==================== ram_arbiter
==> ram_arbiter/final_congestion.png <==
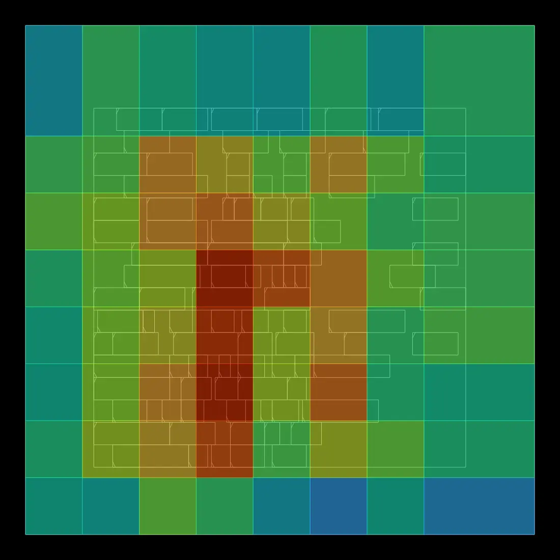
==> ram_arbiter/metal_stack.png <==
Two of the layers only.
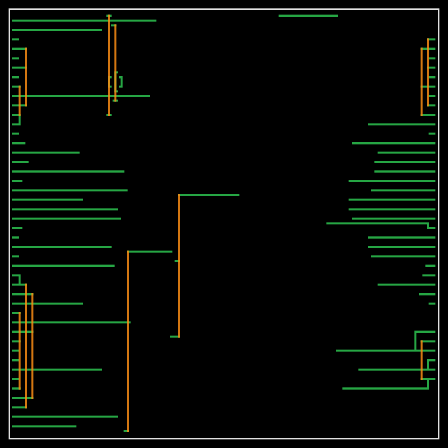
### src/rtl/ram_arbiter.sv
// Two-port arbiter in front of a single-port synchronous RAM: requester 1 has priority,
// and requester 0 is forced through after MAX_WAIT consecutive denied cycles.
module ram_arbiter #(
    parameter int unsigned DW       = 16,
    parameter int unsigned AW       = 10,
    parameter int unsigned MAX_WAIT = 4
) (
    input  logic          clk,
    input  logic          rst_n,
    input  logic          r0_req,
    input  logic          r0_write,
    input  logic [AW-1:0] r0_addr,
    input  logic [DW-1:0] r0_wdata,
    input  logic          r1_req,
    input  logic          r1_write,
    input  logic [AW-1:0] r1_addr,
    input  logic [DW-1:0] r1_wdata,
    output logic          r0_gnt,
    output logic          r1_gnt,
    output logic          r0_rvalid,
    output logic          r1_rvalid,
    output logic [DW-1:0] r0_rdata,
    output logic [DW-1:0] r1_rdata,
    output logic [AW-1:0] ram_addr,
    output logic          ram_write,
    output logic [DW-1:0] ram_wdata,
    input  logic [DW-1:0] ram_rdata
);

    localparam int unsigned CW = 8;
    localparam logic [CW-1:0] MAX_CNT = CW'(MAX_WAIT);

    logic [CW-1:0] r_wait_cnt;
    logic          r_rvalid0;
    logic          r_rvalid1;
    logic          w_starve;
    logic          w_gnt0;
    logic          w_gnt1;

    // Grants are combinational and forced low while reset is held
    always_comb begin
        w_starve = r0_req && (r_wait_cnt == MAX_CNT);
        w_gnt0   = rst_n && r0_req && (!r1_req || w_starve);
        w_gnt1   = rst_n && r1_req && !w_gnt0;
    end

    // RAM port mux; idle cycles park on requester 0 with writes disabled
    always_comb begin
        ram_addr  = r0_addr;
        ram_wdata = r0_wdata;
        ram_write = 1'b0;
        if (w_gnt0) begin
            ram_write = r0_write;
        end else if (w_gnt1) begin
            ram_addr  = r1_addr;
            ram_wdata = r1_wdata;
            ram_write = r1_write;
        end
    end

    // Counts consecutive denied cycles of requester 0, saturating at MAX_WAIT
    always_ff @(posedge clk or negedge rst_n) begin
        if (!rst_n) begin
            r_wait_cnt <= '0;
        end else if (!r0_req || w_gnt0) begin
            r_wait_cnt <= '0;
        end else if (r_wait_cnt < MAX_CNT) begin
            r_wait_cnt <= r_wait_cnt + CW'(1);
        end
    end

    always_ff @(posedge clk or negedge rst_n) begin
        if (!rst_n) begin
            r_rvalid0 <= 1'b0;
            r_rvalid1 <= 1'b0;
        end else begin
            r_rvalid0 <= w_gnt0 && !r0_write;
            r_rvalid1 <= w_gnt1 && !r1_write;
        end
    end

    assign r0_gnt    = w_gnt0;
    assign r1_gnt    = w_gnt1;
    assign r0_rvalid = r_rvalid0;
    assign r1_rvalid = r_rvalid1;
    assign r0_rdata  = ram_rdata;
    assign r1_rdata  = ram_rdata;

endmodule

### config.mk
export PLATFORM = sky130hd
export DESIGN_NAME = ram_arbiter
export DESIGN_NICKNAME = d
export VERILOG_FILES = /design/src/rtl/ram_arbiter.sv
export SDC_FILE = /design/constraint.sdc
export NUM_CORES = 1
export LEC_CHECK = 0
export CAP_MARGIN = 20
export CORE_MARGIN = 8
export CORE_UTILIZATION = 52
export DETAILED_ROUTE_END_ITERATION = 10
export DONT_BUFFER_PORTS = 1
export PLACE_DENSITY = 0.7
export SETUP_SLACK_MARGIN = 0.4
export SKIP_CTS_REPAIR_TIMING = 1
export SLEW_MARGIN = 20
export SYNTH_ARGS = -nofsm -noshare
export SYNTH_HDL_FRONTEND = slang
export SYNTH_SLANG_ARGS = --single-unit
### constraint.sdc
create_clock -name clk -period 2 [get_ports clk]
set_input_delay 0.4 -clock clk [delete_from_list [all_inputs] [get_ports clk]]
set_output_delay 0.4 -clock clk [all_outputs]
set_load 0.02 [all_outputs]
==> results.txt <==
Syn Area/Cell -> 10.3 sq um
Worst-path fanout max -> 7
GRT Overall Usage -> 13.7%
Vias per cell -> 6.51
Row cnt -> 16
IO Pins -> 137
Nets -> 171
Worst Setup SP -> r_wait_cnt[1]
Failing checks -> setup timing
Final TNS setup -> -9.02 ns
Antenna-violating nets left -> 0
Largest Register -> r_wait_cnt
CLK BUF -> 3
Die height -> 61.7 um
Critical path class -> reg2out
Hold_ws -> 0.190 ns
Port Buffers -> 0
Flop+latch power -> 214 uW
Post-detail-place hpwl -> 2.65 mm
Cell Area, Placed -> 943 sq um
Clock Tree Root -> clkbuf_4
Worst slew pin tran -> 0.463 ns
Yosys reg bits -> 10
Die ar. -> 3810 sq um
Switching power total -> 207 uW
First-pass GRT wire length -> 3.86 mm
RePlAce Congestion -> 0.798
Comb gates -> 57
WL met1 -> 1.01 mm
Relative slew slack -> 68.7%
Met3 WL -> 519 um
Flop area -> 250 sq um
Maximum operating frequency -> 0.428 GHz
CP endpoint -> ram_wdata[12]
Post-Syn Instances -> 105
Netlist cell types -> 25
Vias in the first global route -> 741
Fin. Hold Viols -> 0
Maxcap violations -> 0
Seq/Total Area, Yosys -> 23.0%
Compound Share, Synth -> 7.14%
Met2 wire length -> 1.84 mm
Status -> finished, violations left
Most numerous logic cell after layout -> mux2_4
Flop Count -> 10
Hold Crit Class -> in2reg
Cell at the slowest stage of the critical path -> dfrtp_1
FA/HA/MAJ Cells, Area Fraction -> 2.30%
Top power group -> combinational cells
Buffers & Inverters on Critical Path -> 3
Final setup violation count -> 29
Critical path depth -> 7
Tool warnings -> 29
Met2 usage -> 22.3%
Core Region -> 1960 sq um
Starting density of the core -> 55.4%
Final setup margin -> -0.336 ns
PwrDens -> 500 nW/um^2
CP Capture Type -> output pin
Crit start category -> flop
Worst Hold Path EP -> r1_rvalid
Reg power frac -> 35.0%
Routed len/inst -> 29.3 um
Notes on ram_arbiter/final_congestion.png above:
busiest grt layer: met2
Final Util: 62.2%

Notes on ram_arbiter/metal_stack.png above:
met4: drawn in orange, wire length 152 um. met3: drawn in green, wire length 519 um.


==================== pc_branch_unit
==> config.mk <==
export PLATFORM = sky130hd
export DESIGN_NAME = pc_branch_unit
export DESIGN_NICKNAME = d
export VERILOG_FILES = /design/src/rtl/pc_branch_unit.sv
export SDC_FILE = /design/constraint.sdc
export NUM_CORES = 1
export LEC_CHECK = 0
export CORE_AREA = 2 2 66 68
export CTS_CLUSTER_DIAMETER = 80
export DETAILED_ROUTE_END_ITERATION = 7
export DIE_AREA = 0 0 68 70
export DONT_BUFFER_PORTS = 1
export PLACE_DENSITY = 0.74
export SLEW_MARGIN = 25
export SYNTH_ARGS = -nofsm -noshare
export SYNTH_HDL_FRONTEND = slang
export SYNTH_SLANG_ARGS = --single-unit
==> constraint.sdc <==
create_clock -name clk -period 2.7 [get_ports clk]
set_input_delay 0.27 -clock clk [delete_from_list [all_inputs] [get_ports clk]]
set_output_delay 0.27 -clock clk [all_outputs]
set_load 0.03 [all_outputs]
==> src/rtl/pc_branch_unit.sv <==
// Program counter with conditional branches, latched ALU status and a small
// return-address stack; every output comes straight from a register.
module pc_branch_unit #(
  parameter logic [7:0]  RESET_PC    = 8'h00,
  parameter int unsigned STACK_DEPTH = 4
) (
  input  logic       clk,
  input  logic       rst_n,
  input  logic [2:0] alu_flags,
  input  logic       flags_we,
  input  logic [2:0] branch_op,
  input  logic [7:0] target,
  input  logic       stall,
  output logic [7:0] pc,
  output logic [2:0] status,
  output logic       taken,
  output logic [2:0] depth,
  output logic       stack_err
);
  localparam int         AW   = (STACK_DEPTH > 1) ? $clog2(STACK_DEPTH) : 1;
  localparam logic [2:0] DMAX = 3'(STACK_DEPTH);

  typedef enum logic [2:0] {
    OP_NONE, OP_JMP, OP_BZ, OP_BNZ, OP_BN, OP_BV, OP_CALL, OP_RET
  } op_e;

  op_e           op;
  logic [7:0]    stk [STACK_DEPTH];
  logic [7:0]    pc_inc, pc_nxt;
  logic [2:0]    depth_nxt;
  logic          taken_nxt, push, err_set;
  logic [AW-1:0] wr_idx, rd_idx;

  assign op     = op_e'(branch_op);
  assign pc_inc = pc + 8'd1;
  assign wr_idx = depth[AW-1:0];
  assign rd_idx = AW'(depth - 3'd1);

  // Conditions look only at the registered status, so a same-edge flag write
  // cannot influence the branch it coincides with.
  always_comb begin
    pc_nxt    = pc_inc;
    depth_nxt = depth;
    taken_nxt = 1'b0;
    push      = 1'b0;
    err_set   = 1'b0;
    case (op)
      OP_NONE: ;
      OP_JMP:  begin pc_nxt = target; taken_nxt = 1'b1; end
      OP_BZ:   if (status[2])  begin pc_nxt = target; taken_nxt = 1'b1; end
      OP_BNZ:  if (!status[2]) begin pc_nxt = target; taken_nxt = 1'b1; end
      OP_BN:   if (status[1])  begin pc_nxt = target; taken_nxt = 1'b1; end
      OP_BV:   if (status[0])  begin pc_nxt = target; taken_nxt = 1'b1; end
      OP_CALL: begin
        if (depth < DMAX) begin
          push      = 1'b1;
          depth_nxt = depth + 3'd1;
          pc_nxt    = target;
          taken_nxt = 1'b1;
        end else begin
          err_set = 1'b1;
        end
      end
      OP_RET: begin
        if (depth != 3'd0) begin
          depth_nxt = depth - 3'd1;
          pc_nxt    = stk[rd_idx];
          taken_nxt = 1'b1;
        end else begin
          err_set = 1'b1;
        end
      end
    endcase
  end

  always_ff @(posedge clk or negedge rst_n) begin
    if (!rst_n) begin
      pc        <= RESET_PC;
      status    <= 3'b000;
      taken     <= 1'b0;
      depth     <= 3'd0;
      stack_err <= 1'b0;
    end else if (stall) begin
      taken <= 1'b0;
    end else begin
      pc    <= pc_nxt;
      taken <= taken_nxt;
      depth <= depth_nxt;
      if (flags_we) status    <= alu_flags;
      if (err_set)  stack_err <= 1'b1;
    end
  end

  // Entries at or above depth are never read, so contents need no reset.
  always_ff @(posedge clk) begin
    if (!stall && push) stk[wr_idx] <= pc_inc;
  end
endmodule

==> pc_branch_unit/clock_map.png <==
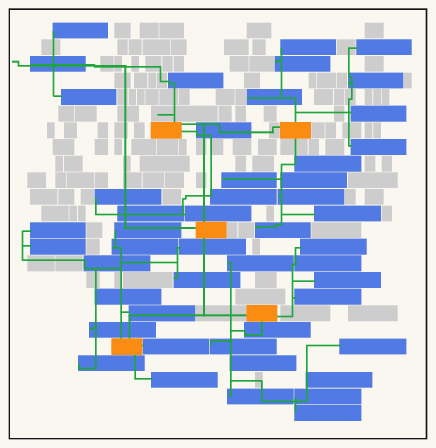
clock wires: drawn in green, length 513 um. flip-flops: drawn in blue, count 48. cells driving clock nets: drawn in orange, count 5.
Position of the flops: widely spread. There are 6 routed clock nets.

==> pc_branch_unit/metal_stack.png <==
Two of the layers only.
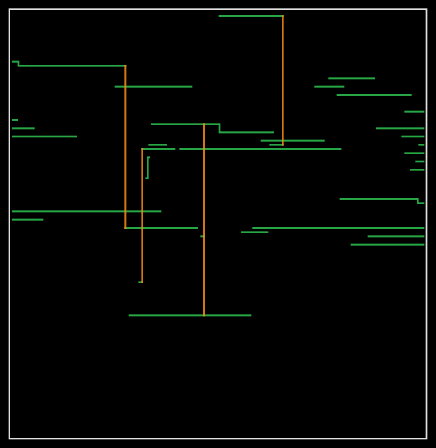
met3: drawn in green, wire length 301 um. met4: drawn in orange, wire length 101 um.

==> results.txt <==
Status -> finished clean
Proportion of layout cells with a drive suffix above 1 -> 13.1%
Relative slew slack -> 50.0%
Port Buffers -> 0
Most frequent cells in the layout -> 32 x edfxtp_1, 16 x dfrtp_1, 12 x nand3_1
Fraction of cell area in non-clock buffers -> 1.01%
Flop+latch power -> 1140 uW
Final Util -> 59.9%
Comb pwr share -> 32.4%
Logic area -> 880 sq um
Buffers & Inverters on Critical Path -> 2
GRT Overall Usage -> 22.9%
RSZ-0062 raised after global routing -> false
XORs/XNORs by Area -> 3.75%
Largest net degree at the start of global routing -> 20
Dominant register cell -> edfxtp_1
Vias per cell -> 6.29
WL met1 -> 1.95 mm
First-pass GRT wire length -> 7.77 mm
Biggest regs -> stk x32, pc x8
Setup Buffers After CTS -> 0
Area growth, synth to finish -> 6.10%
P_int -> 1550 uW
Worst slew pin tran -> 0.748 ns
Residual DRC count -> 0
Cell Area, Placed -> 2360 sq um
Hold_ws -> 0.0361 ns
Comb gates -> 105
Final setup margin -> 0.510 ns
Crit start category -> flop
HP Start -> stall
Die ar. -> 4760 sq um
Yosys simple share -> 9.63%
Clk sinks -> 48
Initial DRC count -> 163
Dominant cell type by area after synthesis -> edfxtp_1
Flop Count -> 48
Grt ovf -> 0
Met2 wire length -> 2.54 mm
Max Slew Vio Count -> 0
Reg power frac -> 47.1%
Floorplan net count -> 197
H-tree depth -> 2
Antenna-violating nets left -> 0
CLK BUF -> 7
Period Utilization, post-route -> 81.1%
Seq/Total Area, Yosys -> 58.2%
Routed len/inst -> 21.4 um
Worst Hold Path EP -> taken
Most numerous logic cell after layout -> edfxtp_1
Clk. pwr -> 497 uW
PwrDens -> 977 nW/um^2
Clock-pin slew on the worst setup and hold paths -> 0.08 ns
R2R Path End -> pc[3]
Seq area share -> 54.9%
Met3 WL -> 300 um
Synth top area share -> 41.1%
Die height -> 70 um

==================== score_ram_arbiter
==> score_ram_arbiter/pins.png <==
Pins as bars across the die edge, other pins in gray.
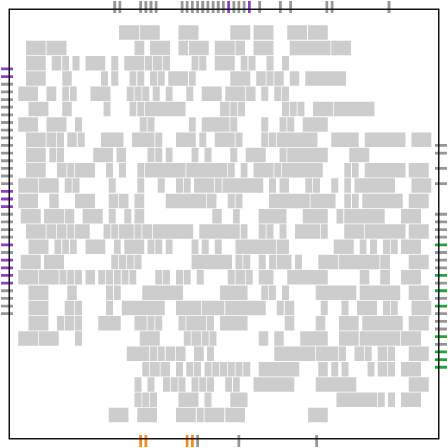
===== src/rtl/score_ram_arbiter.sv =====
// Round-robin arbiter sharing one single-port score/level RAM between four requesters.
// Optional start-up RAM sweep enabled by defining RAM_CLEAR_EN.
module score_ram_arbiter #(
  parameter int DW    = 8,
  parameter int AW    = 3,
  parameter int DEPTH = 8
) (
  input  logic            clk,
  input  logic            reset,
  input  logic [3:0]      req,
  input  logic [3:0]      we,
  input  logic [4*AW-1:0] addr_in,
  input  logic [4*DW-1:0] wdata_in,
  output logic [3:0]      ack,
  output logic [3:0]      rvalid,
  output logic [DW-1:0]   rdata,
  output logic            busy,
  output logic [AW-1:0]   ram_addr,
  output logic [DW-1:0]   ram_wdata,
  output logic            ram_we,
  input  logic [DW-1:0]   ram_rdata
);

  typedef enum logic [1:0] {S_CLEAR, S_IDLE, S_ACCESS, S_RDWAIT} state_t;

`ifdef RAM_CLEAR_EN
  localparam state_t RESET_STATE = S_CLEAR;
  localparam int     CW          = $clog2(DEPTH + 1);
  logic [CW-1:0] r_clr_cnt;
`else
  localparam state_t RESET_STATE = S_IDLE;
`endif

  if (DEPTH > (1 << AW)) begin : g_bad_depth
    $error("DEPTH exceeds the RAM address space");
  end

  state_t     r_state, w_next;
  logic [1:0] r_ptr, r_win;
  logic [1:0] w_win, w_idx;
  logic       w_grant;

  // Winner: first requesting index at or above the pointer, wrapping mod 4.
  // NOTE: every always_comb output gets a default first so no latch is inferred.
  always_comb begin
    w_grant = 1'b0;
    w_win   = r_ptr;
    w_idx   = r_ptr;
    for (int i = 3; i >= 0; i--) begin
      w_idx = r_ptr + 2'(i);
      if (req[w_idx]) begin
        w_grant = 1'b1;
        w_win   = w_idx;
      end
    end
  end

  always_comb begin
    w_next = r_state;
    case (r_state)
`ifdef RAM_CLEAR_EN
      S_CLEAR:  if (r_clr_cnt == CW'(DEPTH)) w_next = S_IDLE;
`else
      S_CLEAR:  w_next = S_IDLE;
`endif
      S_IDLE:   if (w_grant) w_next = S_ACCESS;
      S_ACCESS: w_next = ram_we ? S_IDLE : S_RDWAIT;
      S_RDWAIT: w_next = S_IDLE;
      default:  w_next = S_IDLE;
    endcase
  end

  // NOTE: sequential state uses non-blocking assignments only, so every register
  // samples pre-edge values regardless of statement order.
  always_ff @(posedge clk) begin
    if (!reset) r_state <= RESET_STATE;
    else        r_state <= w_next;
  end

  always_ff @(posedge clk) begin
    if (!reset) begin
      ack       <= '0;
      rvalid    <= '0;
      rdata     <= '0;
      busy      <= 1'b0;
      ram_addr  <= '0;
      ram_wdata <= '0;
      ram_we    <= 1'b0;
      r_ptr     <= '0;
      r_win     <= '0;
`ifdef RAM_CLEAR_EN
      r_clr_cnt <= '0;
`endif
    end else begin
      ack    <= '0;
      rvalid <= '0;
      busy   <= (w_next != S_IDLE);
      case (r_state)
        S_CLEAR: begin
`ifdef RAM_CLEAR_EN
          if (r_clr_cnt != CW'(DEPTH)) begin
            ram_we    <= 1'b1;
            ram_addr  <= AW'(r_clr_cnt);
            ram_wdata <= '0;
            r_clr_cnt <= r_clr_cnt + 1'b1;
          end else begin
            ram_we <= 1'b0;
          end
`else
          ram_we <= 1'b0;
`endif
        end
        S_IDLE: begin
          ram_we <= 1'b0;
          if (w_grant) begin
            ram_addr     <= addr_in[w_win*AW +: AW];
            ram_wdata    <= wdata_in[w_win*DW +: DW];
            ram_we       <= we[w_win];
            ack[w_win]   <= 1'b1;
            r_win        <= w_win;
          end
        end
        S_ACCESS: begin
          ram_we <= 1'b0;
          r_ptr  <= r_win + 2'd1;
        end
        S_RDWAIT: begin
          rdata         <= ram_rdata;
          rvalid[r_win] <= 1'b1;
        end
        default: ram_we <= 1'b0;
      endcase
    end
  end

endmodule


===== config.mk =====
export PLATFORM = sky130hd
export DESIGN_NAME = score_ram_arbiter
export DESIGN_NICKNAME = d
export VERILOG_FILES = /design/src/rtl/score_ram_arbiter.sv
export SDC_FILE = /design/constraint.sdc
export NUM_CORES = 1
export LEC_CHECK = 0
export ABC_AREA = 1
export ABC_CLOCK_PERIOD_IN_PS = 2600
export CAP_MARGIN = 20
export CORE_MARGIN = 1
export CORE_UTILIZATION = 35
export CTS_BUF_LIST = sky130_fd_sc_hd__clkbuf_2 sky130_fd_sc_hd__clkbuf_4 sky130_fd_sc_hd__clkbuf_8
export DETAILED_ROUTE_END_ITERATION = 6
export GPL_TIMING_DRIVEN = 0
export HOLD_SLACK_MARGIN = 0.05
export PLACE_DENSITY = 0.7
export SYNTH_ARGS = -nofsm -noshare
export SYNTH_HDL_FRONTEND = slang
export SYNTH_SLANG_ARGS = --single-unit

===== constraint.sdc =====
create_clock -name clk -period 2.6 [get_ports clk]
set_input_delay 0.65 -clock clk [delete_from_list [all_inputs] [get_ports clk]]
set_output_delay 0.65 -clock clk [all_outputs]
set_load 0.01 [all_outputs]

==> results.txt <==
Clock-pin slew on the worst setup and hold paths -> 0.06 ns
Most frequent CP cell -> nand2_1
WL met1 -> 2.24 mm
Final setup violation count -> 0
Top non-seq family -> simple AND/OR/NAND/NOR gates
First-pass GRT wire length -> 8.21 mm
Hold_ws -> 0.451 ns
Die ar. -> 5790 sq um
N_taps -> 70
CTS tree -> built
Worst-path fanout max -> 10
Reg-to-reg critical path startpoint -> r_ptr[0]
Clk latency of the worst-skew pair -> 0.28 ns
Starting density of the core -> 36.9%
DR pass1 iterations -> 4
P_comb -> 1310 uW
Status -> finished clean
Proportion of layout cells with a drive suffix above 1 -> 8.46%
RePlAce Congestion -> 0.896
R2R Path End -> ram_addr[2]
Antenna-violating nets left -> 0
Synth warn -> 0
Fin crit period -> 2.20 ns
Compound Share, Synth -> 5.14%
Setup Buffers After CTS -> 0
Routed WL -> 4.87 mm
H-tree depth -> 2
Top power group -> combinational cells
IO Pins -> 91
Num CTS Buffers -> 5
Vias in the first global route -> 1813
Logic area -> 1050 sq um
Met2 wire length -> 2.23 mm
Worst VDD drop -> 383 uV
Number of enable flip-flop cells -> 0
Dominant register cell -> dfxtp_1
YS chip area -> 1920 sq um
Multiplexer share -> 0%
Max Slew Vio Count -> 0
Most frequent cell after synthesis -> nand2_1
Core Region -> 5200 sq um
Yosys reg bits -> 35
Grt met1 use -> 22.9%
Resized cells post-CTS -> 0
Non-Filler Instances -> 472
Clock share of power -> 15.8%
XORs/XNORs by Area -> 0%
Clock Tree Root -> clkbuf_8
Layout clock area frac -> 2.92%
Worst Setup SP -> req[1]
Yosys cell count -> 305
Worst Hold Path EP -> ram_wdata[0]
Area growth, synth to finish -> 56.0%
Worst-path cell chain -> clkdlybuf4s50_1 > nand2_1 > nand2_1 > nand2_1 > nand2_1 > inv_2 > nand2_4 > nand3_2 > nand2_4 > nand2_4 > buf_6 > nand2_1 > nand2_1 > nand2_1 > nand2_1 > nand2_1 > nand2_1
Synth top area share -> 36.5%
CP endpoint -> ram_addr[2]
Netlist cell types -> 22
Syn Area/Cell -> 6.30 sq um
Critical path depth -> 17
Seq/Total Area, Yosys -> 36.5%
Buffers & Inverters on Critical Path -> 3
Notes on score_ram_arbiter/pins.png above:
req: drawn in orange, pins 4, direction input, edge bottom. rdata: drawn in green, pins 8, direction output, edge right. addr_in: drawn in purple, pins 12, direction input, edge 10 left, 2 top.
All pins by edge: 33 left, 26 top, 25 right, 7 bottom.
DIE WIDTH: 76.1 um
Port Buffers: 90
die height: 76.1 um


==================== cfeb_fiber_sync_fsm
==> cfeb_fiber_sync_fsm/final_congestion.png <==
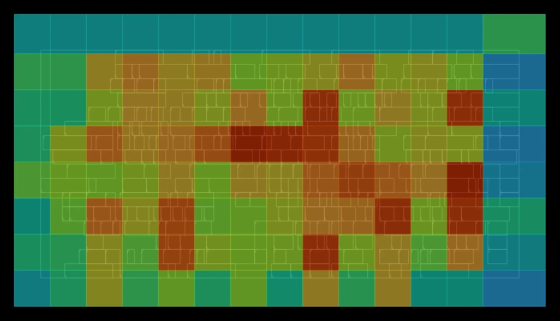
==> cfeb_fiber_sync_fsm/clock_map.png <==
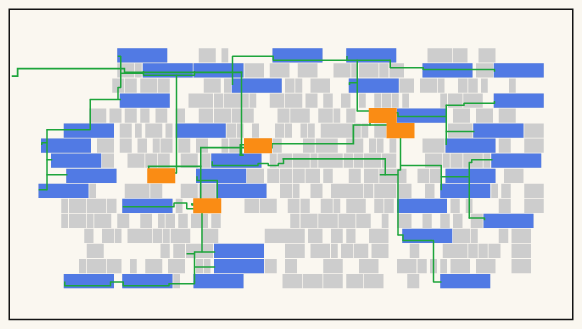
==> cfeb_fiber_sync_fsm/metal_stack.png <==
Two of the layers only.
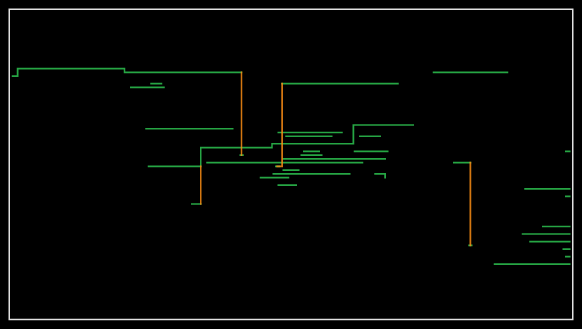
==> config.mk <==
export PLATFORM = sky130hd
export DESIGN_NAME = cfeb_fiber_sync_fsm
export DESIGN_NICKNAME = d
export VERILOG_FILES = /design/src/rtl/cfeb_fiber_sync_fsm.sv
export SDC_FILE = /design/constraint.sdc
export NUM_CORES = 1
export LEC_CHECK = 0
export CORE_ASPECT_RATIO = 0.5
export CORE_MARGIN = 5
export CORE_UTILIZATION = 56
export CTS_CLUSTER_DIAMETER = 40
export DETAILED_ROUTE_END_ITERATION = 8
export PLACE_DENSITY = 0.8
export SLEW_MARGIN = 20
export SYNTH_ARGS = -nofsm -noshare
export SYNTH_HDL_FRONTEND = slang
export SYNTH_SLANG_ARGS = --single-unit
==> constraint.sdc <==
create_clock -name clock -period 3.9 [get_ports clock]
set_clock_uncertainty 0.2 [all_clocks]
set_input_delay 0.975 -clock clock [delete_from_list [all_inputs] [get_ports clock]]
set_output_delay 0.975 -clock clock [all_outputs]
set_load 0.01 [all_outputs]
==> src/rtl/cfeb_fiber_sync_fsm.sv <==
// Frame-marker alignment controller for one CFEB/DCFEB fiber: waits for a stable link,
// locks to the periodic FC marker, confirms its period, then monitors it while locked.
module cfeb_fiber_sync_fsm #(
    parameter int MARKER_PERIOD = 128,
    parameter int LINK_STABLE   = 8,
    parameter int NCONFIRM      = 3
) (
    input  logic       clock,
    input  logic       global_reset_n,
    input  logic       ttc_resync,
    input  logic       fiber_enable,
    input  logic       link_good,
    input  logic [7:0] kchar,
    input  logic       cnt_clear,
    output logic       sync_done,
    output logic       lost_sync,
    output logic [7:0] marker_err_cnt,
    output logic [2:0] sync_state
);

    typedef enum logic [2:0] {
        IDLE      = 3'd0,
        WAIT_LINK = 3'd1,
        HUNT      = 3'd2,
        CONFIRM   = 3'd3,
        DONE      = 3'd4,
        BYPASS    = 3'd5
    } state_t;

    localparam logic [8:0] PERIOD      = 9'(MARKER_PERIOD);
    localparam logic [7:0] STABLE_MAX  = 8'(LINK_STABLE);
    localparam logic [3:0] CONFIRM_MAX = 4'(NCONFIRM);
    localparam logic [7:0] K_FC        = 8'hFC;
    localparam logic [7:0] K_BC        = 8'hBC;

    state_t     state, state_n;
    logic [8:0] phase, phase_n, phase_inc;
    logic [3:0] confirm_cnt, confirm_n;
    logic [7:0] stable_cnt, stable_n;
    logic [7:0] err_cnt, err_cnt_n;
    logic       sync_done_n, lost_n;
    logic       err_seen, err_seen_n;
    logic       enable_q;
    logic       is_fc, is_bc, at_marker, marker_err, count_err;

    always_comb begin
        is_fc      = (kchar == K_FC);
        is_bc      = (kchar == K_BC);
        at_marker  = (phase == PERIOD);
        phase_inc  = at_marker ? 9'd1 : phase + 9'd1;
        // Same error definition serves CONFIRM (abandon lock) and DONE (count it).
        marker_err = (is_fc && !at_marker) || (!is_fc && at_marker) || (!is_fc && !is_bc);

        state_n    = state;
        phase_n    = phase;
        confirm_n  = confirm_cnt;
        stable_n   = 8'd0;
        lost_n     = lost_sync;
        err_seen_n = err_seen;
        count_err  = 1'b0;

        if (ttc_resync) begin
            state_n    = IDLE;
            lost_n     = 1'b0;
            phase_n    = 9'd0;
            confirm_n  = 4'd0;
            err_seen_n = 1'b0;
        end else begin
            case (state)
                IDLE: begin
                    phase_n    = 9'd0;
                    confirm_n  = 4'd0;
                    err_seen_n = 1'b0;
                    state_n    = fiber_enable ? WAIT_LINK : BYPASS;
                end
                BYPASS: begin
                    if (fiber_enable && !enable_q)
                        state_n = IDLE;
                end
                WAIT_LINK: begin
                    phase_n = 9'd0;
                    if (link_good) begin
                        stable_n = stable_cnt + 8'd1;
                        if (stable_n == STABLE_MAX)
                            state_n = HUNT;
                    end
                end
                HUNT: begin
                    if (!link_good) begin
                        state_n = WAIT_LINK;
                    end else if (is_fc) begin
                        phase_n   = 9'd1;
                        confirm_n = 4'd0;
                        state_n   = CONFIRM;
                    end
                end
                CONFIRM: begin
                    if (!link_good) begin
                        state_n   = WAIT_LINK;
                        confirm_n = 4'd0;
                    end else if (at_marker && is_fc) begin
                        confirm_n = confirm_cnt + 4'd1;
                        phase_n   = 9'd1;
                        if (confirm_n == CONFIRM_MAX) begin
                            state_n    = DONE;
                            err_seen_n = 1'b0;
                        end
                    end else if (marker_err) begin
                        state_n   = HUNT;
                        confirm_n = 4'd0;
                    end else begin
                        phase_n = phase_inc;
                    end
                end
                DONE: begin
                    phase_n = phase_inc;
                    if (!link_good) begin
                        state_n = WAIT_LINK;
                        lost_n  = 1'b1;
                    end else if (marker_err) begin
                        count_err = 1'b1;
                        // err_seen spans phases 1..PERIOD; a second error inside it drops lock.
                        if (err_seen) begin
                            state_n   = HUNT;
                            lost_n    = 1'b1;
                            confirm_n = 4'd0;
                        end else begin
                            err_seen_n = !at_marker;
                        end
                    end else if (at_marker) begin
                        err_seen_n = 1'b0;
                    end
                end
                default: state_n = IDLE;
            endcase
        end

        sync_done_n = ((state == DONE) && (state_n == DONE)) ||
                      ((state == BYPASS) && (state_n == BYPASS));

        if (cnt_clear)
            err_cnt_n = count_err ? 8'd1 : 8'd0;
        else if (count_err && (err_cnt != 8'hFF))
            err_cnt_n = err_cnt + 8'd1;
        else
            err_cnt_n = err_cnt;
    end

    always_ff @(posedge clock or negedge global_reset_n) begin
        if (!global_reset_n) begin
            state       <= IDLE;
            phase       <= 9'd0;
            confirm_cnt <= 4'd0;
            stable_cnt  <= 8'd0;
            err_cnt     <= 8'd0;
            sync_done   <= 1'b0;
            lost_sync   <= 1'b0;
            err_seen    <= 1'b0;
            enable_q    <= 1'b0;
        end else begin
            state       <= state_n;
            phase       <= phase_n;
            confirm_cnt <= confirm_n;
            stable_cnt  <= stable_n;
            err_cnt     <= err_cnt_n;
            sync_done   <= sync_done_n;
            lost_sync   <= lost_n;
            err_seen    <= err_seen_n;
            enable_q    <= fiber_enable;
        end
    end

    assign marker_err_cnt = err_cnt;
    assign sync_state     = state;

endmodule

==> results.txt <==
Status -> finished clean
Fin crit period -> 3.41 ns
Proportion of layout cells with a drive suffix above 1 -> 9.31%
HP Start -> lost_sync
PwrDens -> 308 nW/um^2
Hold_ws -> 0.329 ns
Inverters -> 14
Clk sinks -> 36
Area growth, synth to finish -> 17.7%
Final TNS setup -> 0 ns
RSZ-0062 raised after global routing -> false
Nets -> 312
Routed vias -> 2087
Vias in the first global route -> 2010
CLK BUF -> 7
Hold path depth -> 2
Top delay family on crit path -> simple AND/OR/NAND/NOR gates
Max Slew Vio Count -> 0
Largest net degree at the start of global routing -> 37
RePlAce Congestion -> 0.928
Finished Cell Area -> 2770 sq um
Tool warnings -> 29
Worst Setup SP -> kchar[2]
First-pass GRT wire length -> 9.09 mm
Die height -> 55.8 um
CP Capture Type -> flop
Yosys reg bits -> 36
CTS tree -> built
R2R Path End -> phase[5]
Worst-path cell chain -> clkdlybuf4s50_1 > nor3b_1 > and3_1 > ha_1 > nor3_4 > o41ai_2 > o21bai_2 > a211o_1
Fin. Hold Viols -> 0
About cfeb_fiber_sync_fsm/final_congestion.png:
GRT Overall Usage: 19.7%
grt met1 use: 25.7%
Final Util: 69.4%
busiest grt layer: met2

About cfeb_fiber_sync_fsm/clock_map.png:
flip-flops: drawn in blue, count 36. cells driving clock nets: drawn in orange, count 5. clock wires: drawn in green, length 508 um.
Position of the flops: widely spread. There are 6 routed clock nets.
clk latency of the worst-skew pair: 0.29 ns
clock share of power: 34.3%

About cfeb_fiber_sync_fsm/metal_stack.png:
met3: drawn in green, wire length 317 um. met4: drawn in orange, wire length 52.6 um.


==================== arf038b064e1r1w0cbbehraa4acw_swt_obs_misr
==> arf038b064e1r1w0cbbehraa4acw_swt_obs_misr/clock_map.png <==
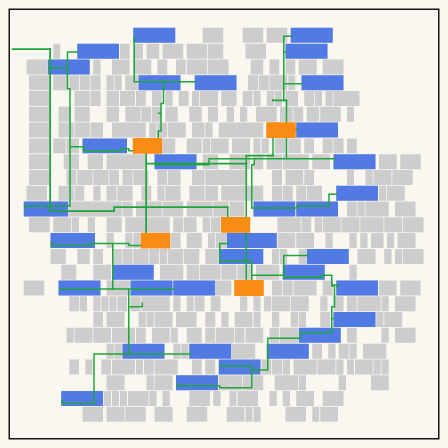
==> arf038b064e1r1w0cbbehraa4acw_swt_obs_misr/metal_stack.png <==
Two of the layers only.
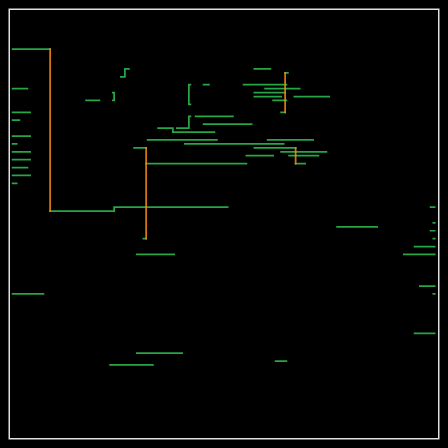
==> arf038b064e1r1w0cbbehraa4acw_swt_obs_misr/pins.png <==
Pins as bars across the die edge, other pins in gray.
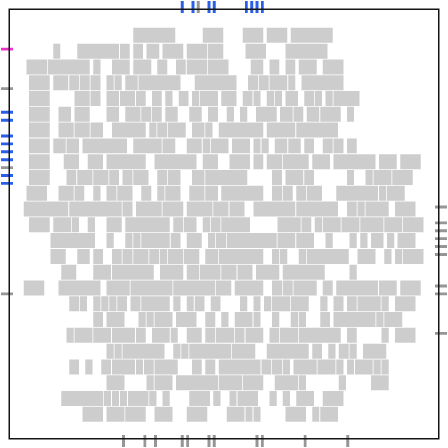
## config.mk

```make
export PLATFORM = sky130hd
export DESIGN_NAME = arf038b064e1r1w0cbbehraa4acw_swt_obs_misr
export DESIGN_NICKNAME = d
export VERILOG_FILES = /design/src/rtl/arf038b064e1r1w0cbbehraa4acw_swt_obs_misr.sv
export SDC_FILE = /design/constraint.sdc
export NUM_CORES = 1
export LEC_CHECK = 0
export CAP_MARGIN = 20
export CORE_MARGIN = 2
export CORE_UTILIZATION = 48
export DETAILED_ROUTE_END_ITERATION = 16
export HOLD_SLACK_MARGIN = 0.15
export PLACE_DENSITY = 0.78
export SYNTH_ARGS = -nofsm -noshare
export SYNTH_HDL_FRONTEND = slang
export SYNTH_HIERARCHICAL = 1
export SYNTH_SLANG_ARGS = --single-unit
```

## constraint.sdc

```tcl
create_clock -name clock -period 1.7 [get_ports clock]
set_input_delay 0.255 -clock clock [delete_from_list [all_inputs] [get_ports clock]]
set_output_delay 0.255 -clock clock [all_outputs]
set_load 0.01 [all_outputs]
```

## src/rtl/arf038b064e1r1w0cbbehraa4acw_swt_obs_misr.sv

```systemverilog
// Observation-flop MISR: compacts obs_in into a signature for a counted run,
// then optionally shifts the signature out serially, MSB first.

module arf038b064e1r1w0cbbehraa4acw_swt_obs_misr_cell (
  input  logic prev,
  input  logic fb,
  input  logic poly,
  input  logic obs,
  output logic nxt
);
  assign nxt = prev ^ (fb & poly) ^ obs;
endmodule

module arf038b064e1r1w0cbbehraa4acw_swt_obs_misr #(
  parameter int                    OBS_FLOP_NUM = 1,
  parameter int                    MISR_WIDTH   = 16,
  parameter logic [MISR_WIDTH-1:0] MISR_POLY    = 16'h1021,
  parameter int                    CNT_W        = 16
) (
  input  logic                    clock,
  input  logic                    reset_b,
  input  logic [OBS_FLOP_NUM-1:0] obs_in,
  input  logic                    start,
  input  logic [CNT_W-1:0]        num_cycles,
  input  logic                    abort,
  input  logic                    shift_en,
  output logic [MISR_WIDTH-1:0]   signature,
  output logic                    sig_out,
  output logic                    busy,
  output logic                    done
);

  typedef enum logic [1:0] {IDLE, COMPACT, DONE, SHIFT} state_t;

  state_t                  state, state_nxt;
  logic [MISR_WIDTH-1:0]   sig_q, sig_nxt, misr_nxt, obs_ext;
  logic [CNT_W-1:0]        cnt, cnt_nxt;

  assign obs_ext = MISR_WIDTH'(obs_in);

  // One cell per signature bit: shifted-in neighbour, polynomial tap, obs input.
  genvar i;
  generate
    for (i = 0; i < MISR_WIDTH; i++) begin : g_cell
      logic prev;
      if (i == 0) begin : g_lsb
        assign prev = 1'b0;
      end else begin : g_upper
        assign prev = sig_q[i-1];
      end
      arf038b064e1r1w0cbbehraa4acw_swt_obs_misr_cell u_cell (
        .prev (prev),
        .fb   (sig_q[MISR_WIDTH-1]),
        .poly (MISR_POLY[i]),
        .obs  (obs_ext[i]),
        .nxt  (misr_nxt[i])
      );
    end
  endgenerate

  always_comb begin
    state_nxt = state;
    sig_nxt   = sig_q;
    cnt_nxt   = cnt;
    if (abort) begin
      state_nxt = IDLE;
    end else begin
      case (state)
        IDLE, DONE: begin
          if (start) begin
            sig_nxt   = '0;
            cnt_nxt   = num_cycles;
            state_nxt = (num_cycles == '0) ? DONE : COMPACT;
          end else if (state == DONE && shift_en) begin
            cnt_nxt   = CNT_W'(MISR_WIDTH);
            state_nxt = SHIFT;
          end
        end
        COMPACT: begin
          sig_nxt = misr_nxt;
          cnt_nxt = cnt - CNT_W'(1);
          if (cnt == CNT_W'(1)) state_nxt = DONE;
        end
        SHIFT: begin
          sig_nxt = {sig_q[MISR_WIDTH-2:0], 1'b0};
          cnt_nxt = cnt - CNT_W'(1);
          if (cnt == CNT_W'(1)) state_nxt = IDLE;
        end
        default: state_nxt = IDLE;
      endcase
    end
  end

  always_ff @(posedge clock) begin
    if (!reset_b) begin
      state <= IDLE;
      sig_q <= '0;
      cnt   <= '0;
    end else begin
      state <= state_nxt;
      sig_q <= sig_nxt;
      cnt   <= cnt_nxt;
    end
  end

  assign signature = sig_q;
  assign sig_out   = (state == SHIFT) & sig_q[MISR_WIDTH-1];
  assign busy      = (state == COMPACT) || (state == SHIFT);
  assign done      = (state == DONE);

endmodule

```

==> results.txt <==
Status -> finished clean
Fraction of cell area in non-clock buffers -> 20.1%
Critical path depth -> 2
Largest stage delay, worst path -> 0.54 ns
Top delay family on crit path -> buffers and inverters
Final setup violation count -> 0
CLK BUF -> 7
R2R Path End -> cnt[14]
Starting density of the core -> 49.7%
Relative slew slack -> 65.0%
GRT met3 Usage -> 4.66%
Netlist cell types -> 46
Clock share of power -> 29.6%
Most frequent cell after synthesis -> nand2_1
Clock Tree Root -> clkbuf_8
R2R cell count -> 7
Top cells by area -> dfxtp_1 29%, mux2_2 7.2%, a21oi_1 6.6%, nand2_1 6.6%, xor2_1 6.4%
Grt met1 use -> 31.1%
Resized cells post-CTS -> 4
Largest net degree at the start of global routing -> 29
Synth warn -> 6
Synth async-reset ratio -> 0%
Reg power frac -> 41.4%
Flop area -> 689 sq um
DR pass1 iterations -> 5
Multiplexer share -> 8.10%
Clk latency of the worst-skew pair -> 0.28 ns
Max Slew Vio Count -> 0
Die ar. -> 5440 sq um
Hold Crit Class -> reg2reg
Antenna violations before repair -> 0
Vias per cell -> 5.48
Proportion of layout cells with a drive suffix above 1 -> 17.8%
Met2 usage -> 39.7%
Critical path arrival -> 1.39 ns
Switching share of power -> 31.1%
Fin crit period -> 1.64 ns
P_comb -> 622 uW
Post-detail-place hpwl -> 4.36 mm
Busiest grt layer -> met2
Crit start category -> flop
Buffers & Inverters on Critical Path -> 1
Grt ovf -> 0
RePlAce Congestion -> 0.905
Top cells by count -> 41 x nand2_1, 34 x dfxtp_1, 31 x a21oi_1
Req. time, crit path -> 1.44 ns
Total chip power -> 2150 uW
Inverters -> 5
Final TNS setup -> 0 ns
Clk sinks -> 34
Most numerous logic cell after layout -> nand2_1
Seq area share -> 21.5%
Vias in the first global route -> 2226
Syn Area/Cell -> 7.80 sq um
Top cell category -> logic gates
Post-CTS Hold Buffers -> 0
HP Start -> signature[13]
IO Pins -> 41
CP Capture Type -> output pin
H-tree depth -> 2
Final Util -> 68.3%
P_leak -> 0.00123 uW
CTS tree -> built
Finished Cell Area -> 3200 sq um
Comb gates -> 272
Clock-pin slew on the worst setup and hold paths -> 0.07 ns
Fillers -> 396
Reg-to-reg critical path startpoint -> cnt[1]
Nets -> 411
Seq/Total Area, Yosys -> 29.2%
About arf038b064e1r1w0cbbehraa4acw_swt_obs_misr/clock_map.png:
flip-flops: drawn in blue, count 34. clock wires: drawn in green, length 507 um. cells driving clock nets: drawn in orange, count 5.
Position of the flops: widely spread.

About arf038b064e1r1w0cbbehraa4acw_swt_obs_misr/metal_stack.png:
met3: drawn in green, wire length 272 um. met4: drawn in orange, wire length 53.0 um.
GRT Overall Usage: 23.7%
routed vias: 2423
routed len/inst: 13.7 um
Routed WL: 6.07 mm

About arf038b064e1r1w0cbbehraa4acw_swt_obs_misr/pins.png:
num_cycles: drawn in blue, pins 16, direction input, edge 8 left, 8 top. clock: drawn in magenta, pins 1, direction input, edge left.


==================== adc_scan_ctrl
==> adc_scan_ctrl/clock_map.png <==
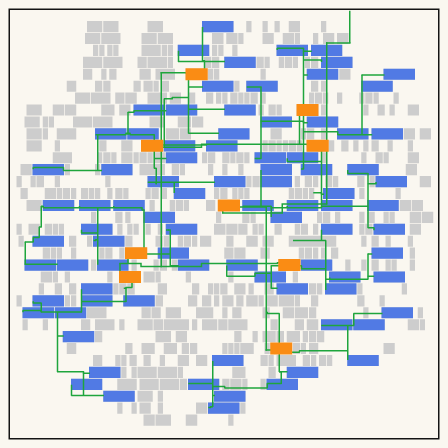
--- config.mk ---
export PLATFORM = sky130hd
export DESIGN_NAME = adc_scan_ctrl
export DESIGN_NICKNAME = d
export VERILOG_FILES = /design/src/rtl/adc_scan_ctrl.sv
export SDC_FILE = /design/constraint.sdc
export NUM_CORES = 1
export LEC_CHECK = 0
export CORE_UTILIZATION = 40
export CTS_CLUSTER_SIZE = 20
export DETAILED_ROUTE_END_ITERATION = 8
export PLACE_DENSITY = 0.67
export RECOVER_POWER = 25
export SLEW_MARGIN = 20
export SYNTH_ARGS = -nofsm -noshare
export SYNTH_HDL_FRONTEND = slang
export SYNTH_SLANG_ARGS = --single-unit
export TNS_END_PERCENT = 50
--- constraint.sdc ---
create_clock -name clock_in -period 3.2 [get_ports clock_in]
set_clock_uncertainty 0.2 [all_clocks]
set_input_delay 0.64 -clock clock_in [delete_from_list [all_inputs] [get_ports clock_in]]
set_output_delay 0.64 -clock clock_in [all_outputs]
set_load 0.1 [all_outputs]
--- src/rtl/adc_scan_ctrl.sv ---
// SPI scan controller for the ADC128S022: sequences channels 0..NUM_CH-1,
// keeps the latest reading per channel and a per-channel line-detect bit.
module adc_scan_ctrl #(
  parameter int NUM_CH  = 3,
  parameter int CLK_DIV = 8
) (
  input  logic                   clock_in,
  input  logic                   reset,
  input  logic                   start,
  input  logic                   continuous,
  input  logic [11:0]            threshold,
  input  logic                   miso,
  output logic                   adc_cs_n,
  output logic                   adc_sclk,
  output logic                   mosi,
  output logic                   busy,
  output logic                   sample_valid,
  output logic [2:0]             sample_ch,
  output logic [11:0]            sample_data,
  output logic [12*NUM_CH-1:0]   readings,
  output logic [NUM_CH-1:0]      line_detect,
  output logic                   scan_done,
  output logic [1:0]             fsm_state
);

  localparam int DW = (CLK_DIV > 1) ? $clog2(CLK_DIV) : 1;

  typedef enum logic [1:0] {IDLE, CS_SETUP, SHIFT, CS_HOLD} state_t;

  state_t         state, state_nxt;
  logic [DW-1:0]  div_cnt;
  logic [4:0]     half_idx;
  logic [2:0]     ch;
  logic [11:0]    shreg;

  logic           div_last, last_ch, frame_end, scan_end;
  logic [2:0]     next_ch;
  logic [4:0]     half_nxt;
  logic [3:0]     bit_nxt;
  logic           addr_bit;

  assign fsm_state = state;

  always_comb begin
    div_last  = (div_cnt == DW'(CLK_DIV - 1));
    last_ch   = (ch == 3'(NUM_CH - 1));
    frame_end = (state == SHIFT) && div_last && (half_idx == 5'd31);
    scan_end  = frame_end && last_ch;
    next_ch   = last_ch ? 3'd0 : ch + 3'd1;
    half_nxt  = half_idx + 5'd1;
    bit_nxt   = half_nxt[4:1];
    addr_bit  = 1'b0;
    case (bit_nxt)
      4'd2:    addr_bit = next_ch[2];
      4'd3:    addr_bit = next_ch[1];
      4'd4:    addr_bit = next_ch[0];
      default: addr_bit = 1'b0;
    endcase
  end

  always_comb begin
    state_nxt = state;
    case (state)
      IDLE:     if (start || continuous) state_nxt = CS_SETUP;
      CS_SETUP: if (div_last)            state_nxt = SHIFT;
      SHIFT:    if (scan_end && !continuous) state_nxt = CS_HOLD;
      CS_HOLD:  if (div_last)            state_nxt = IDLE;
      default:                           state_nxt = IDLE;
    endcase
  end

  always_ff @(posedge clock_in) begin
    if (reset) state <= IDLE;
    else       state <= state_nxt;
  end

  always_ff @(posedge clock_in) begin
    if (reset) begin
      div_cnt      <= '0;
      half_idx     <= '0;
      ch           <= '0;
      shreg        <= '0;
      adc_cs_n     <= 1'b1;
      adc_sclk     <= 1'b1;
      mosi         <= 1'b0;
      busy         <= 1'b0;
      sample_valid <= 1'b0;
      scan_done    <= 1'b0;
      sample_ch    <= '0;
      sample_data  <= '0;
      readings     <= '0;
      line_detect  <= '0;
    end else begin
      sample_valid <= 1'b0;
      scan_done    <= 1'b0;
      if (state == IDLE)  div_cnt <= '0;
      else if (div_last)  div_cnt <= '0;
      else                div_cnt <= div_cnt + DW'(1);

      case (state)
        IDLE: if (start || continuous) begin
          busy     <= 1'b1;
          adc_cs_n <= 1'b0;
          ch       <= '0;
        end
        CS_SETUP: if (div_last) begin
          adc_sclk <= 1'b0;
          mosi     <= 1'b0;
          half_idx <= '0;
        end
        SHIFT: if (div_last) begin
          if (half_idx == 5'd31) begin
            sample_valid <= 1'b1;
            sample_data  <= shreg;
            sample_ch    <= ch;
            scan_done    <= last_ch;
            for (int n = 0; n < NUM_CH; n++) begin
              if (ch == 3'(n)) begin
                readings[n*12 +: 12] <= shreg;
                line_detect[n]       <= (shreg > threshold);
              end
            end
            ch <= next_ch;
            if (scan_end && !continuous) begin
              adc_cs_n <= 1'b1;
            end else begin
              adc_sclk <= 1'b0;
              mosi     <= 1'b0;
              half_idx <= '0;
            end
          end else begin
            half_idx <= half_nxt;
            if (!half_nxt[0]) begin
              adc_sclk <= 1'b0;
              mosi     <= addr_bit;
            end else begin
              adc_sclk <= 1'b1;
              // All 16 bits shift through; only the last 12 (bits 4..15) survive.
              shreg    <= {shreg[10:0], miso};
            end
          end
        end
        CS_HOLD: if (div_last) busy <= 1'b0;
        default: ;
      endcase
    end
  end

endmodule

==> results.txt <==
Flop area -> 1700 sq um
Fin. Hold Viols -> 0
Final TNS setup -> 0 ns
Synth warn -> 0
Yosys cell count -> 458
DR pass1 iterations -> 6
Post-detail-place hpwl -> 6.42 mm
Final setup violation count -> 0
Grt met1 use -> 28.5%
Hold path depth -> 1
Failing checks -> DRC
Largest Register -> readings
Comb pwr share -> 24.1%
Antenna-violating nets left -> 0
Worst Setup SP -> half_idx[0]
Residual DRC count -> 13
Reg-to-reg critical path startpoint -> half_idx[0]
XORs/XNORs by Area -> 0.479%
CTS tree -> built
Crit start category -> flop
Port Buffers -> 78
Status -> finished, violations left
Top delay family on crit path -> simple AND/OR/NAND/NOR gates
Fillers -> 875
Biggest regs -> readings x36, sample_data x12, shreg x12
Diodes inserted -> 0
Dominant cell type by area after synthesis -> dfxtp_1
Syn Area/Cell -> 7.99 sq um
Req. time, crit path -> 3.26 ns
Starting density of the core -> 41.5%
Row cnt -> 34
Top cells by count -> 136 x nand2_1, 85 x dfxtp_1, 78 x a21oi_1
Seq area share -> 38.5%
About adc_scan_ctrl/clock_map.png:
clock wires: drawn in green, length 970 um. flip-flops: drawn in blue, count 85. cells driving clock nets: drawn in orange, count 9.
There are 10 routed clock nets. Position of the flops: widely spread.
clock share of power: 29.4%
clk latency of the worst-skew pair: 0.35 ns
Clk. pwr: 717 uW


==================== noc_bridge_vc_rx
==> noc_bridge_vc_rx/clock_map.png <==
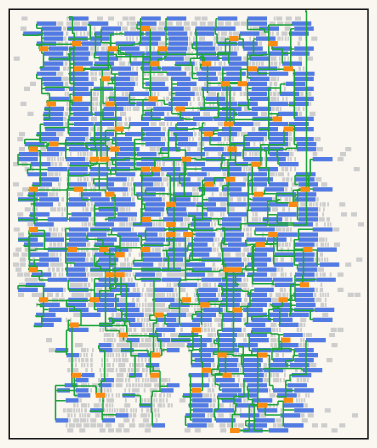
==> noc_bridge_vc_rx/final_congestion.png <==
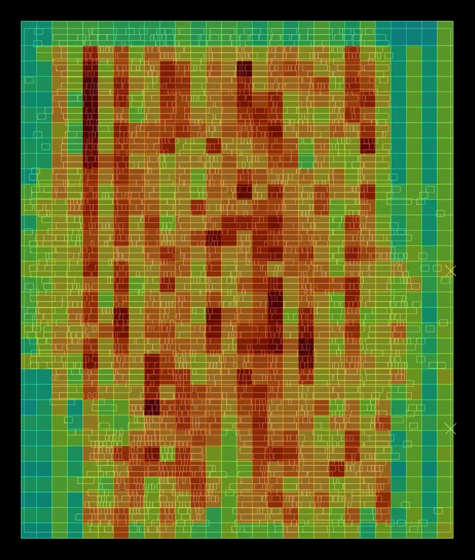
## config.mk

```make
export PLATFORM = sky130hd
export DESIGN_NAME = noc_bridge_vc_rx
export DESIGN_NICKNAME = d
export VERILOG_FILES = /design/src/rtl/noc_bridge_pkg.sv /design/src/rtl/noc_bridge_rx_chan.sv /design/src/rtl/noc_bridge_vc_rx.sv
export SDC_FILE = /design/constraint.sdc
export NUM_CORES = 1
export LEC_CHECK = 0
export ABC_AREA = 1
export CORE_ASPECT_RATIO = 1.2
export CORE_UTILIZATION = 55
export CTS_BUF_LIST = sky130_fd_sc_hd__clkbuf_8
export DETAILED_ROUTE_END_ITERATION = 12
export GPL_TIMING_DRIVEN = 0
export PLACE_DENSITY = 0.8
export RECOVER_POWER = 50
export SYNTH_ARGS = -nofsm -noshare
export SYNTH_HDL_FRONTEND = slang
export SYNTH_SLANG_ARGS = --single-unit
```

## constraint.sdc

```tcl
create_clock -name clk_i -period 4 [get_ports clk_i]
set_input_delay 0.4 -clock clk_i [delete_from_list [all_inputs] [get_ports clk_i]]
set_output_delay 0.4 -clock clk_i [all_outputs]
set_load 0.005 [all_outputs]
```

## src/rtl/noc_bridge_pkg.sv

```systemverilog
// Shared types for the credit-based virtual-channel NoC bridge.
// Link beat layout: tdata = {data_hdr, data}, tuser = {data_validity, credits_hdr, credits}.
package noc_bridge_pkg;

    localparam int unsigned NumCredNocBridge = 8;

    typedef enum logic {
        CH_RSP = 1'b0,
        CH_REQ = 1'b1
    } channel_hdr_e;

    typedef logic [$clog2(NumCredNocBridge+1)-1:0] bridge_credit_t;

    typedef logic [39:0] flit_req_data_t;
    typedef logic [31:0] flit_rsp_data_t;

    // Link data field is sized for the wider of the two channel payloads
    localparam int unsigned FlitDataW = ($bits(flit_req_data_t) > $bits(flit_rsp_data_t)) ?
                                        $bits(flit_req_data_t) : $bits(flit_rsp_data_t);

    typedef struct packed {
        channel_hdr_e         data_hdr;
        logic [FlitDataW-1:0] data;
    } data_bits_t;

    typedef struct packed {
        logic           data_validity;
        channel_hdr_e   credits_hdr;
        bridge_credit_t credits;
    } user_bit_t;

    typedef struct packed {
        data_bits_t tdata;
        user_bit_t  tuser;
    } axis_packet_t;

    localparam logic [0:0] IdxReq = 1'b0;
    localparam logic [0:0] IdxRsp = 1'b1;

    function automatic logic [0:0] hdr_to_idx(channel_hdr_e hdr);
        return (hdr == CH_REQ) ? IdxReq : IdxRsp;
    endfunction

endpackage

```

## src/rtl/noc_bridge_rx_chan.sv

```systemverilog
// One receive channel: registered FIFO (no fall-through) plus the count of
// popped slots not yet handed back to the remote end as credits.
module noc_bridge_rx_chan #(
    parameter int unsigned DataW = 32,
    parameter int unsigned Depth = 8,
    parameter int unsigned CredW = 4
) (
    input  logic             clk_i,
    input  logic             rst_ni,
    input  logic             push_i,
    input  logic [DataW-1:0] data_i,
    output logic             valid_o,
    input  logic             ready_i,
    output logic [DataW-1:0] data_o,
    input  logic             ret_ack_i,
    output logic [CredW-1:0] ret_cnt_o,
    output logic             drop_o
);

    localparam int unsigned PtrW = (Depth > 1) ? $clog2(Depth) : 1;
    localparam int unsigned CntW = $clog2(Depth + 1);

    logic [DataW-1:0] mem_q [Depth];
    logic [DataW-1:0] mem_d [Depth];
    logic [PtrW-1:0]  wr_ptr_q, wr_ptr_d;
    logic [PtrW-1:0]  rd_ptr_q, rd_ptr_d;
    logic [CntW-1:0]  cnt_q, cnt_d;
    logic [CredW-1:0] ret_q, ret_d;
    logic             full, pop, wr_en;

    function automatic logic [PtrW-1:0] next_ptr(logic [PtrW-1:0] p);
        return (p == PtrW'(Depth - 1)) ? '0 : p + PtrW'(1);
    endfunction

    assign full      = (cnt_q == CntW'(Depth));
    assign valid_o   = (cnt_q != '0);
    assign data_o    = mem_q[rd_ptr_q];
    assign pop       = valid_o && ready_i;
    // When full, a same-cycle pop frees the slot being overwritten
    assign wr_en     = push_i && (!full || pop);
    assign drop_o    = push_i && full && !pop;
    assign ret_cnt_o = ret_q;

    always_comb begin
        mem_d    = mem_q;
        wr_ptr_d = wr_ptr_q;
        rd_ptr_d = rd_ptr_q;
        cnt_d    = cnt_q;
        if (wr_en) begin
            mem_d[wr_ptr_q] = data_i;
            wr_ptr_d        = next_ptr(wr_ptr_q);
        end
        if (pop) begin
            rd_ptr_d = next_ptr(rd_ptr_q);
        end
        case ({wr_en, pop})
            2'b10:   cnt_d = cnt_q + CntW'(1);
            2'b01:   cnt_d = cnt_q - CntW'(1);
            default: cnt_d = cnt_q;
        endcase
        ret_d = ret_ack_i ? '0 : ret_q;
        if (pop && (ret_d != CredW'(Depth))) begin
            ret_d = ret_d + CredW'(1);
        end
    end

    always_ff @(posedge clk_i) begin
        if (!rst_ni) begin
            wr_ptr_q <= '0;
            rd_ptr_q <= '0;
            cnt_q    <= '0;
            ret_q    <= '0;
        end else begin
            wr_ptr_q <= wr_ptr_d;
            rd_ptr_q <= rd_ptr_d;
            cnt_q    <= cnt_d;
            ret_q    <= ret_d;
        end
    end

    always_ff @(posedge clk_i) begin
        mem_q <= mem_d;
    end

endmodule

```

## src/rtl/noc_bridge_vc_rx.sv

```systemverilog
// Receive side of the virtual-channel NoC bridge: link demux, credit-in register.
// Optional NOC_BRIDGE_RX_OVF_ERR_EN adds a sticky ovf_err_o for dropped overflow flits.
module noc_bridge_vc_rx
    import noc_bridge_pkg::*;
#(
    parameter int unsigned NumCred  = NumCredNocBridge,
    parameter int unsigned ReqDataW = $bits(flit_req_data_t),
    parameter int unsigned RspDataW = $bits(flit_rsp_data_t)
) (
    input  logic                           clk_i,
    input  logic                           rst_ni,
    input  logic [$bits(data_bits_t)-1:0]  axis_tdata_i,
    input  logic [$bits(user_bit_t)-1:0]   axis_tuser_i,
    input  logic                           axis_tvalid_i,
    output logic                           axis_tready_o,
    output logic                           req_valid_o,
    input  logic                           req_ready_i,
    output logic [ReqDataW-1:0]            req_data_o,
    output logic                           rsp_valid_o,
    input  logic                           rsp_ready_i,
    output logic [RspDataW-1:0]            rsp_data_o,
    output logic                           cred_in_valid_o,
    output logic                           cred_in_hdr_o,
    output logic [$bits(bridge_credit_t)-1:0] cred_in_o,
    output logic [$bits(bridge_credit_t)-1:0] cred_ret_req_o,
    output logic [$bits(bridge_credit_t)-1:0] cred_ret_rsp_o,
    input  logic                           cred_ret_ack_i,
    input  logic                           cred_ret_hdr_i
`ifdef NOC_BRIDGE_RX_OVF_ERR_EN
    ,
    output logic                           ovf_err_o
`endif
);

    localparam int unsigned CredW = $bits(bridge_credit_t);

    data_bits_t     tdata;
    user_bit_t      tuser;
    logic           accept;
    logic [1:0]     push;
    logic [1:0]     ack;
    logic [1:0]     drop;
    logic           ready_q, ready_d;
    logic           cred_vld_q, cred_vld_d;
    channel_hdr_e   cred_hdr_q, cred_hdr_d;
    bridge_credit_t cred_q, cred_d;

    assign tdata  = data_bits_t'(axis_tdata_i);
    assign tuser  = user_bit_t'(axis_tuser_i);
    assign accept = axis_tvalid_i && ready_q;

    always_comb begin
        push = '0;
        if (accept && tuser.data_validity) begin
            push[hdr_to_idx(tdata.data_hdr)] = 1'b1;
        end
        ack = '0;
        if (cred_ret_ack_i) begin
            ack[hdr_to_idx(channel_hdr_e'(cred_ret_hdr_i))] = 1'b1;
        end
        ready_d    = 1'b1;
        cred_vld_d = accept && (tuser.credits != '0);
        cred_hdr_d = cred_hdr_q;
        cred_d     = cred_q;
        if (cred_vld_d) begin
            cred_hdr_d = tuser.credits_hdr;
            cred_d     = tuser.credits;
        end
    end

    always_ff @(posedge clk_i) begin
        if (!rst_ni) begin
            ready_q    <= 1'b0;
            cred_vld_q <= 1'b0;
            cred_hdr_q <= CH_RSP;
            cred_q     <= '0;
        end else begin
            ready_q    <= ready_d;
            cred_vld_q <= cred_vld_d;
            cred_hdr_q <= cred_hdr_d;
            cred_q     <= cred_d;
        end
    end

    assign axis_tready_o   = ready_q;
    assign cred_in_valid_o = cred_vld_q;
    assign cred_in_hdr_o   = cred_hdr_q;
    assign cred_in_o       = cred_q;

    noc_bridge_rx_chan #(.DataW(ReqDataW), .Depth(NumCred), .CredW(CredW)) u_req_chan (
        .clk_i     (clk_i),
        .rst_ni    (rst_ni),
        .push_i    (push[IdxReq]),
        .data_i    (tdata.data[ReqDataW-1:0]),
        .valid_o   (req_valid_o),
        .ready_i   (req_ready_i),
        .data_o    (req_data_o),
        .ret_ack_i (ack[IdxReq]),
        .ret_cnt_o (cred_ret_req_o),
        .drop_o    (drop[IdxReq])
    );

    noc_bridge_rx_chan #(.DataW(RspDataW), .Depth(NumCred), .CredW(CredW)) u_rsp_chan (
        .clk_i     (clk_i),
        .rst_ni    (rst_ni),
        .push_i    (push[IdxRsp]),
        .data_i    (tdata.data[RspDataW-1:0]),
        .valid_o   (rsp_valid_o),
        .ready_i   (rsp_ready_i),
        .data_o    (rsp_data_o),
        .ret_ack_i (ack[IdxRsp]),
        .ret_cnt_o (cred_ret_rsp_o),
        .drop_o    (drop[IdxRsp])
    );

`ifdef NOC_BRIDGE_RX_OVF_ERR_EN
    logic ovf_q, ovf_d;

    assign ovf_d = ovf_q || (drop != '0);

    always_ff @(posedge clk_i) begin
        if (!rst_ni) begin
            ovf_q <= 1'b0;
        end else begin
            ovf_q <= ovf_d;
        end
    end

    assign ovf_err_o = ovf_q;
`else
    logic unused_drop;
    assign unused_drop = ^drop;
`endif

endmodule

```

==> results.txt <==
Met2 wire length -> 29.0 mm
Top power group -> sequential cells
Yosys cell count -> 1742
Max reg flops -> 320
Die ar. -> 44800 sq um
CTS tree -> built
Failing checks -> DRC, capacitance limit, slew limit
Met2 usage -> 44.6%
Largest net degree at the start of global routing -> 31
Syn Area/Cell -> 13.9 sq um
Comb gates -> 995
DP Worst Slack -> 1.08 ns
Clock-pin slew on the worst setup and hold paths -> 0.06 ns
Comb pwr share -> 35.0%
Placed cell count -> 2452
Logic share of the area -> 19.8%
Top cells by count -> 576 x edfxtp_1, 266 x nand2_1, 198 x nor2_1
Initial DRC count -> 1460
Dominant cell type by area after synthesis -> edfxtp_1
Residual DRC count -> 4
Worst Setup SP -> u_req_chan.rd_ptr_q[1]
Status -> finished, violations left
First-pass GRT wire length -> 86.7 mm
Max Slew Vio Count -> 31
Relative slew slack -> -28.5%
Most frequent cells in the layout -> 576 x edfxtp_1, 269 x nand2_1, 185 x nor2_1
CLK BUF -> 90
Vias in the first global route -> 15728
Crit start category -> flop
Compound Share, Synth -> 7.72%
Maximum operating frequency -> 0.272 GHz
Period Utilization, post-route -> 91.9%
Maxcap violations -> 1
Post-Syn Instances -> 1742
Seq/Total Area, Yosys -> 74.4%
PwrDens -> 630 nW/um^2
Top sig layer -> met4
P_comb -> 6230 uW
Synth warn -> 0
Netlist cell types -> 39
YS chip area -> 24200 sq um
FA/HA/MAJ Cells, Area Fraction -> 0.962%
Worst-path fanout max -> 10
R2R Path End -> u_rsp_chan.mem_q[26]
Worst Hold Path EP -> axis_tready_o
Clk. pwr -> 4400 uW
Row cnt -> 83
Largest stage delay, worst path -> 0.76 ns
Clk_skew -> 0.0167 ns
About noc_bridge_vc_rx/clock_map.png:
flip-flops: drawn in blue, count 611. clock wires: drawn in green, length 6530 um. cells driving clock nets: drawn in orange, count 85.
Position of the flops: widely spread. There are 86 routed clock nets.

About noc_bridge_vc_rx/final_congestion.png:
GRT Overall Usage: 25.6%
busiest grt layer: met2
routed len/inst: 21.9 um
grt met1 use: 31.5%
Final Util: 65.6%


==================== tpu_ctl
--- src/rtl/tpu_ctl.sv ---
// tpu_ctl: transmit packet unit controller.
// Accepts a send request, emits a head flit, waits for the remote head
// response, streams len data flits from the packet buffer, waits for the
// remote data response, then reports completion (or an error) to the scheduler.
//
// Ports:
//   clk, rst                    clock, synchronous active-high reset
//   tx_req_vld/len/ready        send request from scheduler
//   ob_vld/type/ready, sel_head flit to outbound encoder (sel_head=1: head fields)
//   start_rd, rd_vld, rd_en     packet-buffer read control
//   ib_rsp_vld/type/status/err  remote response, consumed with ib_rsp_ready
//   done_vld/status/err/ready   completion report to scheduler
//   rel_buf                     packet-buffer release (successful completion only)

`ifndef NOU_TYPE_WIDTH
`define NOU_TYPE_WIDTH 2
`endif
`ifndef NOU_ERR_CODE_WIDTH
`define NOU_ERR_CODE_WIDTH 4
`endif
`ifndef HEAD_FLIT_TYPE
`define HEAD_FLIT_TYPE 2'd1
`endif
`ifndef DATA_FLIT_TYPE
`define DATA_FLIT_TYPE 2'd2
`endif
`ifndef RSP_STATUS_OK
`define RSP_STATUS_OK 1'b0
`endif
`ifndef RSP_STATUS_ERR
`define RSP_STATUS_ERR 1'b1
`endif
`ifndef NO_BUF_AVAILABLE
`define NO_BUF_AVAILABLE 4'd1
`endif
`ifndef BAD_TX_LEN
`define BAD_TX_LEN 4'd8
`endif
`ifndef BAD_RSP_TYPE
`define BAD_RSP_TYPE 4'd9
`endif
`ifndef TIME_OUT_OB_HEAD
`define TIME_OUT_OB_HEAD 4'd10
`endif
`ifndef TIME_OUT_IB_HEAD_RSP
`define TIME_OUT_IB_HEAD_RSP 4'd11
`endif
`ifndef TIME_OUT_OB_DATA
`define TIME_OUT_OB_DATA 4'd12
`endif
`ifndef TIME_OUT_IB_DATA_RSP
`define TIME_OUT_IB_DATA_RSP 4'd13
`endif

module tpu_ctl #(
  parameter int unsigned LEN_W     = 8,
  parameter int unsigned TICK_HOLD = 11000,
  parameter int unsigned TICK_W    = 16
) (
  input  logic                           clk,
  input  logic                           rst,
  input  logic                           tx_req_vld,
  input  logic [LEN_W-1:0]               tx_req_len,
  output logic                           tx_req_ready,
  output logic                           ob_vld,
  output logic [`NOU_TYPE_WIDTH-1:0]     ob_type,
  output logic                           sel_head,
  input  logic                           ob_ready,
  output logic                           start_rd,
  input  logic                           rd_vld,
  output logic                           rd_en,
  input  logic                           ib_rsp_vld,
  input  logic [`NOU_TYPE_WIDTH-1:0]     ib_rsp_type,
  input  logic                           ib_rsp_status,
  input  logic [`NOU_ERR_CODE_WIDTH-1:0] ib_rsp_err,
  output logic                           ib_rsp_ready,
  output logic                           done_vld,
  output logic                           done_status,
  output logic [`NOU_ERR_CODE_WIDTH-1:0] done_err,
  input  logic                           done_ready,
  output logic                           rel_buf
);

  localparam int unsigned TYPE_W = `NOU_TYPE_WIDTH;
  localparam int unsigned ERR_W  = `NOU_ERR_CODE_WIDTH;

  localparam logic [TYPE_W-1:0] HEAD_T   = `HEAD_FLIT_TYPE;
  localparam logic [TYPE_W-1:0] DATA_T   = `DATA_FLIT_TYPE;
  localparam logic              ST_OK    = `RSP_STATUS_OK;
  localparam logic              ST_ERR   = `RSP_STATUS_ERR;
  localparam logic [ERR_W-1:0]  E_LEN    = `BAD_TX_LEN;
  localparam logic [ERR_W-1:0]  E_TYPE   = `BAD_RSP_TYPE;
  localparam logic [ERR_W-1:0]  E_TO_OBH = `TIME_OUT_OB_HEAD;
  localparam logic [ERR_W-1:0]  E_TO_IBH = `TIME_OUT_IB_HEAD_RSP;
  localparam logic [ERR_W-1:0]  E_TO_OBD = `TIME_OUT_OB_DATA;
  localparam logic [ERR_W-1:0]  E_TO_IBD = `TIME_OUT_IB_DATA_RSP;

  localparam logic [TICK_W-1:0] TICK_MAX = TICK_W'(TICK_HOLD);

  if (TICK_HOLD >= (64'd1 << TICK_W)) begin : g_tick_chk
    $error("tpu_ctl: TICK_HOLD does not fit in TICK_W bits");
  end

  typedef enum logic [2:0] {
    IDLE          = 3'd0,
    SEND_HEAD     = 3'd1,
    WAIT_HEAD_RSP = 3'd2,
    SEND_DATA     = 3'd3,
    WAIT_DATA_RSP = 3'd4,
    DONE          = 3'd5,
    ERROR         = 3'd6
  } state_e;

  state_e             state_q, state_d;
  logic [LEN_W-1:0]   len_q, len_d;
  logic [LEN_W-1:0]   cnt_q, cnt_d;
  logic [TICK_W-1:0]  tick_q, tick_d;
  logic [ERR_W-1:0]   err_q, err_d;

  logic               stalling;
  logic               progress;
  logic [ERR_W-1:0]   to_code;

  always_ff @(posedge clk) begin
    if (rst) begin
      state_q <= IDLE;
      len_q   <= '0;
      cnt_q   <= '0;
      tick_q  <= '0;
      err_q   <= '0;
    end else begin
      state_q <= state_d;
      len_q   <= len_d;
      cnt_q   <= cnt_d;
      tick_q  <= tick_d;
      err_q   <= err_d;
    end
  end

  always_comb begin
    state_d      = state_q;
    len_d        = len_q;
    cnt_d        = cnt_q;
    err_d        = err_q;
    tick_d       = '0;
    stalling     = 1'b0;
    progress     = 1'b0;
    to_code      = '0;
    tx_req_ready = 1'b0;
    ob_vld       = 1'b0;
    ob_type      = '0;
    sel_head     = 1'b0;
    start_rd     = 1'b0;
    rd_en        = 1'b0;
    ib_rsp_ready = 1'b0;
    done_vld     = 1'b0;
    done_status  = 1'b0;
    done_err     = '0;
    rel_buf      = 1'b0;

    case (state_q)
      IDLE: begin
        tx_req_ready = 1'b1;
        if (tx_req_vld) begin
          len_d = tx_req_len;
          if (tx_req_len == '0) begin
            state_d = ERROR;
            err_d   = E_LEN;
          end else begin
            state_d = SEND_HEAD;
          end
        end
      end
      SEND_HEAD: begin
        ob_vld   = 1'b1;
        ob_type  = HEAD_T;
        sel_head = 1'b1;
        stalling = 1'b1;
        to_code  = E_TO_OBH;
        progress = ob_ready;
        if (ob_ready) state_d = WAIT_HEAD_RSP;
      end
      WAIT_HEAD_RSP: begin
        ib_rsp_ready = 1'b1;
        stalling     = 1'b1;
        to_code      = E_TO_IBH;
        progress     = ib_rsp_vld;
        if (ib_rsp_vld) begin
          if (ib_rsp_status == ST_ERR) begin
            state_d = ERROR;
            err_d   = ib_rsp_err;
          end else if (ib_rsp_type != HEAD_T) begin
            state_d = ERROR;
            err_d   = E_TYPE;
          end else begin
            state_d = SEND_DATA;
            cnt_d   = '0;
          end
        end
      end
      SEND_DATA: begin
        ob_vld   = rd_vld;
        ob_type  = DATA_T;
        rd_en    = rd_vld & ob_ready;
        stalling = 1'b1;
        to_code  = E_TO_OBD;
        progress = rd_vld & ob_ready;
        if (rd_vld & ob_ready) begin
          cnt_d = cnt_q + LEN_W'(1);
          if (cnt_q == len_q - LEN_W'(1)) state_d = WAIT_DATA_RSP;
        end
      end
      WAIT_DATA_RSP: begin
        ib_rsp_ready = 1'b1;
        stalling     = 1'b1;
        to_code      = E_TO_IBD;
        progress     = ib_rsp_vld;
        if (ib_rsp_vld) begin
          if (ib_rsp_status == ST_ERR) begin
            state_d = ERROR;
            err_d   = ib_rsp_err;
          end else if (ib_rsp_type != DATA_T) begin
            state_d = ERROR;
            err_d   = E_TYPE;
          end else begin
            state_d = DONE;
          end
        end
      end
      DONE: begin
        done_vld    = 1'b1;
        done_status = ST_OK;
        rel_buf     = done_ready;
        if (done_ready) state_d = IDLE;
      end
      ERROR: begin
        done_vld     = 1'b1;
        done_status  = ST_ERR;
        done_err     = err_q;
        ib_rsp_ready = 1'b1;
        if (done_ready) state_d = IDLE;
      end
      default: state_d = IDLE;
    endcase

    // Timeout only fires on a stalled cycle, so a transfer in the same cycle wins.
    if (stalling && !progress && (tick_q == TICK_MAX)) begin
      state_d = ERROR;
      err_d   = to_code;
    end

    // Any state change or transfer restarts the stall count; it cannot pass
    // TICK_MAX because reaching it forces a state change.
    if (stalling && !progress && (state_d == state_q)) begin
      tick_d = tick_q + TICK_W'(1);
    end

    start_rd = (state_d == SEND_DATA) && (state_q != SEND_DATA);
  end

endmodule

--- config.mk ---
export PLATFORM = sky130hd
export DESIGN_NAME = tpu_ctl
export DESIGN_NICKNAME = d
export VERILOG_FILES = /design/src/rtl/tpu_ctl.sv
export SDC_FILE = /design/constraint.sdc
export NUM_CORES = 1
export LEC_CHECK = 0
export CELL_PAD_IN_SITES_DETAIL_PLACEMENT = 0
export CELL_PAD_IN_SITES_GLOBAL_PLACEMENT = 2
export CORE_MARGIN = 1
export CORE_UTILIZATION = 31
export CTS_CLUSTER_SIZE = 8
export DETAILED_ROUTE_END_ITERATION = 12
export PLACE_DENSITY_LB_ADDON = 0.1
export SYNTH_ARGS = -nofsm -noshare
export SYNTH_HDL_FRONTEND = slang
export SYNTH_SLANG_ARGS = --single-unit
--- constraint.sdc ---
create_clock -name clk -period 2.9 [get_ports clk]
set_input_delay 0.435 -clock clk [delete_from_list [all_inputs] [get_ports clk]]
set_output_delay 0.435 -clock clk [all_outputs]
set_load 0.02 [all_outputs]
==> tpu_ctl/final_congestion.png <==
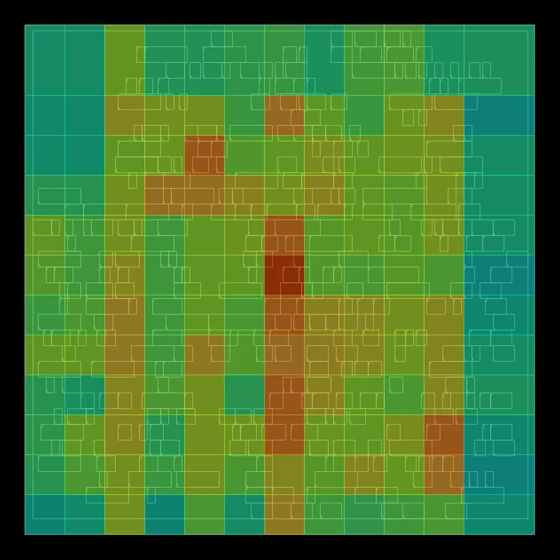
busiest grt layer: met2
grt met1 use: 22.5%
Final Util: 43.5%
routed len/inst: 12.7 um

==> tpu_ctl/pins.png <==
Pins as bars across the die edge, other pins in gray.
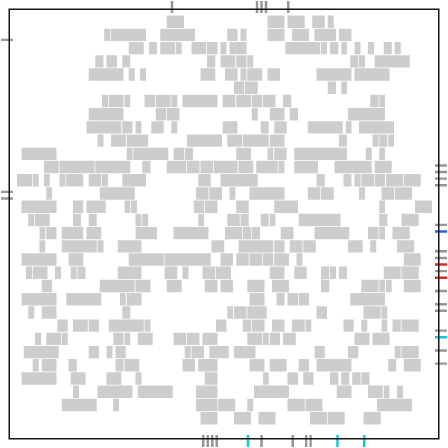
rd_vld: drawn in blue, pins 1, direction input, edge right. ib_rsp_err: drawn in cyan, pins 4, direction input, edge 3 bottom, 1 right. ob_type: drawn in red, pins 2, direction output, edge right.
All pins by edge: 18 right, 11 bottom, 5 top, 3 left.
die height: 88.1 um
Port Buffers: 36
DIE WIDTH: 88.1 um

==> results.txt <==
Status -> finished clean
Worst-path cell chain -> clkdlybuf4s50_1 > nor4_2 > buf_4 > a21boi_0 > a221o_1 > buf_4 > o31ai_4 > nor2_2 > buf_6
Logic area -> 1430 sq um
Largest net degree at the start of global routing -> 20
P_comb -> 596 uW
Routed WL -> 5.71 mm
R2R cell count -> 9
Top cells by count -> 43 x nor2_1, 39 x dfxtp_1, 31 x nand2_1
Netlist cell types -> 60
Dominant cell type by area after synthesis -> dfxtp_1
Reg-to-reg critical path startpoint -> len_q[2]
Num CTS Buffers -> 5
Yosys reg bits -> 39
Nets -> 376
Grt ovf -> 0
Flop+latch power -> 599 uW
Dominant register cell -> dfxtp_1
DR pass1 iterations -> 4
P_int -> 1140 uW
Starting density of the core -> 31.8%
Hold Crit Class -> reg2reg
Relative slew slack -> 68.6%
Seq/Total Area, Yosys -> 34.0%
R2R Path End -> cnt_q[4]
Synth async-reset ratio -> 0%
Most numerous logic cell after layout -> nor2_1
Top non-seq family -> simple AND/OR/NAND/NOR gates
Top cell category -> logic gates
Comb gates -> 223
Met2 usage -> 24.9%
Core Region -> 7210 sq um
Non-Filler Instances -> 450
Top delay family on crit path -> buffers and inverters
Fin. Hold Viols -> 0
HP Start -> len_q[0]
Switching share of power -> 32.1%
First-pass GRT wire length -> 9.73 mm
Die ar. -> 7760 sq um
Top power group -> sequential cells
Initial DRC count -> 64
Critical path class -> in2out
Resized cells post-CTS -> 4
Crit start category -> input port
Buffers & Inverters on Critical Path -> 4
R2R setup slack -> 0.50 ns
Flop area -> 783 sq um
Floorplan net count -> 313
Compound Share, Synth -> 17.0%
Logic share of the area -> 45.4%
Clock Tree Root -> clkbuf_8
N_taps -> 99
Final setup margin -> 0.144 ns
Number of enable flip-flop cells -> 0
XORs/XNORs by Area -> 10.7%
Worst Hold Path EP -> len_q[0]
Req. time, crit path -> 2.47 ns
Layout clock area frac -> 3.86%
P_leak -> 0.00116 uW
PwrDens -> 536 nW/um^2
Max Slew Vio Count -> 0
Hold_ws -> 0.488 ns
Hold path depth -> 2
Clk latency of the worst-skew pair -> 0.29 ns
Clock-pin slew on the worst setup and hold paths -> 0.08 ns
YS chip area -> 2300 sq um

==================== ring_meas_sched
==> ring_meas_sched/clock_map.png <==
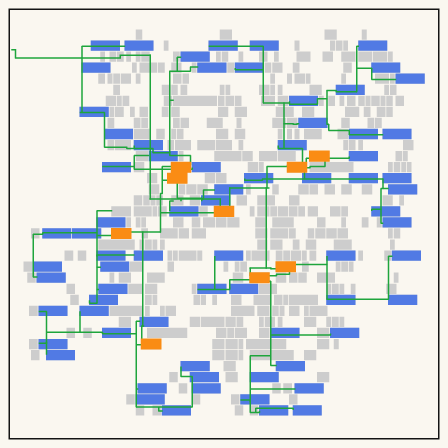
$ cat config.mk
export PLATFORM = sky130hd
export DESIGN_NAME = ring_meas_sched
export DESIGN_NICKNAME = d
export VERILOG_FILES = /design/src/rtl/ring_meas_sched.sv
export SDC_FILE = /design/constraint.sdc
export NUM_CORES = 1
export LEC_CHECK = 0
export ABC_CLOCK_PERIOD_IN_PS = 3700
export CAP_MARGIN = 20
export CORE_MARGIN = 2
export CORE_UTILIZATION = 35
export CTS_CLUSTER_SIZE = 25
export DETAILED_ROUTE_END_ITERATION = 8
export DONT_BUFFER_PORTS = 1
export PLACE_DENSITY = 0.55
export SETUP_SLACK_MARGIN = 0.1
export SYNTH_ARGS = -nofsm -noshare
export SYNTH_HDL_FRONTEND = slang
export SYNTH_SLANG_ARGS = --single-unit
$ cat constraint.sdc
create_clock -name i_clk -period 3.7 [get_ports i_clk]
set_clock_uncertainty 0.1 [all_clocks]
set_input_delay 0.74 -clock i_clk [delete_from_list [all_inputs] [get_ports i_clk]]
set_output_delay 0.74 -clock i_clk [all_outputs]
set_load 0.1 [all_outputs]
$ cat src/rtl/ring_meas_sched.sv
// ring_meas_sched: round-robin gated frequency measurement of pRINGS ring oscillators.
// Ports: i_clk/i_rst (sync, active-high); i_start/i_stop/i_cont/i_mask scan control;
// i_ring_gray async Gray count of selected ring; o_ring_sel/o_ring_en ring drive;
// o_busy, o_valid/o_idx/o_count result strobe. Define RING_MEAS_HOLD_EN to add the
// per-ring result file with i_rd_idx/o_rd_count (registered read, 1-cycle latency).
module ring_meas_sched #(
    parameter int pRINGS  = 4,
    parameter int pCNT_W  = 12,
    parameter int pSETTLE = 16,
    parameter int pGATE   = 1024
) (
    input  logic                        i_clk,
    input  logic                        i_rst,
    input  logic                        i_start,
    input  logic                        i_stop,
    input  logic                        i_cont,
    input  logic [pRINGS-1:0]           i_mask,
    input  logic [pCNT_W-1:0]           i_ring_gray,
`ifdef RING_MEAS_HOLD_EN
    input  logic [$clog2(pRINGS)-1:0]   i_rd_idx,
    output logic [pCNT_W-1:0]           o_rd_count,
`endif
    output logic [$clog2(pRINGS)-1:0]   o_ring_sel,
    output logic                        o_ring_en,
    output logic                        o_busy,
    output logic                        o_valid,
    output logic [$clog2(pRINGS)-1:0]   o_idx,
    output logic [pCNT_W-1:0]           o_count
);
    localparam int SW   = $clog2(pRINGS);
    localparam int CMAX = pGATE > pSETTLE ? pGATE : pSETTLE;
    localparam int CW   = $clog2(CMAX);
    localparam logic [CW-1:0] SET_LAST  = CW'(pSETTLE - 1);
    localparam logic [CW-1:0] GATE_LAST = CW'(pGATE - 1);

    typedef enum logic [1:0] {IDLE, SETTLE, GATE, DONE} state_t;

    state_t            state_q;
    logic [pCNT_W-1:0] sync1_q, sync2_q, bin_d, b0_q, count_q;
    logic [pRINGS-1:0] mask_q;
    logic              cont_q, en_q, valid_q, has_next_d;
    logic [SW-1:0]     sel_q, idx_q, next_d;
    logic [CW-1:0]     cnt_q;

    function automatic logic [SW-1:0] lowest(input logic [pRINGS-1:0] m);
        lowest = '0;
        for (int i = pRINGS - 1; i >= 0; i--) if (m[i]) lowest = SW'(i);
    endfunction

    always_ff @(posedge i_clk) begin
        if (i_rst) {sync2_q, sync1_q} <= '0;
        else       {sync2_q, sync1_q} <= {sync1_q, i_ring_gray};
    end

    // Binary bit i is the XOR of all Gray bits at or above i.
    always_comb begin
        bin_d = '0;
        for (int i = 0; i < pCNT_W; i++) bin_d[i] = ^(sync2_q >> i);
    end

    // Lowest set mask bit strictly above the current ring.
    always_comb begin
        next_d     = '0;
        has_next_d = 1'b0;
        for (int i = pRINGS - 1; i >= 0; i--) begin
            if (mask_q[i] && i > int'(sel_q)) begin
                next_d     = SW'(i);
                has_next_d = 1'b1;
            end
        end
    end

    always_ff @(posedge i_clk) begin
        if (i_rst) begin
            state_q <= IDLE;
            mask_q  <= '0;
            cont_q  <= 1'b0;
            sel_q   <= '0;
            en_q    <= 1'b0;
            valid_q <= 1'b0;
            idx_q   <= '0;
            count_q <= '0;
            b0_q    <= '0;
            cnt_q   <= '0;
        end else if (i_stop) begin
            state_q <= IDLE;
            en_q    <= 1'b0;
            valid_q <= 1'b0;
            cnt_q   <= '0;
        end else begin
            valid_q <= 1'b0;
            case (state_q)
                IDLE: begin
                    if (i_start && |i_mask) begin
                        mask_q  <= i_mask;
                        cont_q  <= i_cont;
                        sel_q   <= lowest(i_mask);
                        en_q    <= 1'b1;
                        cnt_q   <= '0;
                        state_q <= SETTLE;
                    end
                end
                SETTLE: begin
                    if (cnt_q == SET_LAST) begin
                        b0_q    <= bin_d;
                        cnt_q   <= '0;
                        state_q <= GATE;
                    end else cnt_q <= cnt_q + 1'b1;
                end
                GATE: begin
                    if (cnt_q == GATE_LAST) begin
                        // Modular subtract absorbs counter wrap inside the window.
                        count_q <= bin_d - b0_q;
                        idx_q   <= sel_q;
                        valid_q <= 1'b1;
                        en_q    <= 1'b0;
                        cnt_q   <= '0;
                        state_q <= DONE;
                    end else cnt_q <= cnt_q + 1'b1;
                end
                DONE: begin
                    if (has_next_d || cont_q) begin
                        sel_q   <= has_next_d ? next_d : lowest(mask_q);
                        en_q    <= 1'b1;
                        state_q <= SETTLE;
                    end else state_q <= IDLE;
                end
            endcase
        end
    end

`ifdef RING_MEAS_HOLD_EN
    logic [pCNT_W-1:0] file_q [pRINGS];
    logic [pCNT_W-1:0] rd_q;

    // The result is written at the end of its o_valid cycle; a same-cycle
    // read of that index is forwarded so it sees the new value.
    always_ff @(posedge i_clk) begin
        if (i_rst) begin
            for (int i = 0; i < pRINGS; i++) file_q[i] <= '0;
            rd_q <= '0;
        end else begin
            if (valid_q) file_q[idx_q] <= count_q;
            rd_q <= (valid_q && i_rd_idx == idx_q) ? count_q : file_q[i_rd_idx];
        end
    end

    assign o_rd_count = rd_q;
`endif

    assign o_ring_sel = sel_q;
    assign o_ring_en  = en_q;
    assign o_busy     = state_q != IDLE;
    assign o_valid    = valid_q;
    assign o_idx      = idx_q;
    assign o_count    = count_q;
endmodule

==> results.txt <==
Final setup violation count -> 0
Total chip power -> 2020 uW
IO Pins -> 40
Worst-path cell chain -> xor3_2 > xnor2_4 > xor2_2 > xor2_2 > buf_4 > ha_1 > nor2b_1 > o21a_1 > o21ai_0 > a211oi_2 > o21a_1 > o311ai_0
Multiplexer share -> 1.95%
P_int -> 1450 uW
Top delay family on crit path -> AND-OR/OR-AND gates
Flop area -> 1420 sq um
Num CTS Buffers -> 9
Initial DRC count -> 80
Row cnt -> 36
Finished Cell Area -> 4060 sq um
WL met1 -> 3.67 mm
Top power group -> sequential cells
RSZ-0062 raised after global routing -> false
Post-Syn Instances -> 411
Final Util -> 41.1%
YS chip area -> 3590 sq um
DIE WIDTH -> 105 um
Crit start category -> flop
Number of enable flip-flop cells -> 0
Residual DRC count -> 0
Compound Share, Synth -> 18.4%
Logic area -> 2050 sq um
Maximum operating frequency -> 0.293 GHz
Worst-path fanout max -> 4
Fin crit period -> 3.41 ns
Fraction of cell area in non-clock buffers -> 2.22%
DP Worst Slack -> 0.107 ns
Final TNS setup -> 0 ns
Area growth, synth to finish -> 13.0%
R2R Path End -> o_count[11]
CP Capture Type -> flop
Buffers & Inverters on Critical Path -> 1
Clock share of power -> 37.2%
Vias per cell -> 5.09
R2R setup slack -> 0.29 ns
Status -> finished clean
First-pass GRT wire length -> 12.8 mm
Dominant cell type by area after synthesis -> dfxtp_1
Top sig layer -> met4
Reg power frac -> 40.0%
## Picture notes: ring_meas_sched/clock_map.png
cells driving clock nets: drawn in orange, count 9. flip-flops: drawn in blue, count 71. clock wires: drawn in green, length 930 um.
Position of the flops: widely spread. There are 10 routed clock nets.


==================== uart_tx_serializer_flat
$ cat config.mk
export PLATFORM = sky130hd
export DESIGN_NAME = uart_tx_serializer_flat
export DESIGN_NICKNAME = d
export VERILOG_FILES = /design/src/rtl/uart_tx_serializer_if.sv /design/src/rtl/uart_tx_serializer.sv /design/src/flat_wrapper.sv
export SDC_FILE = /design/constraint.sdc
export NUM_CORES = 1
export LEC_CHECK = 0
export CAP_MARGIN = 5
export CORE_UTILIZATION = 40
export DETAILED_ROUTE_END_ITERATION = 8
export SLEW_MARGIN = 15
export SYNTH_ARGS = -nofsm -noshare
export SYNTH_HDL_FRONTEND = slang
export SYNTH_SLANG_ARGS = --single-unit
$ cat constraint.sdc
create_clock -name clk -period 5.9 [get_ports clk]
set_input_delay 1.77 -clock clk [delete_from_list [all_inputs] [get_ports clk]]
set_output_delay 1.77 -clock clk [all_outputs]
set_load 0.1 [all_outputs]
$ cat src/rtl/uart_tx_serializer_if.sv
// FIFO read port between the UART transmit FIFO and the TX serializer.
// First-word-fall-through: data is valid whenever fifo_empty is low.
interface uart_tx_serializer_if;
  logic       fifo_empty;
  logic [7:0] fifo_data;
  logic       fifo_read_en;

  modport master (
    input  fifo_empty,
    input  fifo_data,
    output fifo_read_en
  );

  modport slave (
    output fifo_empty,
    output fifo_data,
    input  fifo_read_en
  );
endinterface

$ cat src/rtl/uart_tx_serializer.sv
// UART transmit serializer: pops one byte per frame from the TX FIFO
// and shifts it out as start, 8 data LSB first, optional parity, stop.
module uart_tx_serializer #(
  parameter int unsigned CLKS_PER_BIT = 868,
  parameter bit          PARITY_EN    = 1'b0,
  parameter bit          PARITY_ODD   = 1'b0,
  parameter int unsigned STOP_BITS    = 1
) (
  input  logic                        clk,
  input  logic                        reset,
  input  logic                        enable,
  uart_tx_serializer_if.master        fifo,
  output logic                        tx,
  output logic                        busy,
  output logic                        tx_done
);

  localparam int unsigned CW = $clog2(CLKS_PER_BIT);
  localparam logic [CW-1:0] CNT_MAX = CW'(CLKS_PER_BIT - 1);
  localparam logic [2:0] STOP_MAX = 3'(STOP_BITS - 1);

  typedef enum logic [2:0] {
    IDLE,
    START,
    DATA,
    PARITY,
    STOP
  } state_e;

  state_e        state_q, state_d;
  logic [CW-1:0] cnt_q, cnt_d;
  logic [2:0]    bit_q, bit_d;
  logic [7:0]    shift_q, shift_d;
  logic          par_q, par_d;
  logic          tx_q, tx_d;
  logic          done_q, done_d;

  logic bit_end;
  logic last_stop;
  logic launch;

  assign bit_end   = (cnt_q == CNT_MAX);
  assign last_stop = (state_q == STOP) && bit_end
                     && (bit_q == STOP_MAX);
  // Gate with reset so the FIFO is never popped while held in reset.
  assign launch    = enable && !fifo.fifo_empty && !reset
                     && ((state_q == IDLE) || last_stop);

  assign fifo.fifo_read_en = launch;
  assign tx      = tx_q;
  assign busy    = (state_q != IDLE);
  assign tx_done = done_q;

  always_ff @(posedge clk or posedge reset) begin
    if (reset) begin
      state_q <= IDLE;
      cnt_q   <= '0;
      bit_q   <= '0;
      shift_q <= '0;
      par_q   <= 1'b0;
      tx_q    <= 1'b1;
      done_q  <= 1'b0;
    end else begin
      state_q <= state_d;
      cnt_q   <= cnt_d;
      bit_q   <= bit_d;
      shift_q <= shift_d;
      par_q   <= par_d;
      tx_q    <= tx_d;
      done_q  <= done_d;
    end
  end

  always_comb begin
    state_d = state_q;
    cnt_d   = bit_end ? '0 : cnt_q + 1'b1;
    bit_d   = bit_q;
    shift_d = shift_q;
    par_d   = par_q;
    tx_d    = tx_q;
    done_d  = 1'b0;

    unique case (state_q)
      IDLE: begin
        cnt_d = '0;
        tx_d  = 1'b1;
      end
      START: begin
        if (bit_end) begin
          state_d = DATA;
          bit_d   = '0;
          tx_d    = shift_q[0];
        end
      end
      DATA: begin
        if (bit_end) begin
          if (bit_q == 3'd7) begin
            bit_d = '0;
            if (PARITY_EN) begin
              state_d = PARITY;
              tx_d    = par_q;
            end else begin
              state_d = STOP;
              tx_d    = 1'b1;
            end
          end else begin
            bit_d   = bit_q + 3'd1;
            shift_d = {1'b0, shift_q[7:1]};
            tx_d    = shift_q[1];
          end
        end
      end
      PARITY: begin
        if (bit_end) begin
          state_d = STOP;
          bit_d   = '0;
          tx_d    = 1'b1;
        end
      end
      STOP: begin
        if (bit_end) begin
          if (bit_q == STOP_MAX) begin
            state_d = IDLE;
            bit_d   = '0;
            tx_d    = 1'b1;
            done_d  = 1'b1;
          end else begin
            bit_d = bit_q + 3'd1;
          end
        end
      end
      default: state_d = IDLE;
    endcase

    // A new frame may start from IDLE or chain off the final stop cycle.
    if (launch) begin
      state_d = START;
      cnt_d   = '0;
      bit_d   = '0;
      shift_d = fifo.fifo_data;
      par_d   = (^fifo.fifo_data) ^ PARITY_ODD;
      tx_d    = 1'b0;
    end
  end

endmodule

$ cat src/flat_wrapper.sv
// flat-port wrapper written by rule: the top's interface ports become plain ports
module uart_tx_serializer_flat 
#(
  parameter int unsigned CLKS_PER_BIT = 868,
  parameter bit          PARITY_EN    = 1'b0,
  parameter bit          PARITY_ODD   = 1'b0,
  parameter int unsigned STOP_BITS    = 1
)
  (clk, reset, enable, tx, busy, tx_done, fifo_fifo_empty, fifo_fifo_data, fifo_fifo_read_en);
  uart_tx_serializer_if fifo_i ();
  input  logic clk;
  input  logic reset;
  input  logic enable;
  output logic tx;
  output logic busy;
  output logic tx_done;
  input wire logic [$bits(fifo_i.fifo_empty)-1:0] fifo_fifo_empty;
  input wire logic [$bits(fifo_i.fifo_data)-1:0] fifo_fifo_data;
  output wire logic [$bits(fifo_i.fifo_read_en)-1:0] fifo_fifo_read_en;
  assign fifo_i.fifo_empty = fifo_fifo_empty;
  assign fifo_i.fifo_data = fifo_fifo_data;
  assign fifo_fifo_read_en = fifo_i.fifo_read_en;
  uart_tx_serializer #(.CLKS_PER_BIT(CLKS_PER_BIT), .PARITY_EN(PARITY_EN), .PARITY_ODD(PARITY_ODD), .STOP_BITS(STOP_BITS)) u_core (.clk(clk), .reset(reset), .enable(enable), .fifo(fifo_i), .tx(tx), .busy(busy), .tx_done(tx_done));
endmodule
==> uart_tx_serializer_flat/pins.png <==
Pins as bars across the die edge, other pins in gray.
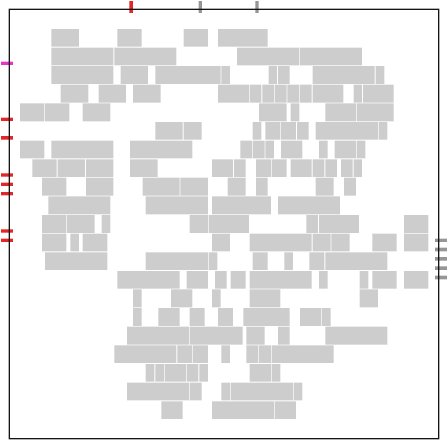
fifo_fifo_data: drawn in red, pins 8, direction input, edge 7 left, 1 top. clk: drawn in magenta, pins 1, direction input, edge left.
All pins by edge: 8 left, 5 right, 3 top.

==> uart_tx_serializer_flat/cell_classes.png <==
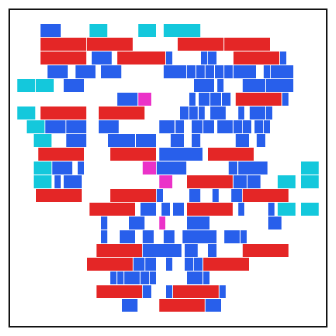
clock drivers and dummy loads: drawn in magenta, cells 4. other buffers and delay cells: drawn in cyan, cells 15. all other logic: drawn in blue, cells 105. flops: drawn in red, cells 26.

==> results.txt <==
First-pass GRT wire length -> 4.47 mm
Top cells by area -> dfrtp_1 43%, mux2_2 10%, ha_1 3.4%, nor2_1 3.1%, xor2_1 3.0%
Netlist cell types -> 41
Maxcap violations -> 0
Post-CTS Hold Buffers -> 0
Inverters -> 9
Critical path class -> in2out
Reg power frac -> 66.9%
Grt met1 use -> 19.0%
CP endpoint -> fifo_fifo_read_en
Die height -> 62.5 um
R2R cell count -> 6
Max reg flops -> 10
Seq area share -> 38.7%
Status -> finished clean
Final setup margin -> 0.913 ns
Most numerous logic cell after layout -> dfrtp_1
Port Buffers -> 15
Cell Area, Placed -> 1660 sq um
Flop area -> 652 sq um
Worst-path cell chain -> clkdlybuf4s50_1 > nor3b_1 > and3_2 > a21oi_4 > inv_2 > buf_12
Top delay family on crit path -> buffers and inverters
IO Pins -> 16
Synth async-reset ratio -> 100%
Busiest grt layer -> met2
Fin. Hold Viols -> 0
CLK BUF -> 4
Largest stage delay, worst path -> 0.48 ns
Met2 usage -> 24.0%
Residual DRC count -> 0
Dominant cell type by area after synthesis -> dfrtp_1
GRT met3 Usage -> 2.37%
Vias in the first global route -> 986
P_int -> 211 uW
Grt ovf -> 0
Hold path depth -> 2
Switching power total -> 55.0 uW
Worst Setup SP -> reset
Layout clock area frac -> 1.56%
Yosys cell count -> 135
PwrDens -> 158 nW/um^2
Largest Register -> u_core.cnt_q

==================== pc_flow_ctrl_flat
==> config.mk <==
export PLATFORM = sky130hd
export DESIGN_NAME = pc_flow_ctrl_flat
export DESIGN_NICKNAME = d
export VERILOG_FILES = /design/src/rtl/pc_flow_ctrl_if.sv /design/src/rtl/pc_flow_ctrl.sv /design/src/flat_wrapper.sv
export SDC_FILE = /design/constraint.sdc
export NUM_CORES = 1
export LEC_CHECK = 0
export ABC_CLOCK_PERIOD_IN_PS = 2900
export CORE_ASPECT_RATIO = 1.25
export CORE_MARGIN = 5
export CORE_UTILIZATION = 60
export DETAILED_ROUTE_END_ITERATION = 6
export DONT_BUFFER_PORTS = 1
export PLACE_DENSITY = 0.77
export SYNTH_ARGS = -nofsm -noshare
export SYNTH_HDL_FRONTEND = slang
export SYNTH_SLANG_ARGS = --single-unit
==> constraint.sdc <==
create_clock -name clk -period 2.9 [get_ports clk]
set_clock_uncertainty 0.2 [all_clocks]
set_input_delay 0.725 -clock clk [delete_from_list [all_inputs] [get_ports clk]]
set_output_delay 0.725 -clock clk [all_outputs]
set_load 0.005 [all_outputs]
==> src/rtl/pc_flow_ctrl_if.sv <==
// Handshake bundle between the program-flow controller and the PC/IR/stack datapath.
// master = controller side, slave = datapath side.
interface pc_flow_ctrl_if;
    logic [17:0] ir;
    logic        c;
    logic        z;
    logic        int_req;
    logic [1:0]  pc_mux_sel;
    logic        pc_ld;
    logic        pc_inc;
    logic        ir_ld;
    logic        stk_push;
    logic        stk_pop;
    logic        ie;
    logic        int_ack;
    logic [5:0]  stk_depth;
    logic        stk_err;

    modport master (
        input  ir, c, z, int_req,
        output pc_mux_sel, pc_ld, pc_inc, ir_ld, stk_push, stk_pop, ie, int_ack, stk_depth,
               stk_err
    );

    modport slave (
        output ir, c, z, int_req,
        input  pc_mux_sel, pc_ld, pc_inc, ir_ld, stk_push, stk_pop, ie, int_ack, stk_depth,
               stk_err
    );
endinterface

==> src/rtl/pc_flow_ctrl.sv <==
// Program-flow controller: fetch/execute sequencing, branch/call/return decode,
// return-stack depth tracking and edge-triggered interrupt entry.
module pc_flow_ctrl #(
    parameter int unsigned STK_MAX = 32
) (
    input  logic              clk,
    input  logic              rst_n,
    pc_flow_ctrl_if.master    bus_io
);

    localparam logic [5:0] StkMax = 6'(STK_MAX);

    localparam logic [4:0] OpBrn   = 5'b00100;
    localparam logic [4:0] OpBreq  = 5'b00101;
    localparam logic [4:0] OpBrne  = 5'b00110;
    localparam logic [4:0] OpBrcs  = 5'b00111;
    localparam logic [4:0] OpBrcc  = 5'b01000;
    localparam logic [4:0] OpCall  = 5'b01001;
    localparam logic [4:0] OpRet   = 5'b01010;
    localparam logic [4:0] OpRetie = 5'b01011;
    localparam logic [4:0] OpSei   = 5'b01100;
    localparam logic [4:0] OpCli   = 5'b01101;

    typedef enum logic [2:0] {StRst, StInit, StFetch, StExec, StIntr, StHalt} state_e;

    state_e     state_q, state_d;
    logic       ie_q, ie_d;
    logic       pend_q, pend_d;
    logic       int_prev_q;
    logic       err_q, err_d;
    logic [5:0] depth_q, depth_d;

    logic       pend_now;
    logic       taken;
    logic [4:0] opcode;
    logic [1:0] pc_mux_sel;
    logic       pc_ld, pc_inc, ir_ld, stk_push, stk_pop, int_ack;
    logic       unused_ir;

    assign opcode    = bus_io.ir[17:13];
    assign unused_ir = ^bus_io.ir[12:0];
    assign pend_now  = pend_q | (bus_io.int_req & ~int_prev_q);

    always_comb begin
        unique case (opcode)
            OpBrn:   taken = 1'b1;
            OpBreq:  taken = bus_io.z;
            OpBrne:  taken = ~bus_io.z;
            OpBrcs:  taken = bus_io.c;
            OpBrcc:  taken = ~bus_io.c;
            default: taken = 1'b0;
        endcase
    end

    always_ff @(posedge clk or negedge rst_n) begin
        if (!rst_n) begin
            state_q    <= StRst;
            ie_q       <= 1'b0;
            pend_q     <= 1'b0;
            int_prev_q <= 1'b0;
            err_q      <= 1'b0;
            depth_q    <= '0;
        end else begin
            state_q    <= state_d;
            ie_q       <= ie_d;
            pend_q     <= pend_d;
            int_prev_q <= bus_io.int_req;
            err_q      <= err_d;
            depth_q    <= depth_d;
        end
    end

    always_comb begin
        state_d    = state_q;
        ie_d       = ie_q;
        err_d      = err_q;
        depth_d    = depth_q;
        pc_mux_sel = 2'b00;
        pc_ld      = 1'b0;
        pc_inc     = 1'b0;
        ir_ld      = 1'b0;
        stk_push   = 1'b0;
        stk_pop    = 1'b0;
        int_ack    = 1'b0;

        unique case (state_q)
            StRst: state_d = StInit;
            StInit: begin
                pc_ld      = 1'b1;
                pc_mux_sel = 2'b11;
                ie_d       = 1'b0;
                depth_d    = '0;
                state_d    = StFetch;
            end
            StFetch: begin
                ir_ld   = 1'b1;
                state_d = StExec;
            end
            StExec: begin
                state_d = StFetch;
                case (opcode)
                    OpBrn, OpBreq, OpBrne, OpBrcs, OpBrcc: begin
                        pc_ld  = taken;
                        pc_inc = ~taken;
                    end
                    OpCall: begin
                        if (depth_q == StkMax) begin
                            err_d   = 1'b1;
                            state_d = StHalt;
                        end else begin
                            stk_push = 1'b1;
                            pc_ld    = 1'b1;
                            depth_d  = depth_q + 6'd1;
                        end
                    end
                    OpRet, OpRetie: begin
                        if (depth_q == '0) begin
                            err_d   = 1'b1;
                            state_d = StHalt;
                        end else begin
                            stk_pop    = 1'b1;
                            pc_ld      = 1'b1;
                            pc_mux_sel = 2'b01;
                            depth_d    = depth_q - 6'd1;
                            if (opcode == OpRetie) ie_d = 1'b1;
                        end
                    end
                    OpSei: begin
                        ie_d   = 1'b1;
                        pc_inc = 1'b1;
                    end
                    OpCli: begin
                        ie_d   = 1'b0;
                        pc_inc = 1'b1;
                    end
                    default: pc_inc = 1'b1;
                endcase
                // Judged on post-EXEC IE/depth so SEI with a same-cycle edge enters INTR at once.
                if (state_d == StFetch && pend_now && ie_d && depth_d < StkMax) begin
                    state_d = StIntr;
                end
            end
            StIntr: begin
                stk_push   = 1'b1;
                pc_ld      = 1'b1;
                pc_mux_sel = 2'b10;
                int_ack    = 1'b1;
                ie_d       = 1'b0;
                depth_d    = depth_q + 6'd1;
                state_d    = StFetch;
            end
            StHalt: state_d = StHalt;
            default: state_d = StRst;
        endcase

        pend_d = (state_d == StIntr) ? 1'b0 : pend_now;
    end

    assign bus_io.pc_mux_sel = pc_mux_sel;
    assign bus_io.pc_ld      = pc_ld;
    assign bus_io.pc_inc     = pc_inc;
    assign bus_io.ir_ld      = ir_ld;
    assign bus_io.stk_push   = stk_push;
    assign bus_io.stk_pop    = stk_pop;
    assign bus_io.int_ack    = int_ack;
    assign bus_io.ie         = ie_q;
    assign bus_io.stk_depth  = depth_q;
    assign bus_io.stk_err    = err_q;

endmodule

==> src/flat_wrapper.sv <==
// flat-port wrapper written by rule: the top's interface ports become plain ports
module pc_flow_ctrl_flat 
#(
    parameter int unsigned STK_MAX = 32
)
  (clk, rst_n, bus_io_ir, bus_io_c, bus_io_z, bus_io_int_req, bus_io_pc_mux_sel, bus_io_pc_ld, bus_io_pc_inc, bus_io_ir_ld, bus_io_stk_push, bus_io_stk_pop, bus_io_ie, bus_io_int_ack, bus_io_stk_depth, bus_io_stk_err);
  pc_flow_ctrl_if bus_io_i ();
  input  logic clk;
  input  logic rst_n;
  input wire logic [$bits(bus_io_i.ir)-1:0] bus_io_ir;
  input wire logic [$bits(bus_io_i.c)-1:0] bus_io_c;
  input wire logic [$bits(bus_io_i.z)-1:0] bus_io_z;
  input wire logic [$bits(bus_io_i.int_req)-1:0] bus_io_int_req;
  output wire logic [$bits(bus_io_i.pc_mux_sel)-1:0] bus_io_pc_mux_sel;
  output wire logic [$bits(bus_io_i.pc_ld)-1:0] bus_io_pc_ld;
  output wire logic [$bits(bus_io_i.pc_inc)-1:0] bus_io_pc_inc;
  output wire logic [$bits(bus_io_i.ir_ld)-1:0] bus_io_ir_ld;
  output wire logic [$bits(bus_io_i.stk_push)-1:0] bus_io_stk_push;
  output wire logic [$bits(bus_io_i.stk_pop)-1:0] bus_io_stk_pop;
  output wire logic [$bits(bus_io_i.ie)-1:0] bus_io_ie;
  output wire logic [$bits(bus_io_i.int_ack)-1:0] bus_io_int_ack;
  output wire logic [$bits(bus_io_i.stk_depth)-1:0] bus_io_stk_depth;
  output wire logic [$bits(bus_io_i.stk_err)-1:0] bus_io_stk_err;
  assign bus_io_i.ir = bus_io_ir;
  assign bus_io_i.c = bus_io_c;
  assign bus_io_i.z = bus_io_z;
  assign bus_io_i.int_req = bus_io_int_req;
  assign bus_io_pc_mux_sel = bus_io_i.pc_mux_sel;
  assign bus_io_pc_ld = bus_io_i.pc_ld;
  assign bus_io_pc_inc = bus_io_i.pc_inc;
  assign bus_io_ir_ld = bus_io_i.ir_ld;
  assign bus_io_stk_push = bus_io_i.stk_push;
  assign bus_io_stk_pop = bus_io_i.stk_pop;
  assign bus_io_ie = bus_io_i.ie;
  assign bus_io_int_ack = bus_io_i.int_ack;
  assign bus_io_stk_depth = bus_io_i.stk_depth;
  assign bus_io_stk_err = bus_io_i.stk_err;
  pc_flow_ctrl #(.STK_MAX(STK_MAX)) u_core (.clk(clk), .rst_n(rst_n), .bus_io(bus_io_i));
endmodule
==> pc_flow_ctrl_flat/cell_classes.png <==
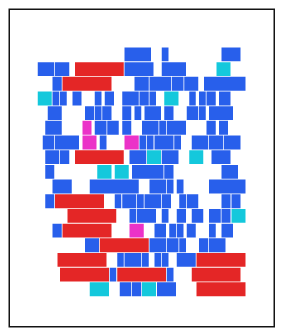
flops: drawn in red, cells 13. other buffers and delay cells: drawn in cyan, cells 10. clock drivers and dummy loads: drawn in magenta, cells 4. all other logic: drawn in blue, cells 111.

==> pc_flow_ctrl_flat/metal_stack.png <==
Two of the layers only.
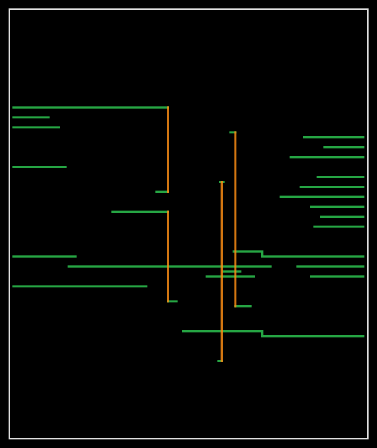
met3: drawn in green, wire length 245 um. met4: drawn in orange, wire length 72.1 um.

==> results.txt <==
Status -> finished clean
P_comb -> 559 uW
Clk latency of the worst-skew pair -> 0.28 ns
Nets -> 164
Clock-pin slew on the worst setup and hold paths -> 0.08 ns
Worst-path fanout max -> 4
DIE WIDTH -> 48.8 um
Met3 WL -> 244 um
Area growth, synth to finish -> 7.08%
Top sig layer -> met4
Cell Area, Placed -> 1140 sq um
Clk sinks -> 13
Netlist cell types -> 50
Final TNS setup -> 0 ns
R2R Path End -> u_core.bus_io.stk_depth[3]
Final setup margin -> 0.0510 ns
Row cnt -> 17
Yosys simple share -> 26.4%
Synth async-reset ratio -> 100%
YS chip area -> 1130 sq um
CTS tree -> built
CP Capture Type -> output pin
Hold path depth -> 0
R2R setup slack -> 0.60 ns

==================== dual_rail_wavefront_driver
==> dual_rail_wavefront_driver/metal_stack.png <==
Two of the layers only.
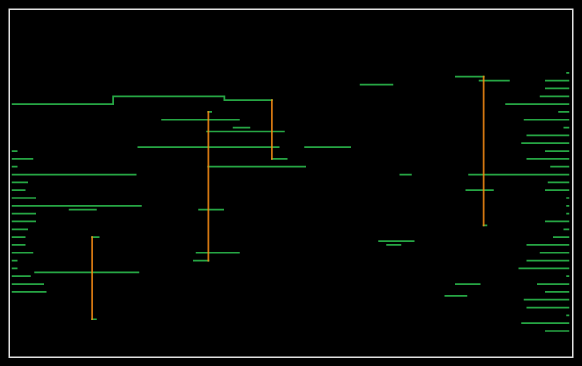
==> dual_rail_wavefront_driver/cell_classes.png <==
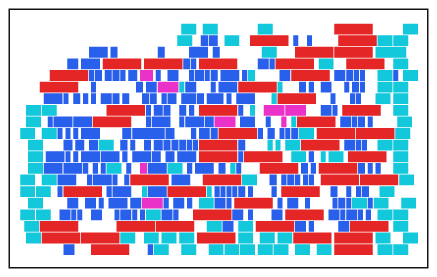
`config.mk`:
```
export PLATFORM = sky130hd
export DESIGN_NAME = dual_rail_wavefront_driver
export DESIGN_NICKNAME = d
export VERILOG_FILES = /design/src/rtl/dual_rail_pkg.sv /design/src/rtl/dual_rail_completion.sv /design/src/rtl/dual_rail_wavefront_driver.sv
export SDC_FILE = /design/constraint.sdc
export NUM_CORES = 1
export LEC_CHECK = 0
export CAP_MARGIN = 20
export CORE_ASPECT_RATIO = 0.6
export CORE_MARGIN = 2
export CORE_UTILIZATION = 50
export DETAILED_ROUTE_END_ITERATION = 8
export GPL_TIMING_DRIVEN = 0
export HOLD_SLACK_MARGIN = 0.15
export PLACE_DENSITY = 0.92
export SLEW_MARGIN = 10
export SYNTH_ARGS = -nofsm -noshare
export SYNTH_HDL_FRONTEND = slang
export SYNTH_SLANG_ARGS = --single-unit
```
`constraint.sdc`:
```
create_clock -name clk -period 3.69 [get_ports clk]
set_clock_uncertainty 0.1 [all_clocks]
set_input_delay 0.738 -clock clk [delete_from_list [all_inputs] [get_ports clk]]
set_output_delay 0.738 -clock clk [all_outputs]
set_load 0.05 [all_outputs]
```
`src/rtl/dual_rail_pkg.sv`:
```
// dual_rail_pkg: sequencer states and per-pair dual-rail code helpers.
package dual_rail_pkg;
    typedef enum logic [1:0] {IDLE, WAIT_DATA, WAIT_NULL, RESULT} state_t;
    function automatic logic [1:0] dr_encode(input logic b);
        return {b, ~b};
    endfunction
    function automatic logic dr_is_data(input logic t, input logic f);
        return t ^ f;
    endfunction
    function automatic logic dr_is_null(input logic t, input logic f);
        return ~(t | f);
    endfunction
    function automatic logic dr_is_illegal(input logic t, input logic f);
        return t & f;
    endfunction
endpackage

```
`src/rtl/dual_rail_completion.sv`:
```
// dual_rail_completion: combinational DATA/NULL/ILLEGAL detection over N dual-rail pairs.
module dual_rail_completion
    import dual_rail_pkg::*;
#(
    parameter int N = 9
) (
    input  logic [N-1:0] t,
    input  logic [N-1:0] f,
    output logic         complete,
    output logic         all_null,
    output logic         illegal
);
    logic [N-1:0] is_data;
    logic [N-1:0] is_null;
    logic [N-1:0] is_bad;
    for (genvar g = 0; g < N; g++) begin : g_pair
        assign is_data[g] = dr_is_data(t[g], f[g]);
        assign is_null[g] = dr_is_null(t[g], f[g]);
        assign is_bad[g]  = dr_is_illegal(t[g], f[g]);
    end
    assign complete = &is_data;
    assign all_null = &is_null;
    assign illegal  = |is_bad;
endmodule

```
`src/rtl/dual_rail_wavefront_driver.sv`:
```
// dual_rail_wavefront_driver: launches DATA/NULL wavefronts into a dual-rail adder
// and returns a registered single-rail sum, overflow and error flag.
module dual_rail_wavefront_driver
    import dual_rail_pkg::*;
#(
    parameter int WIDTH   = 8,
    parameter int TIMEOUT = 15
) (
    input  logic             clk,
    input  logic             rst,
    input  logic             in_valid,
    output logic             in_ready,
    input  logic [WIDTH-1:0] in_a,
    input  logic [WIDTH-1:0] in_b,
    output logic [WIDTH-1:0] a_t,
    output logic [WIDTH-1:0] a_f,
    output logic [WIDTH-1:0] b_t,
    output logic [WIDTH-1:0] b_f,
    input  logic [WIDTH-1:0] s_t,
    input  logic [WIDTH-1:0] s_f,
    input  logic             of_t,
    input  logic             of_f,
    output logic             out_valid,
    input  logic             out_ready,
    output logic [WIDTH-1:0] out_sum,
    output logic             out_of,
    output logic             out_err
);
    localparam int CW = $clog2(TIMEOUT + 1);
    state_t        state;
    logic [1:0]    stab;
    logic [CW-1:0] wait_cnt;
    logic          complete;
    logic          all_null;
    logic          illegal;
    logic          timed_out;
    dual_rail_completion #(.N(WIDTH + 1)) u_completion (
        .t        ({of_t, s_t}),
        .f        ({of_f, s_f}),
        .complete (complete),
        .all_null (all_null),
        .illegal  (illegal)
    );
    // wait_cnt holds edges already spent, so this edge is the TIMEOUT-th one
    assign timed_out = wait_cnt == CW'(TIMEOUT - 1);
    always_ff @(posedge clk or posedge rst) begin
        if (rst) begin
            state     <= IDLE;
            stab      <= '0;
            wait_cnt  <= '0;
            in_ready  <= 1'b0;
            out_valid <= 1'b0;
            out_sum   <= '0;
            out_of    <= 1'b0;
            out_err   <= 1'b0;
            a_t       <= '0;
            a_f       <= '0;
            b_t       <= '0;
            b_f       <= '0;
        end else begin
            case (state)
                IDLE: begin
                    in_ready <= 1'b1;
                    if (in_valid && in_ready) begin
                        a_t      <= in_a;
                        a_f      <= ~in_a;
                        b_t      <= in_b;
                        b_f      <= ~in_b;
                        in_ready <= 1'b0;
                        out_sum  <= '0;
                        out_of   <= 1'b0;
                        out_err  <= 1'b0;
                        stab     <= '0;
                        wait_cnt <= '0;
                        state    <= WAIT_DATA;
                    end
                end
                WAIT_DATA: begin
                    wait_cnt <= wait_cnt + CW'(1);
                    stab     <= complete ? stab + 2'd1 : 2'd0;
                    if (illegal) out_err <= 1'b1;
                    if ((complete && stab == 2'd1) || timed_out) begin
                        if (complete && stab == 2'd1) begin
                            out_sum <= s_t;
                            out_of  <= of_t;
                        end else begin
                            out_err <= 1'b1;
                        end
                        a_t      <= '0;
                        a_f      <= '0;
                        b_t      <= '0;
                        b_f      <= '0;
                        stab     <= '0;
                        wait_cnt <= '0;
                        state    <= WAIT_NULL;
                    end
                end
                WAIT_NULL: begin
                    wait_cnt <= wait_cnt + CW'(1);
                    stab     <= all_null ? stab + 2'd1 : 2'd0;
                    if (illegal) out_err <= 1'b1;
                    if ((all_null && stab == 2'd1) || timed_out) begin
                        if (!(all_null && stab == 2'd1)) out_err <= 1'b1;
                        stab      <= '0;
                        wait_cnt  <= '0;
                        out_valid <= 1'b1;
                        state     <= RESULT;
                    end
                end
                RESULT: begin
                    if (out_ready) begin
                        out_valid <= 1'b0;
                        in_ready  <= 1'b1;
                        state     <= IDLE;
                    end
                end
                default: state <= IDLE;
            endcase
        end
    end
endmodule
```
==> results.txt <==
Status -> finished clean
Top delay family on crit path -> buffers and inverters
Post-Syn Instances -> 280
Critical path class -> in2reg
Vias per cell -> 5.51
Hold_ws -> 0.384 ns
RSZ-0062 raised after global routing -> false
Diodes inserted -> 0
Core Region -> 5080 sq um
Met3 WL -> 454 um
Area growth, synth to finish -> 38.0%
Comb gates -> 190
Nets -> 433
R2R cell count -> 7
Clock Tree Root -> clkbuf_8
Fin. Hold Viols -> 0
Grt met1 use -> 31.7%
Num CTS Buffers -> 5
Tool warnings -> 40
PwrDens -> 944 nW/um^2
Most numerous logic cell after layout -> clkdlybuf4s50_1
Met2 usage -> 40.8%
Crit start category -> input port
Most frequent cell after synthesis -> nand2_1
Grt ovf -> 0
Top non-seq family -> AND-OR/OR-AND gates
Yosys cell count -> 280
Clk. pwr -> 326 uW
CP endpoint -> b_t[6]
Logic share of the area -> 32.7%
Port Buffers -> 81
YS chip area -> 2630 sq um
Hold path depth -> 2
Compound Share, Synth -> 16.6%
Die ar. -> 5880 sq um
Switching share of power -> 52.8%
Non-Filler Instances -> 436
Synth Cell Area -> 2630 sq um
Switching power total -> 1810 uW
Worst-path fanout max -> 10
Top power group -> combinational cells
Multiplexer share -> 0.808%
Reg power frac -> 28.0%
Dominant cell type by area after synthesis -> dfrtp_1
GRT met3 Usage -> 5.38%
RePlAce Congestion -> 0.855
IO Pins -> 82
H-tree depth -> 2
Syn Area/Cell -> 9.41 sq um
DP Worst Slack -> 0.272 ns
DR pass1 iterations -> 4
Req. time, crit path -> 3.74 ns
Critical path arrival -> 3.13 ns
Seq area share -> 35.8%
P_leak -> 0.00169 uW
Inverters -> 26
Clk sinks -> 52
HP Start -> out_sum[3]
Row cnt -> 20
Max Root-Sink Buffers -> 2
XORs/XNORs by Area -> 0%
Synth warn -> 0
Worst Setup SP -> s_t[6]
Antenna-violating nets left -> 0
Flop+latch power -> 962 uW
Number of enable flip-flop cells -> 0
Flop area -> 1300 sq um
R2R Path End -> b_t[6]
Relative slew slack -> 52.3%
Antenna violations before repair -> 0
About dual_rail_wavefront_driver/metal_stack.png:
met4: drawn in orange, wire length 76.2 um. met3: drawn in green, wire length 454 um.
Routed WL: 6.60 mm
routed vias: 2404
routed len/inst: 15.1 um
GRT Overall Usage: 23.9%

About dual_rail_wavefront_driver/cell_classes.png:
clock drivers and dummy loads: drawn in magenta, cells 8. flops: drawn in red, cells 52. other buffers and delay cells: drawn in cyan, cells 94. all other logic: drawn in blue, cells 216.


==================== seq_restoring_divider_16_8
==> seq_restoring_divider_16_8/pins.png <==
Pins as bars across the die edge, other pins in gray.
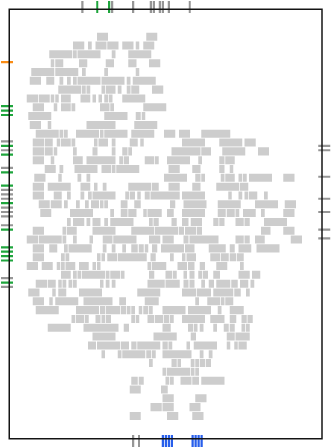
<file path="src/rtl/seq_restoring_divider_16_8.sv">
// Iterative unsigned restoring divider, one quotient bit per cycle, with
// valid/ready handshakes on operand and result sides.
module seq_restoring_divider_16_8 #(
    parameter int DW_N = 16,
    parameter int DW_D = 8
) (
    input  logic            CLK,
    input  logic            RST,
    input  logic            in_valid,
    output logic            in_ready,
    input  logic [DW_N-1:0] dividend,
    input  logic [DW_D-1:0] divisor,
    output logic            out_valid,
    input  logic            out_ready,
    output logic [DW_N-1:0] quotient,
    output logic [DW_D-1:0] remainder,
    output logic            div_by_zero
);

    localparam int CW = $clog2(DW_N);

    typedef enum logic [1:0] {
        IDLE = 2'd0,
        BUSY = 2'd1,
        DONE = 2'd2
    } state_t;

    state_t          state_q, state_d;
    logic [CW-1:0]   cnt_q, cnt_d;
    logic [DW_N-1:0] dvd_q, dvd_d;
    logic [DW_D-1:0] dvs_q, dvs_d;
    logic [DW_D:0]   prem_q, prem_d;
    logic [DW_N-1:0] quot_q, quot_d;
    logic [DW_D-1:0] rem_q, rem_d;
    logic            dbz_q, dbz_d;

    logic [DW_D:0]   shifted_s;
    logic [DW_D+1:0] trial_s;
    logic            qbit_s;

    // One restoring step: the dividend register shifts out its MSB into the
    // partial remainder and collects quotient bits at its LSB.
    always_comb begin
        shifted_s = {prem_q[DW_D-1:0], dvd_q[DW_N-1]};
        trial_s   = {1'b0, shifted_s} - {2'b00, dvs_q};
        qbit_s    = ~trial_s[DW_D+1];
    end

    // Next-state and datapath update
    always_comb begin
        state_d = state_q;
        cnt_d   = cnt_q;
        dvd_d   = dvd_q;
        dvs_d   = dvs_q;
        prem_d  = prem_q;
        quot_d  = quot_q;
        rem_d   = rem_q;
        dbz_d   = dbz_q;
        case (state_q)
            IDLE: begin
                if (in_valid) begin
                    dvd_d  = dividend;
                    dvs_d  = divisor;
                    prem_d = '0;
                    cnt_d  = '0;
                    if (divisor == {DW_D{1'b0}}) begin
                        quot_d  = {DW_N{1'b1}};
                        rem_d   = '0;
                        dbz_d   = 1'b1;
                        state_d = DONE;
                    end else begin
                        state_d = BUSY;
                    end
                end else begin
                    state_d = IDLE;
                end
            end
            BUSY: begin
                prem_d = qbit_s ? trial_s[DW_D:0] : shifted_s;
                dvd_d  = {dvd_q[DW_N-2:0], qbit_s};
                cnt_d  = cnt_q + CW'(1);
                if (cnt_q == CW'(DW_N - 1)) begin
                    // Remainder is below the divisor here, so the low bits suffice.
                    quot_d  = {dvd_q[DW_N-2:0], qbit_s};
                    rem_d   = prem_d[DW_D-1:0];
                    dbz_d   = 1'b0;
                    state_d = DONE;
                end else begin
                    state_d = BUSY;
                end
            end
            DONE: begin
                if (out_ready) begin
                    state_d = IDLE;
                end else begin
                    state_d = DONE;
                end
            end
            default: begin
                state_d = IDLE;
            end
        endcase
    end

    // State and datapath registers with synchronous reset
    always_ff @(posedge CLK) begin
        if (RST) begin
            state_q <= IDLE;
            cnt_q   <= '0;
            dvd_q   <= '0;
            dvs_q   <= '0;
            prem_q  <= '0;
            quot_q  <= '0;
            rem_q   <= '0;
            dbz_q   <= 1'b0;
        end else begin
            state_q <= state_d;
            cnt_q   <= cnt_d;
            dvd_q   <= dvd_d;
            dvs_q   <= dvs_d;
            prem_q  <= prem_d;
            quot_q  <= quot_d;
            rem_q   <= rem_d;
            dbz_q   <= dbz_d;
        end
    end

    assign in_ready    = (state_q == IDLE);
    assign out_valid   = (state_q == DONE);
    assign quotient    = quot_q;
    assign remainder   = rem_q;
    assign div_by_zero = dbz_q;

endmodule

</file>
<file path="config.mk">
export PLATFORM = sky130hd
export DESIGN_NAME = seq_restoring_divider_16_8
export DESIGN_NICKNAME = d
export VERILOG_FILES = /design/src/rtl/seq_restoring_divider_16_8.sv
export SDC_FILE = /design/constraint.sdc
export NUM_CORES = 1
export LEC_CHECK = 0
export CAP_MARGIN = 20
export CORE_AREA = 5 5 91 127
export CTS_BUF_LIST = sky130_fd_sc_hd__clkbuf_8 sky130_fd_sc_hd__clkbuf_16
export DETAILED_ROUTE_END_ITERATION = 10
export DIE_AREA = 0 0 96 132
export GPL_TIMING_DRIVEN = 0
export PLACE_DENSITY_LB_ADDON = 0.3
export SLEW_MARGIN = 40
export SYNTH_ARGS = -nofsm -noshare
export SYNTH_HDL_FRONTEND = slang
export SYNTH_SLANG_ARGS = --single-unit
</file>
<file path="constraint.sdc">
create_clock -name CLK -period 5.02 [get_ports CLK]
set_clock_uncertainty 0.15 [all_clocks]
set_input_delay 0.502 -clock CLK [delete_from_list [all_inputs] [get_ports CLK]]
set_output_delay 0.502 -clock CLK [all_outputs]
set_load 0.01 [all_outputs]
</file>
==> results.txt <==
Logic area -> 1600 sq um
Top sig layer -> met4
Starting density of the core -> 29.2%
Cell Area, Placed -> 3690 sq um
IO Pins -> 55
Yosys reg bits -> 63
Yosys simple share -> 23.3%
Clk. pwr -> 620 uW
CP endpoint -> prem_q[0]
YS chip area -> 2990 sq um
Final setup margin -> 2.37 ns
Top delay family on crit path -> AND-OR/OR-AND gates
Dominant cell type by area after synthesis -> dfxtp_1
Netlist cell types -> 44
Status -> finished clean
Reg-to-reg critical path startpoint -> dvs_q[6]
Placed cell count -> 560
Met3 WL -> 420 um
Core Region -> 10200 sq um
Cell at the slowest stage of the critical path -> a21oi_1
R2R setup slack -> 2.37 ns
Worst Setup SP -> dvs_q[6]
Diodes inserted -> 0
Nets -> 471
Post-CTS Hold Buffers -> 0
RePlAce Congestion -> 0.805
Fin crit period -> 2.65 ns
Yosys cell count -> 369
CLK BUF -> 9
Critical path class -> reg2reg
Flop area -> 1260 sq um
Switching share of power -> 31.4%
R2R cell count -> 7
P_int -> 1060 uW
Post-Syn Instances -> 369
Worst slew pin tran -> 0.823 ns
GRT met3 Usage -> 3.66%
Top non-seq family -> AND-OR/OR-AND gates
Switching power total -> 485 uW
## Picture notes: seq_restoring_divider_16_8/pins.png
dividend: drawn in green, pins 16, direction input, edge 14 left, 2 top. divisor: drawn in blue, pins 8, direction input, edge bottom. CLK: drawn in orange, pins 1, direction input, edge left.
die height: 132 um
DIE WIDTH: 96 um
Port Buffers: 53



==> gallery <==
Placed cells, one color a class.
(a)
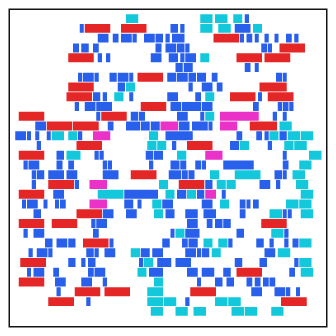
(b)
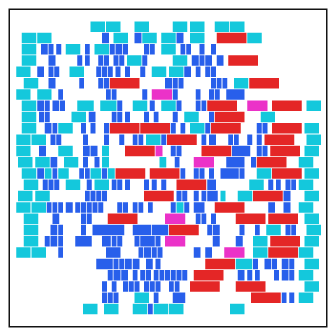
(c)
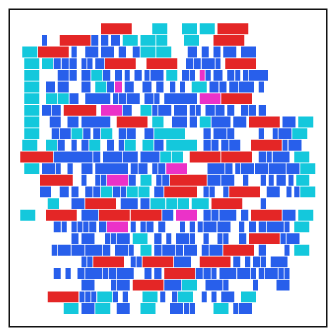
(d)
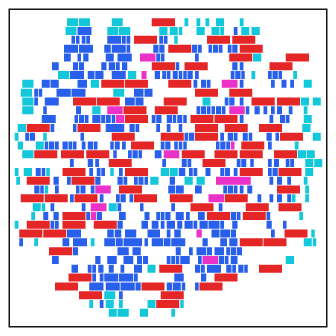
(e)
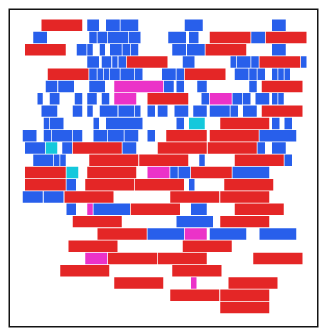
(f)
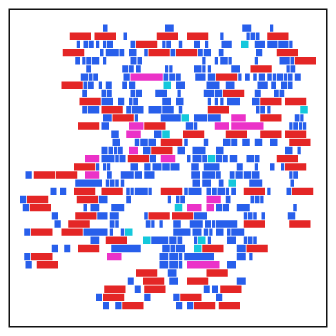
- tpu_ctl = (a)
- arf038b064e1r1w0cbbehraa4acw_swt_obs_misr = (c)
- adc_scan_ctrl = (d)
- pc_branch_unit = (e)
- ring_meas_sched = (f)
- score_ram_arbiter = (b)
The one with the most cells is (d).

Key to (c):
other buffers and delay cells: drawn in cyan, cells 69. all other logic: drawn in blue, cells 277. clock drivers and dummy loads: drawn in magenta, cells 8. flops: drawn in red, cells 34.


==> screenshots <==
Pin placement.
Pins as bars across the die edge, other pins in gray.
Plate I
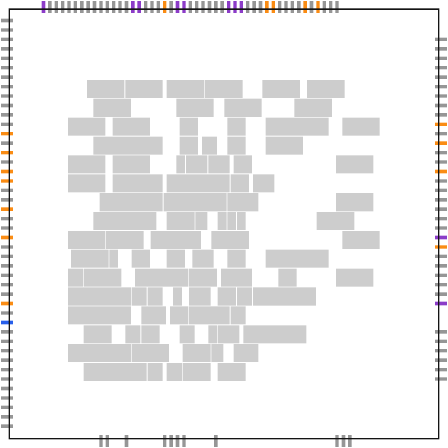
Plate II
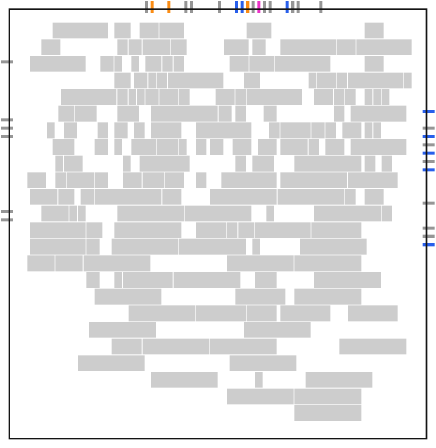
Plate III
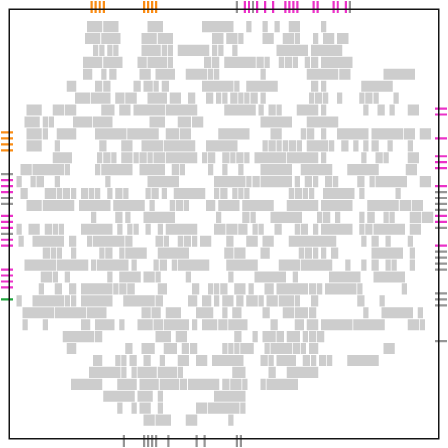
Plate IV
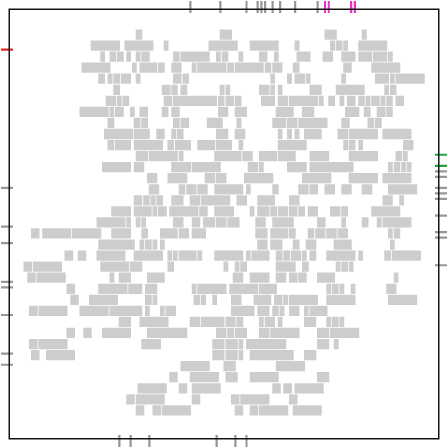
Plate V
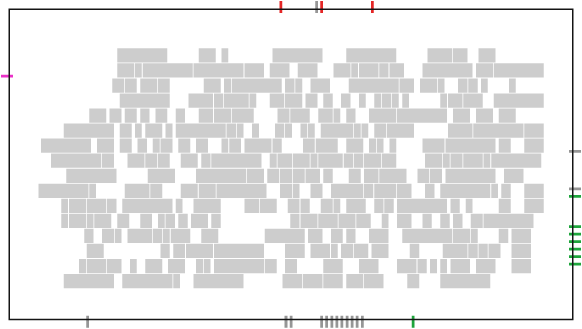
Plate VI
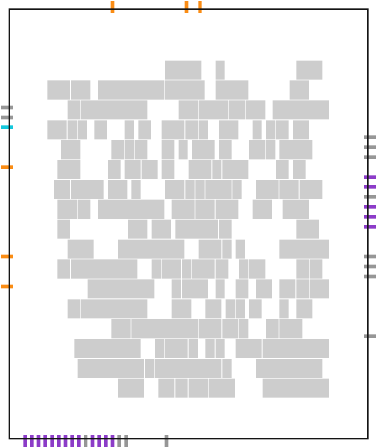
- cfeb_fiber_sync_fsm = Plate V
- adc_scan_ctrl = Plate III
- pc_flow_ctrl_flat = Plate VI
- ram_arbiter = Plate I
- pc_branch_unit = Plate II
- ring_meas_sched = Plate IV
Of these, fewest pins: Plate V
Of these, most pins: Plate I

Power is estimated from default activity; no workload was simulated.
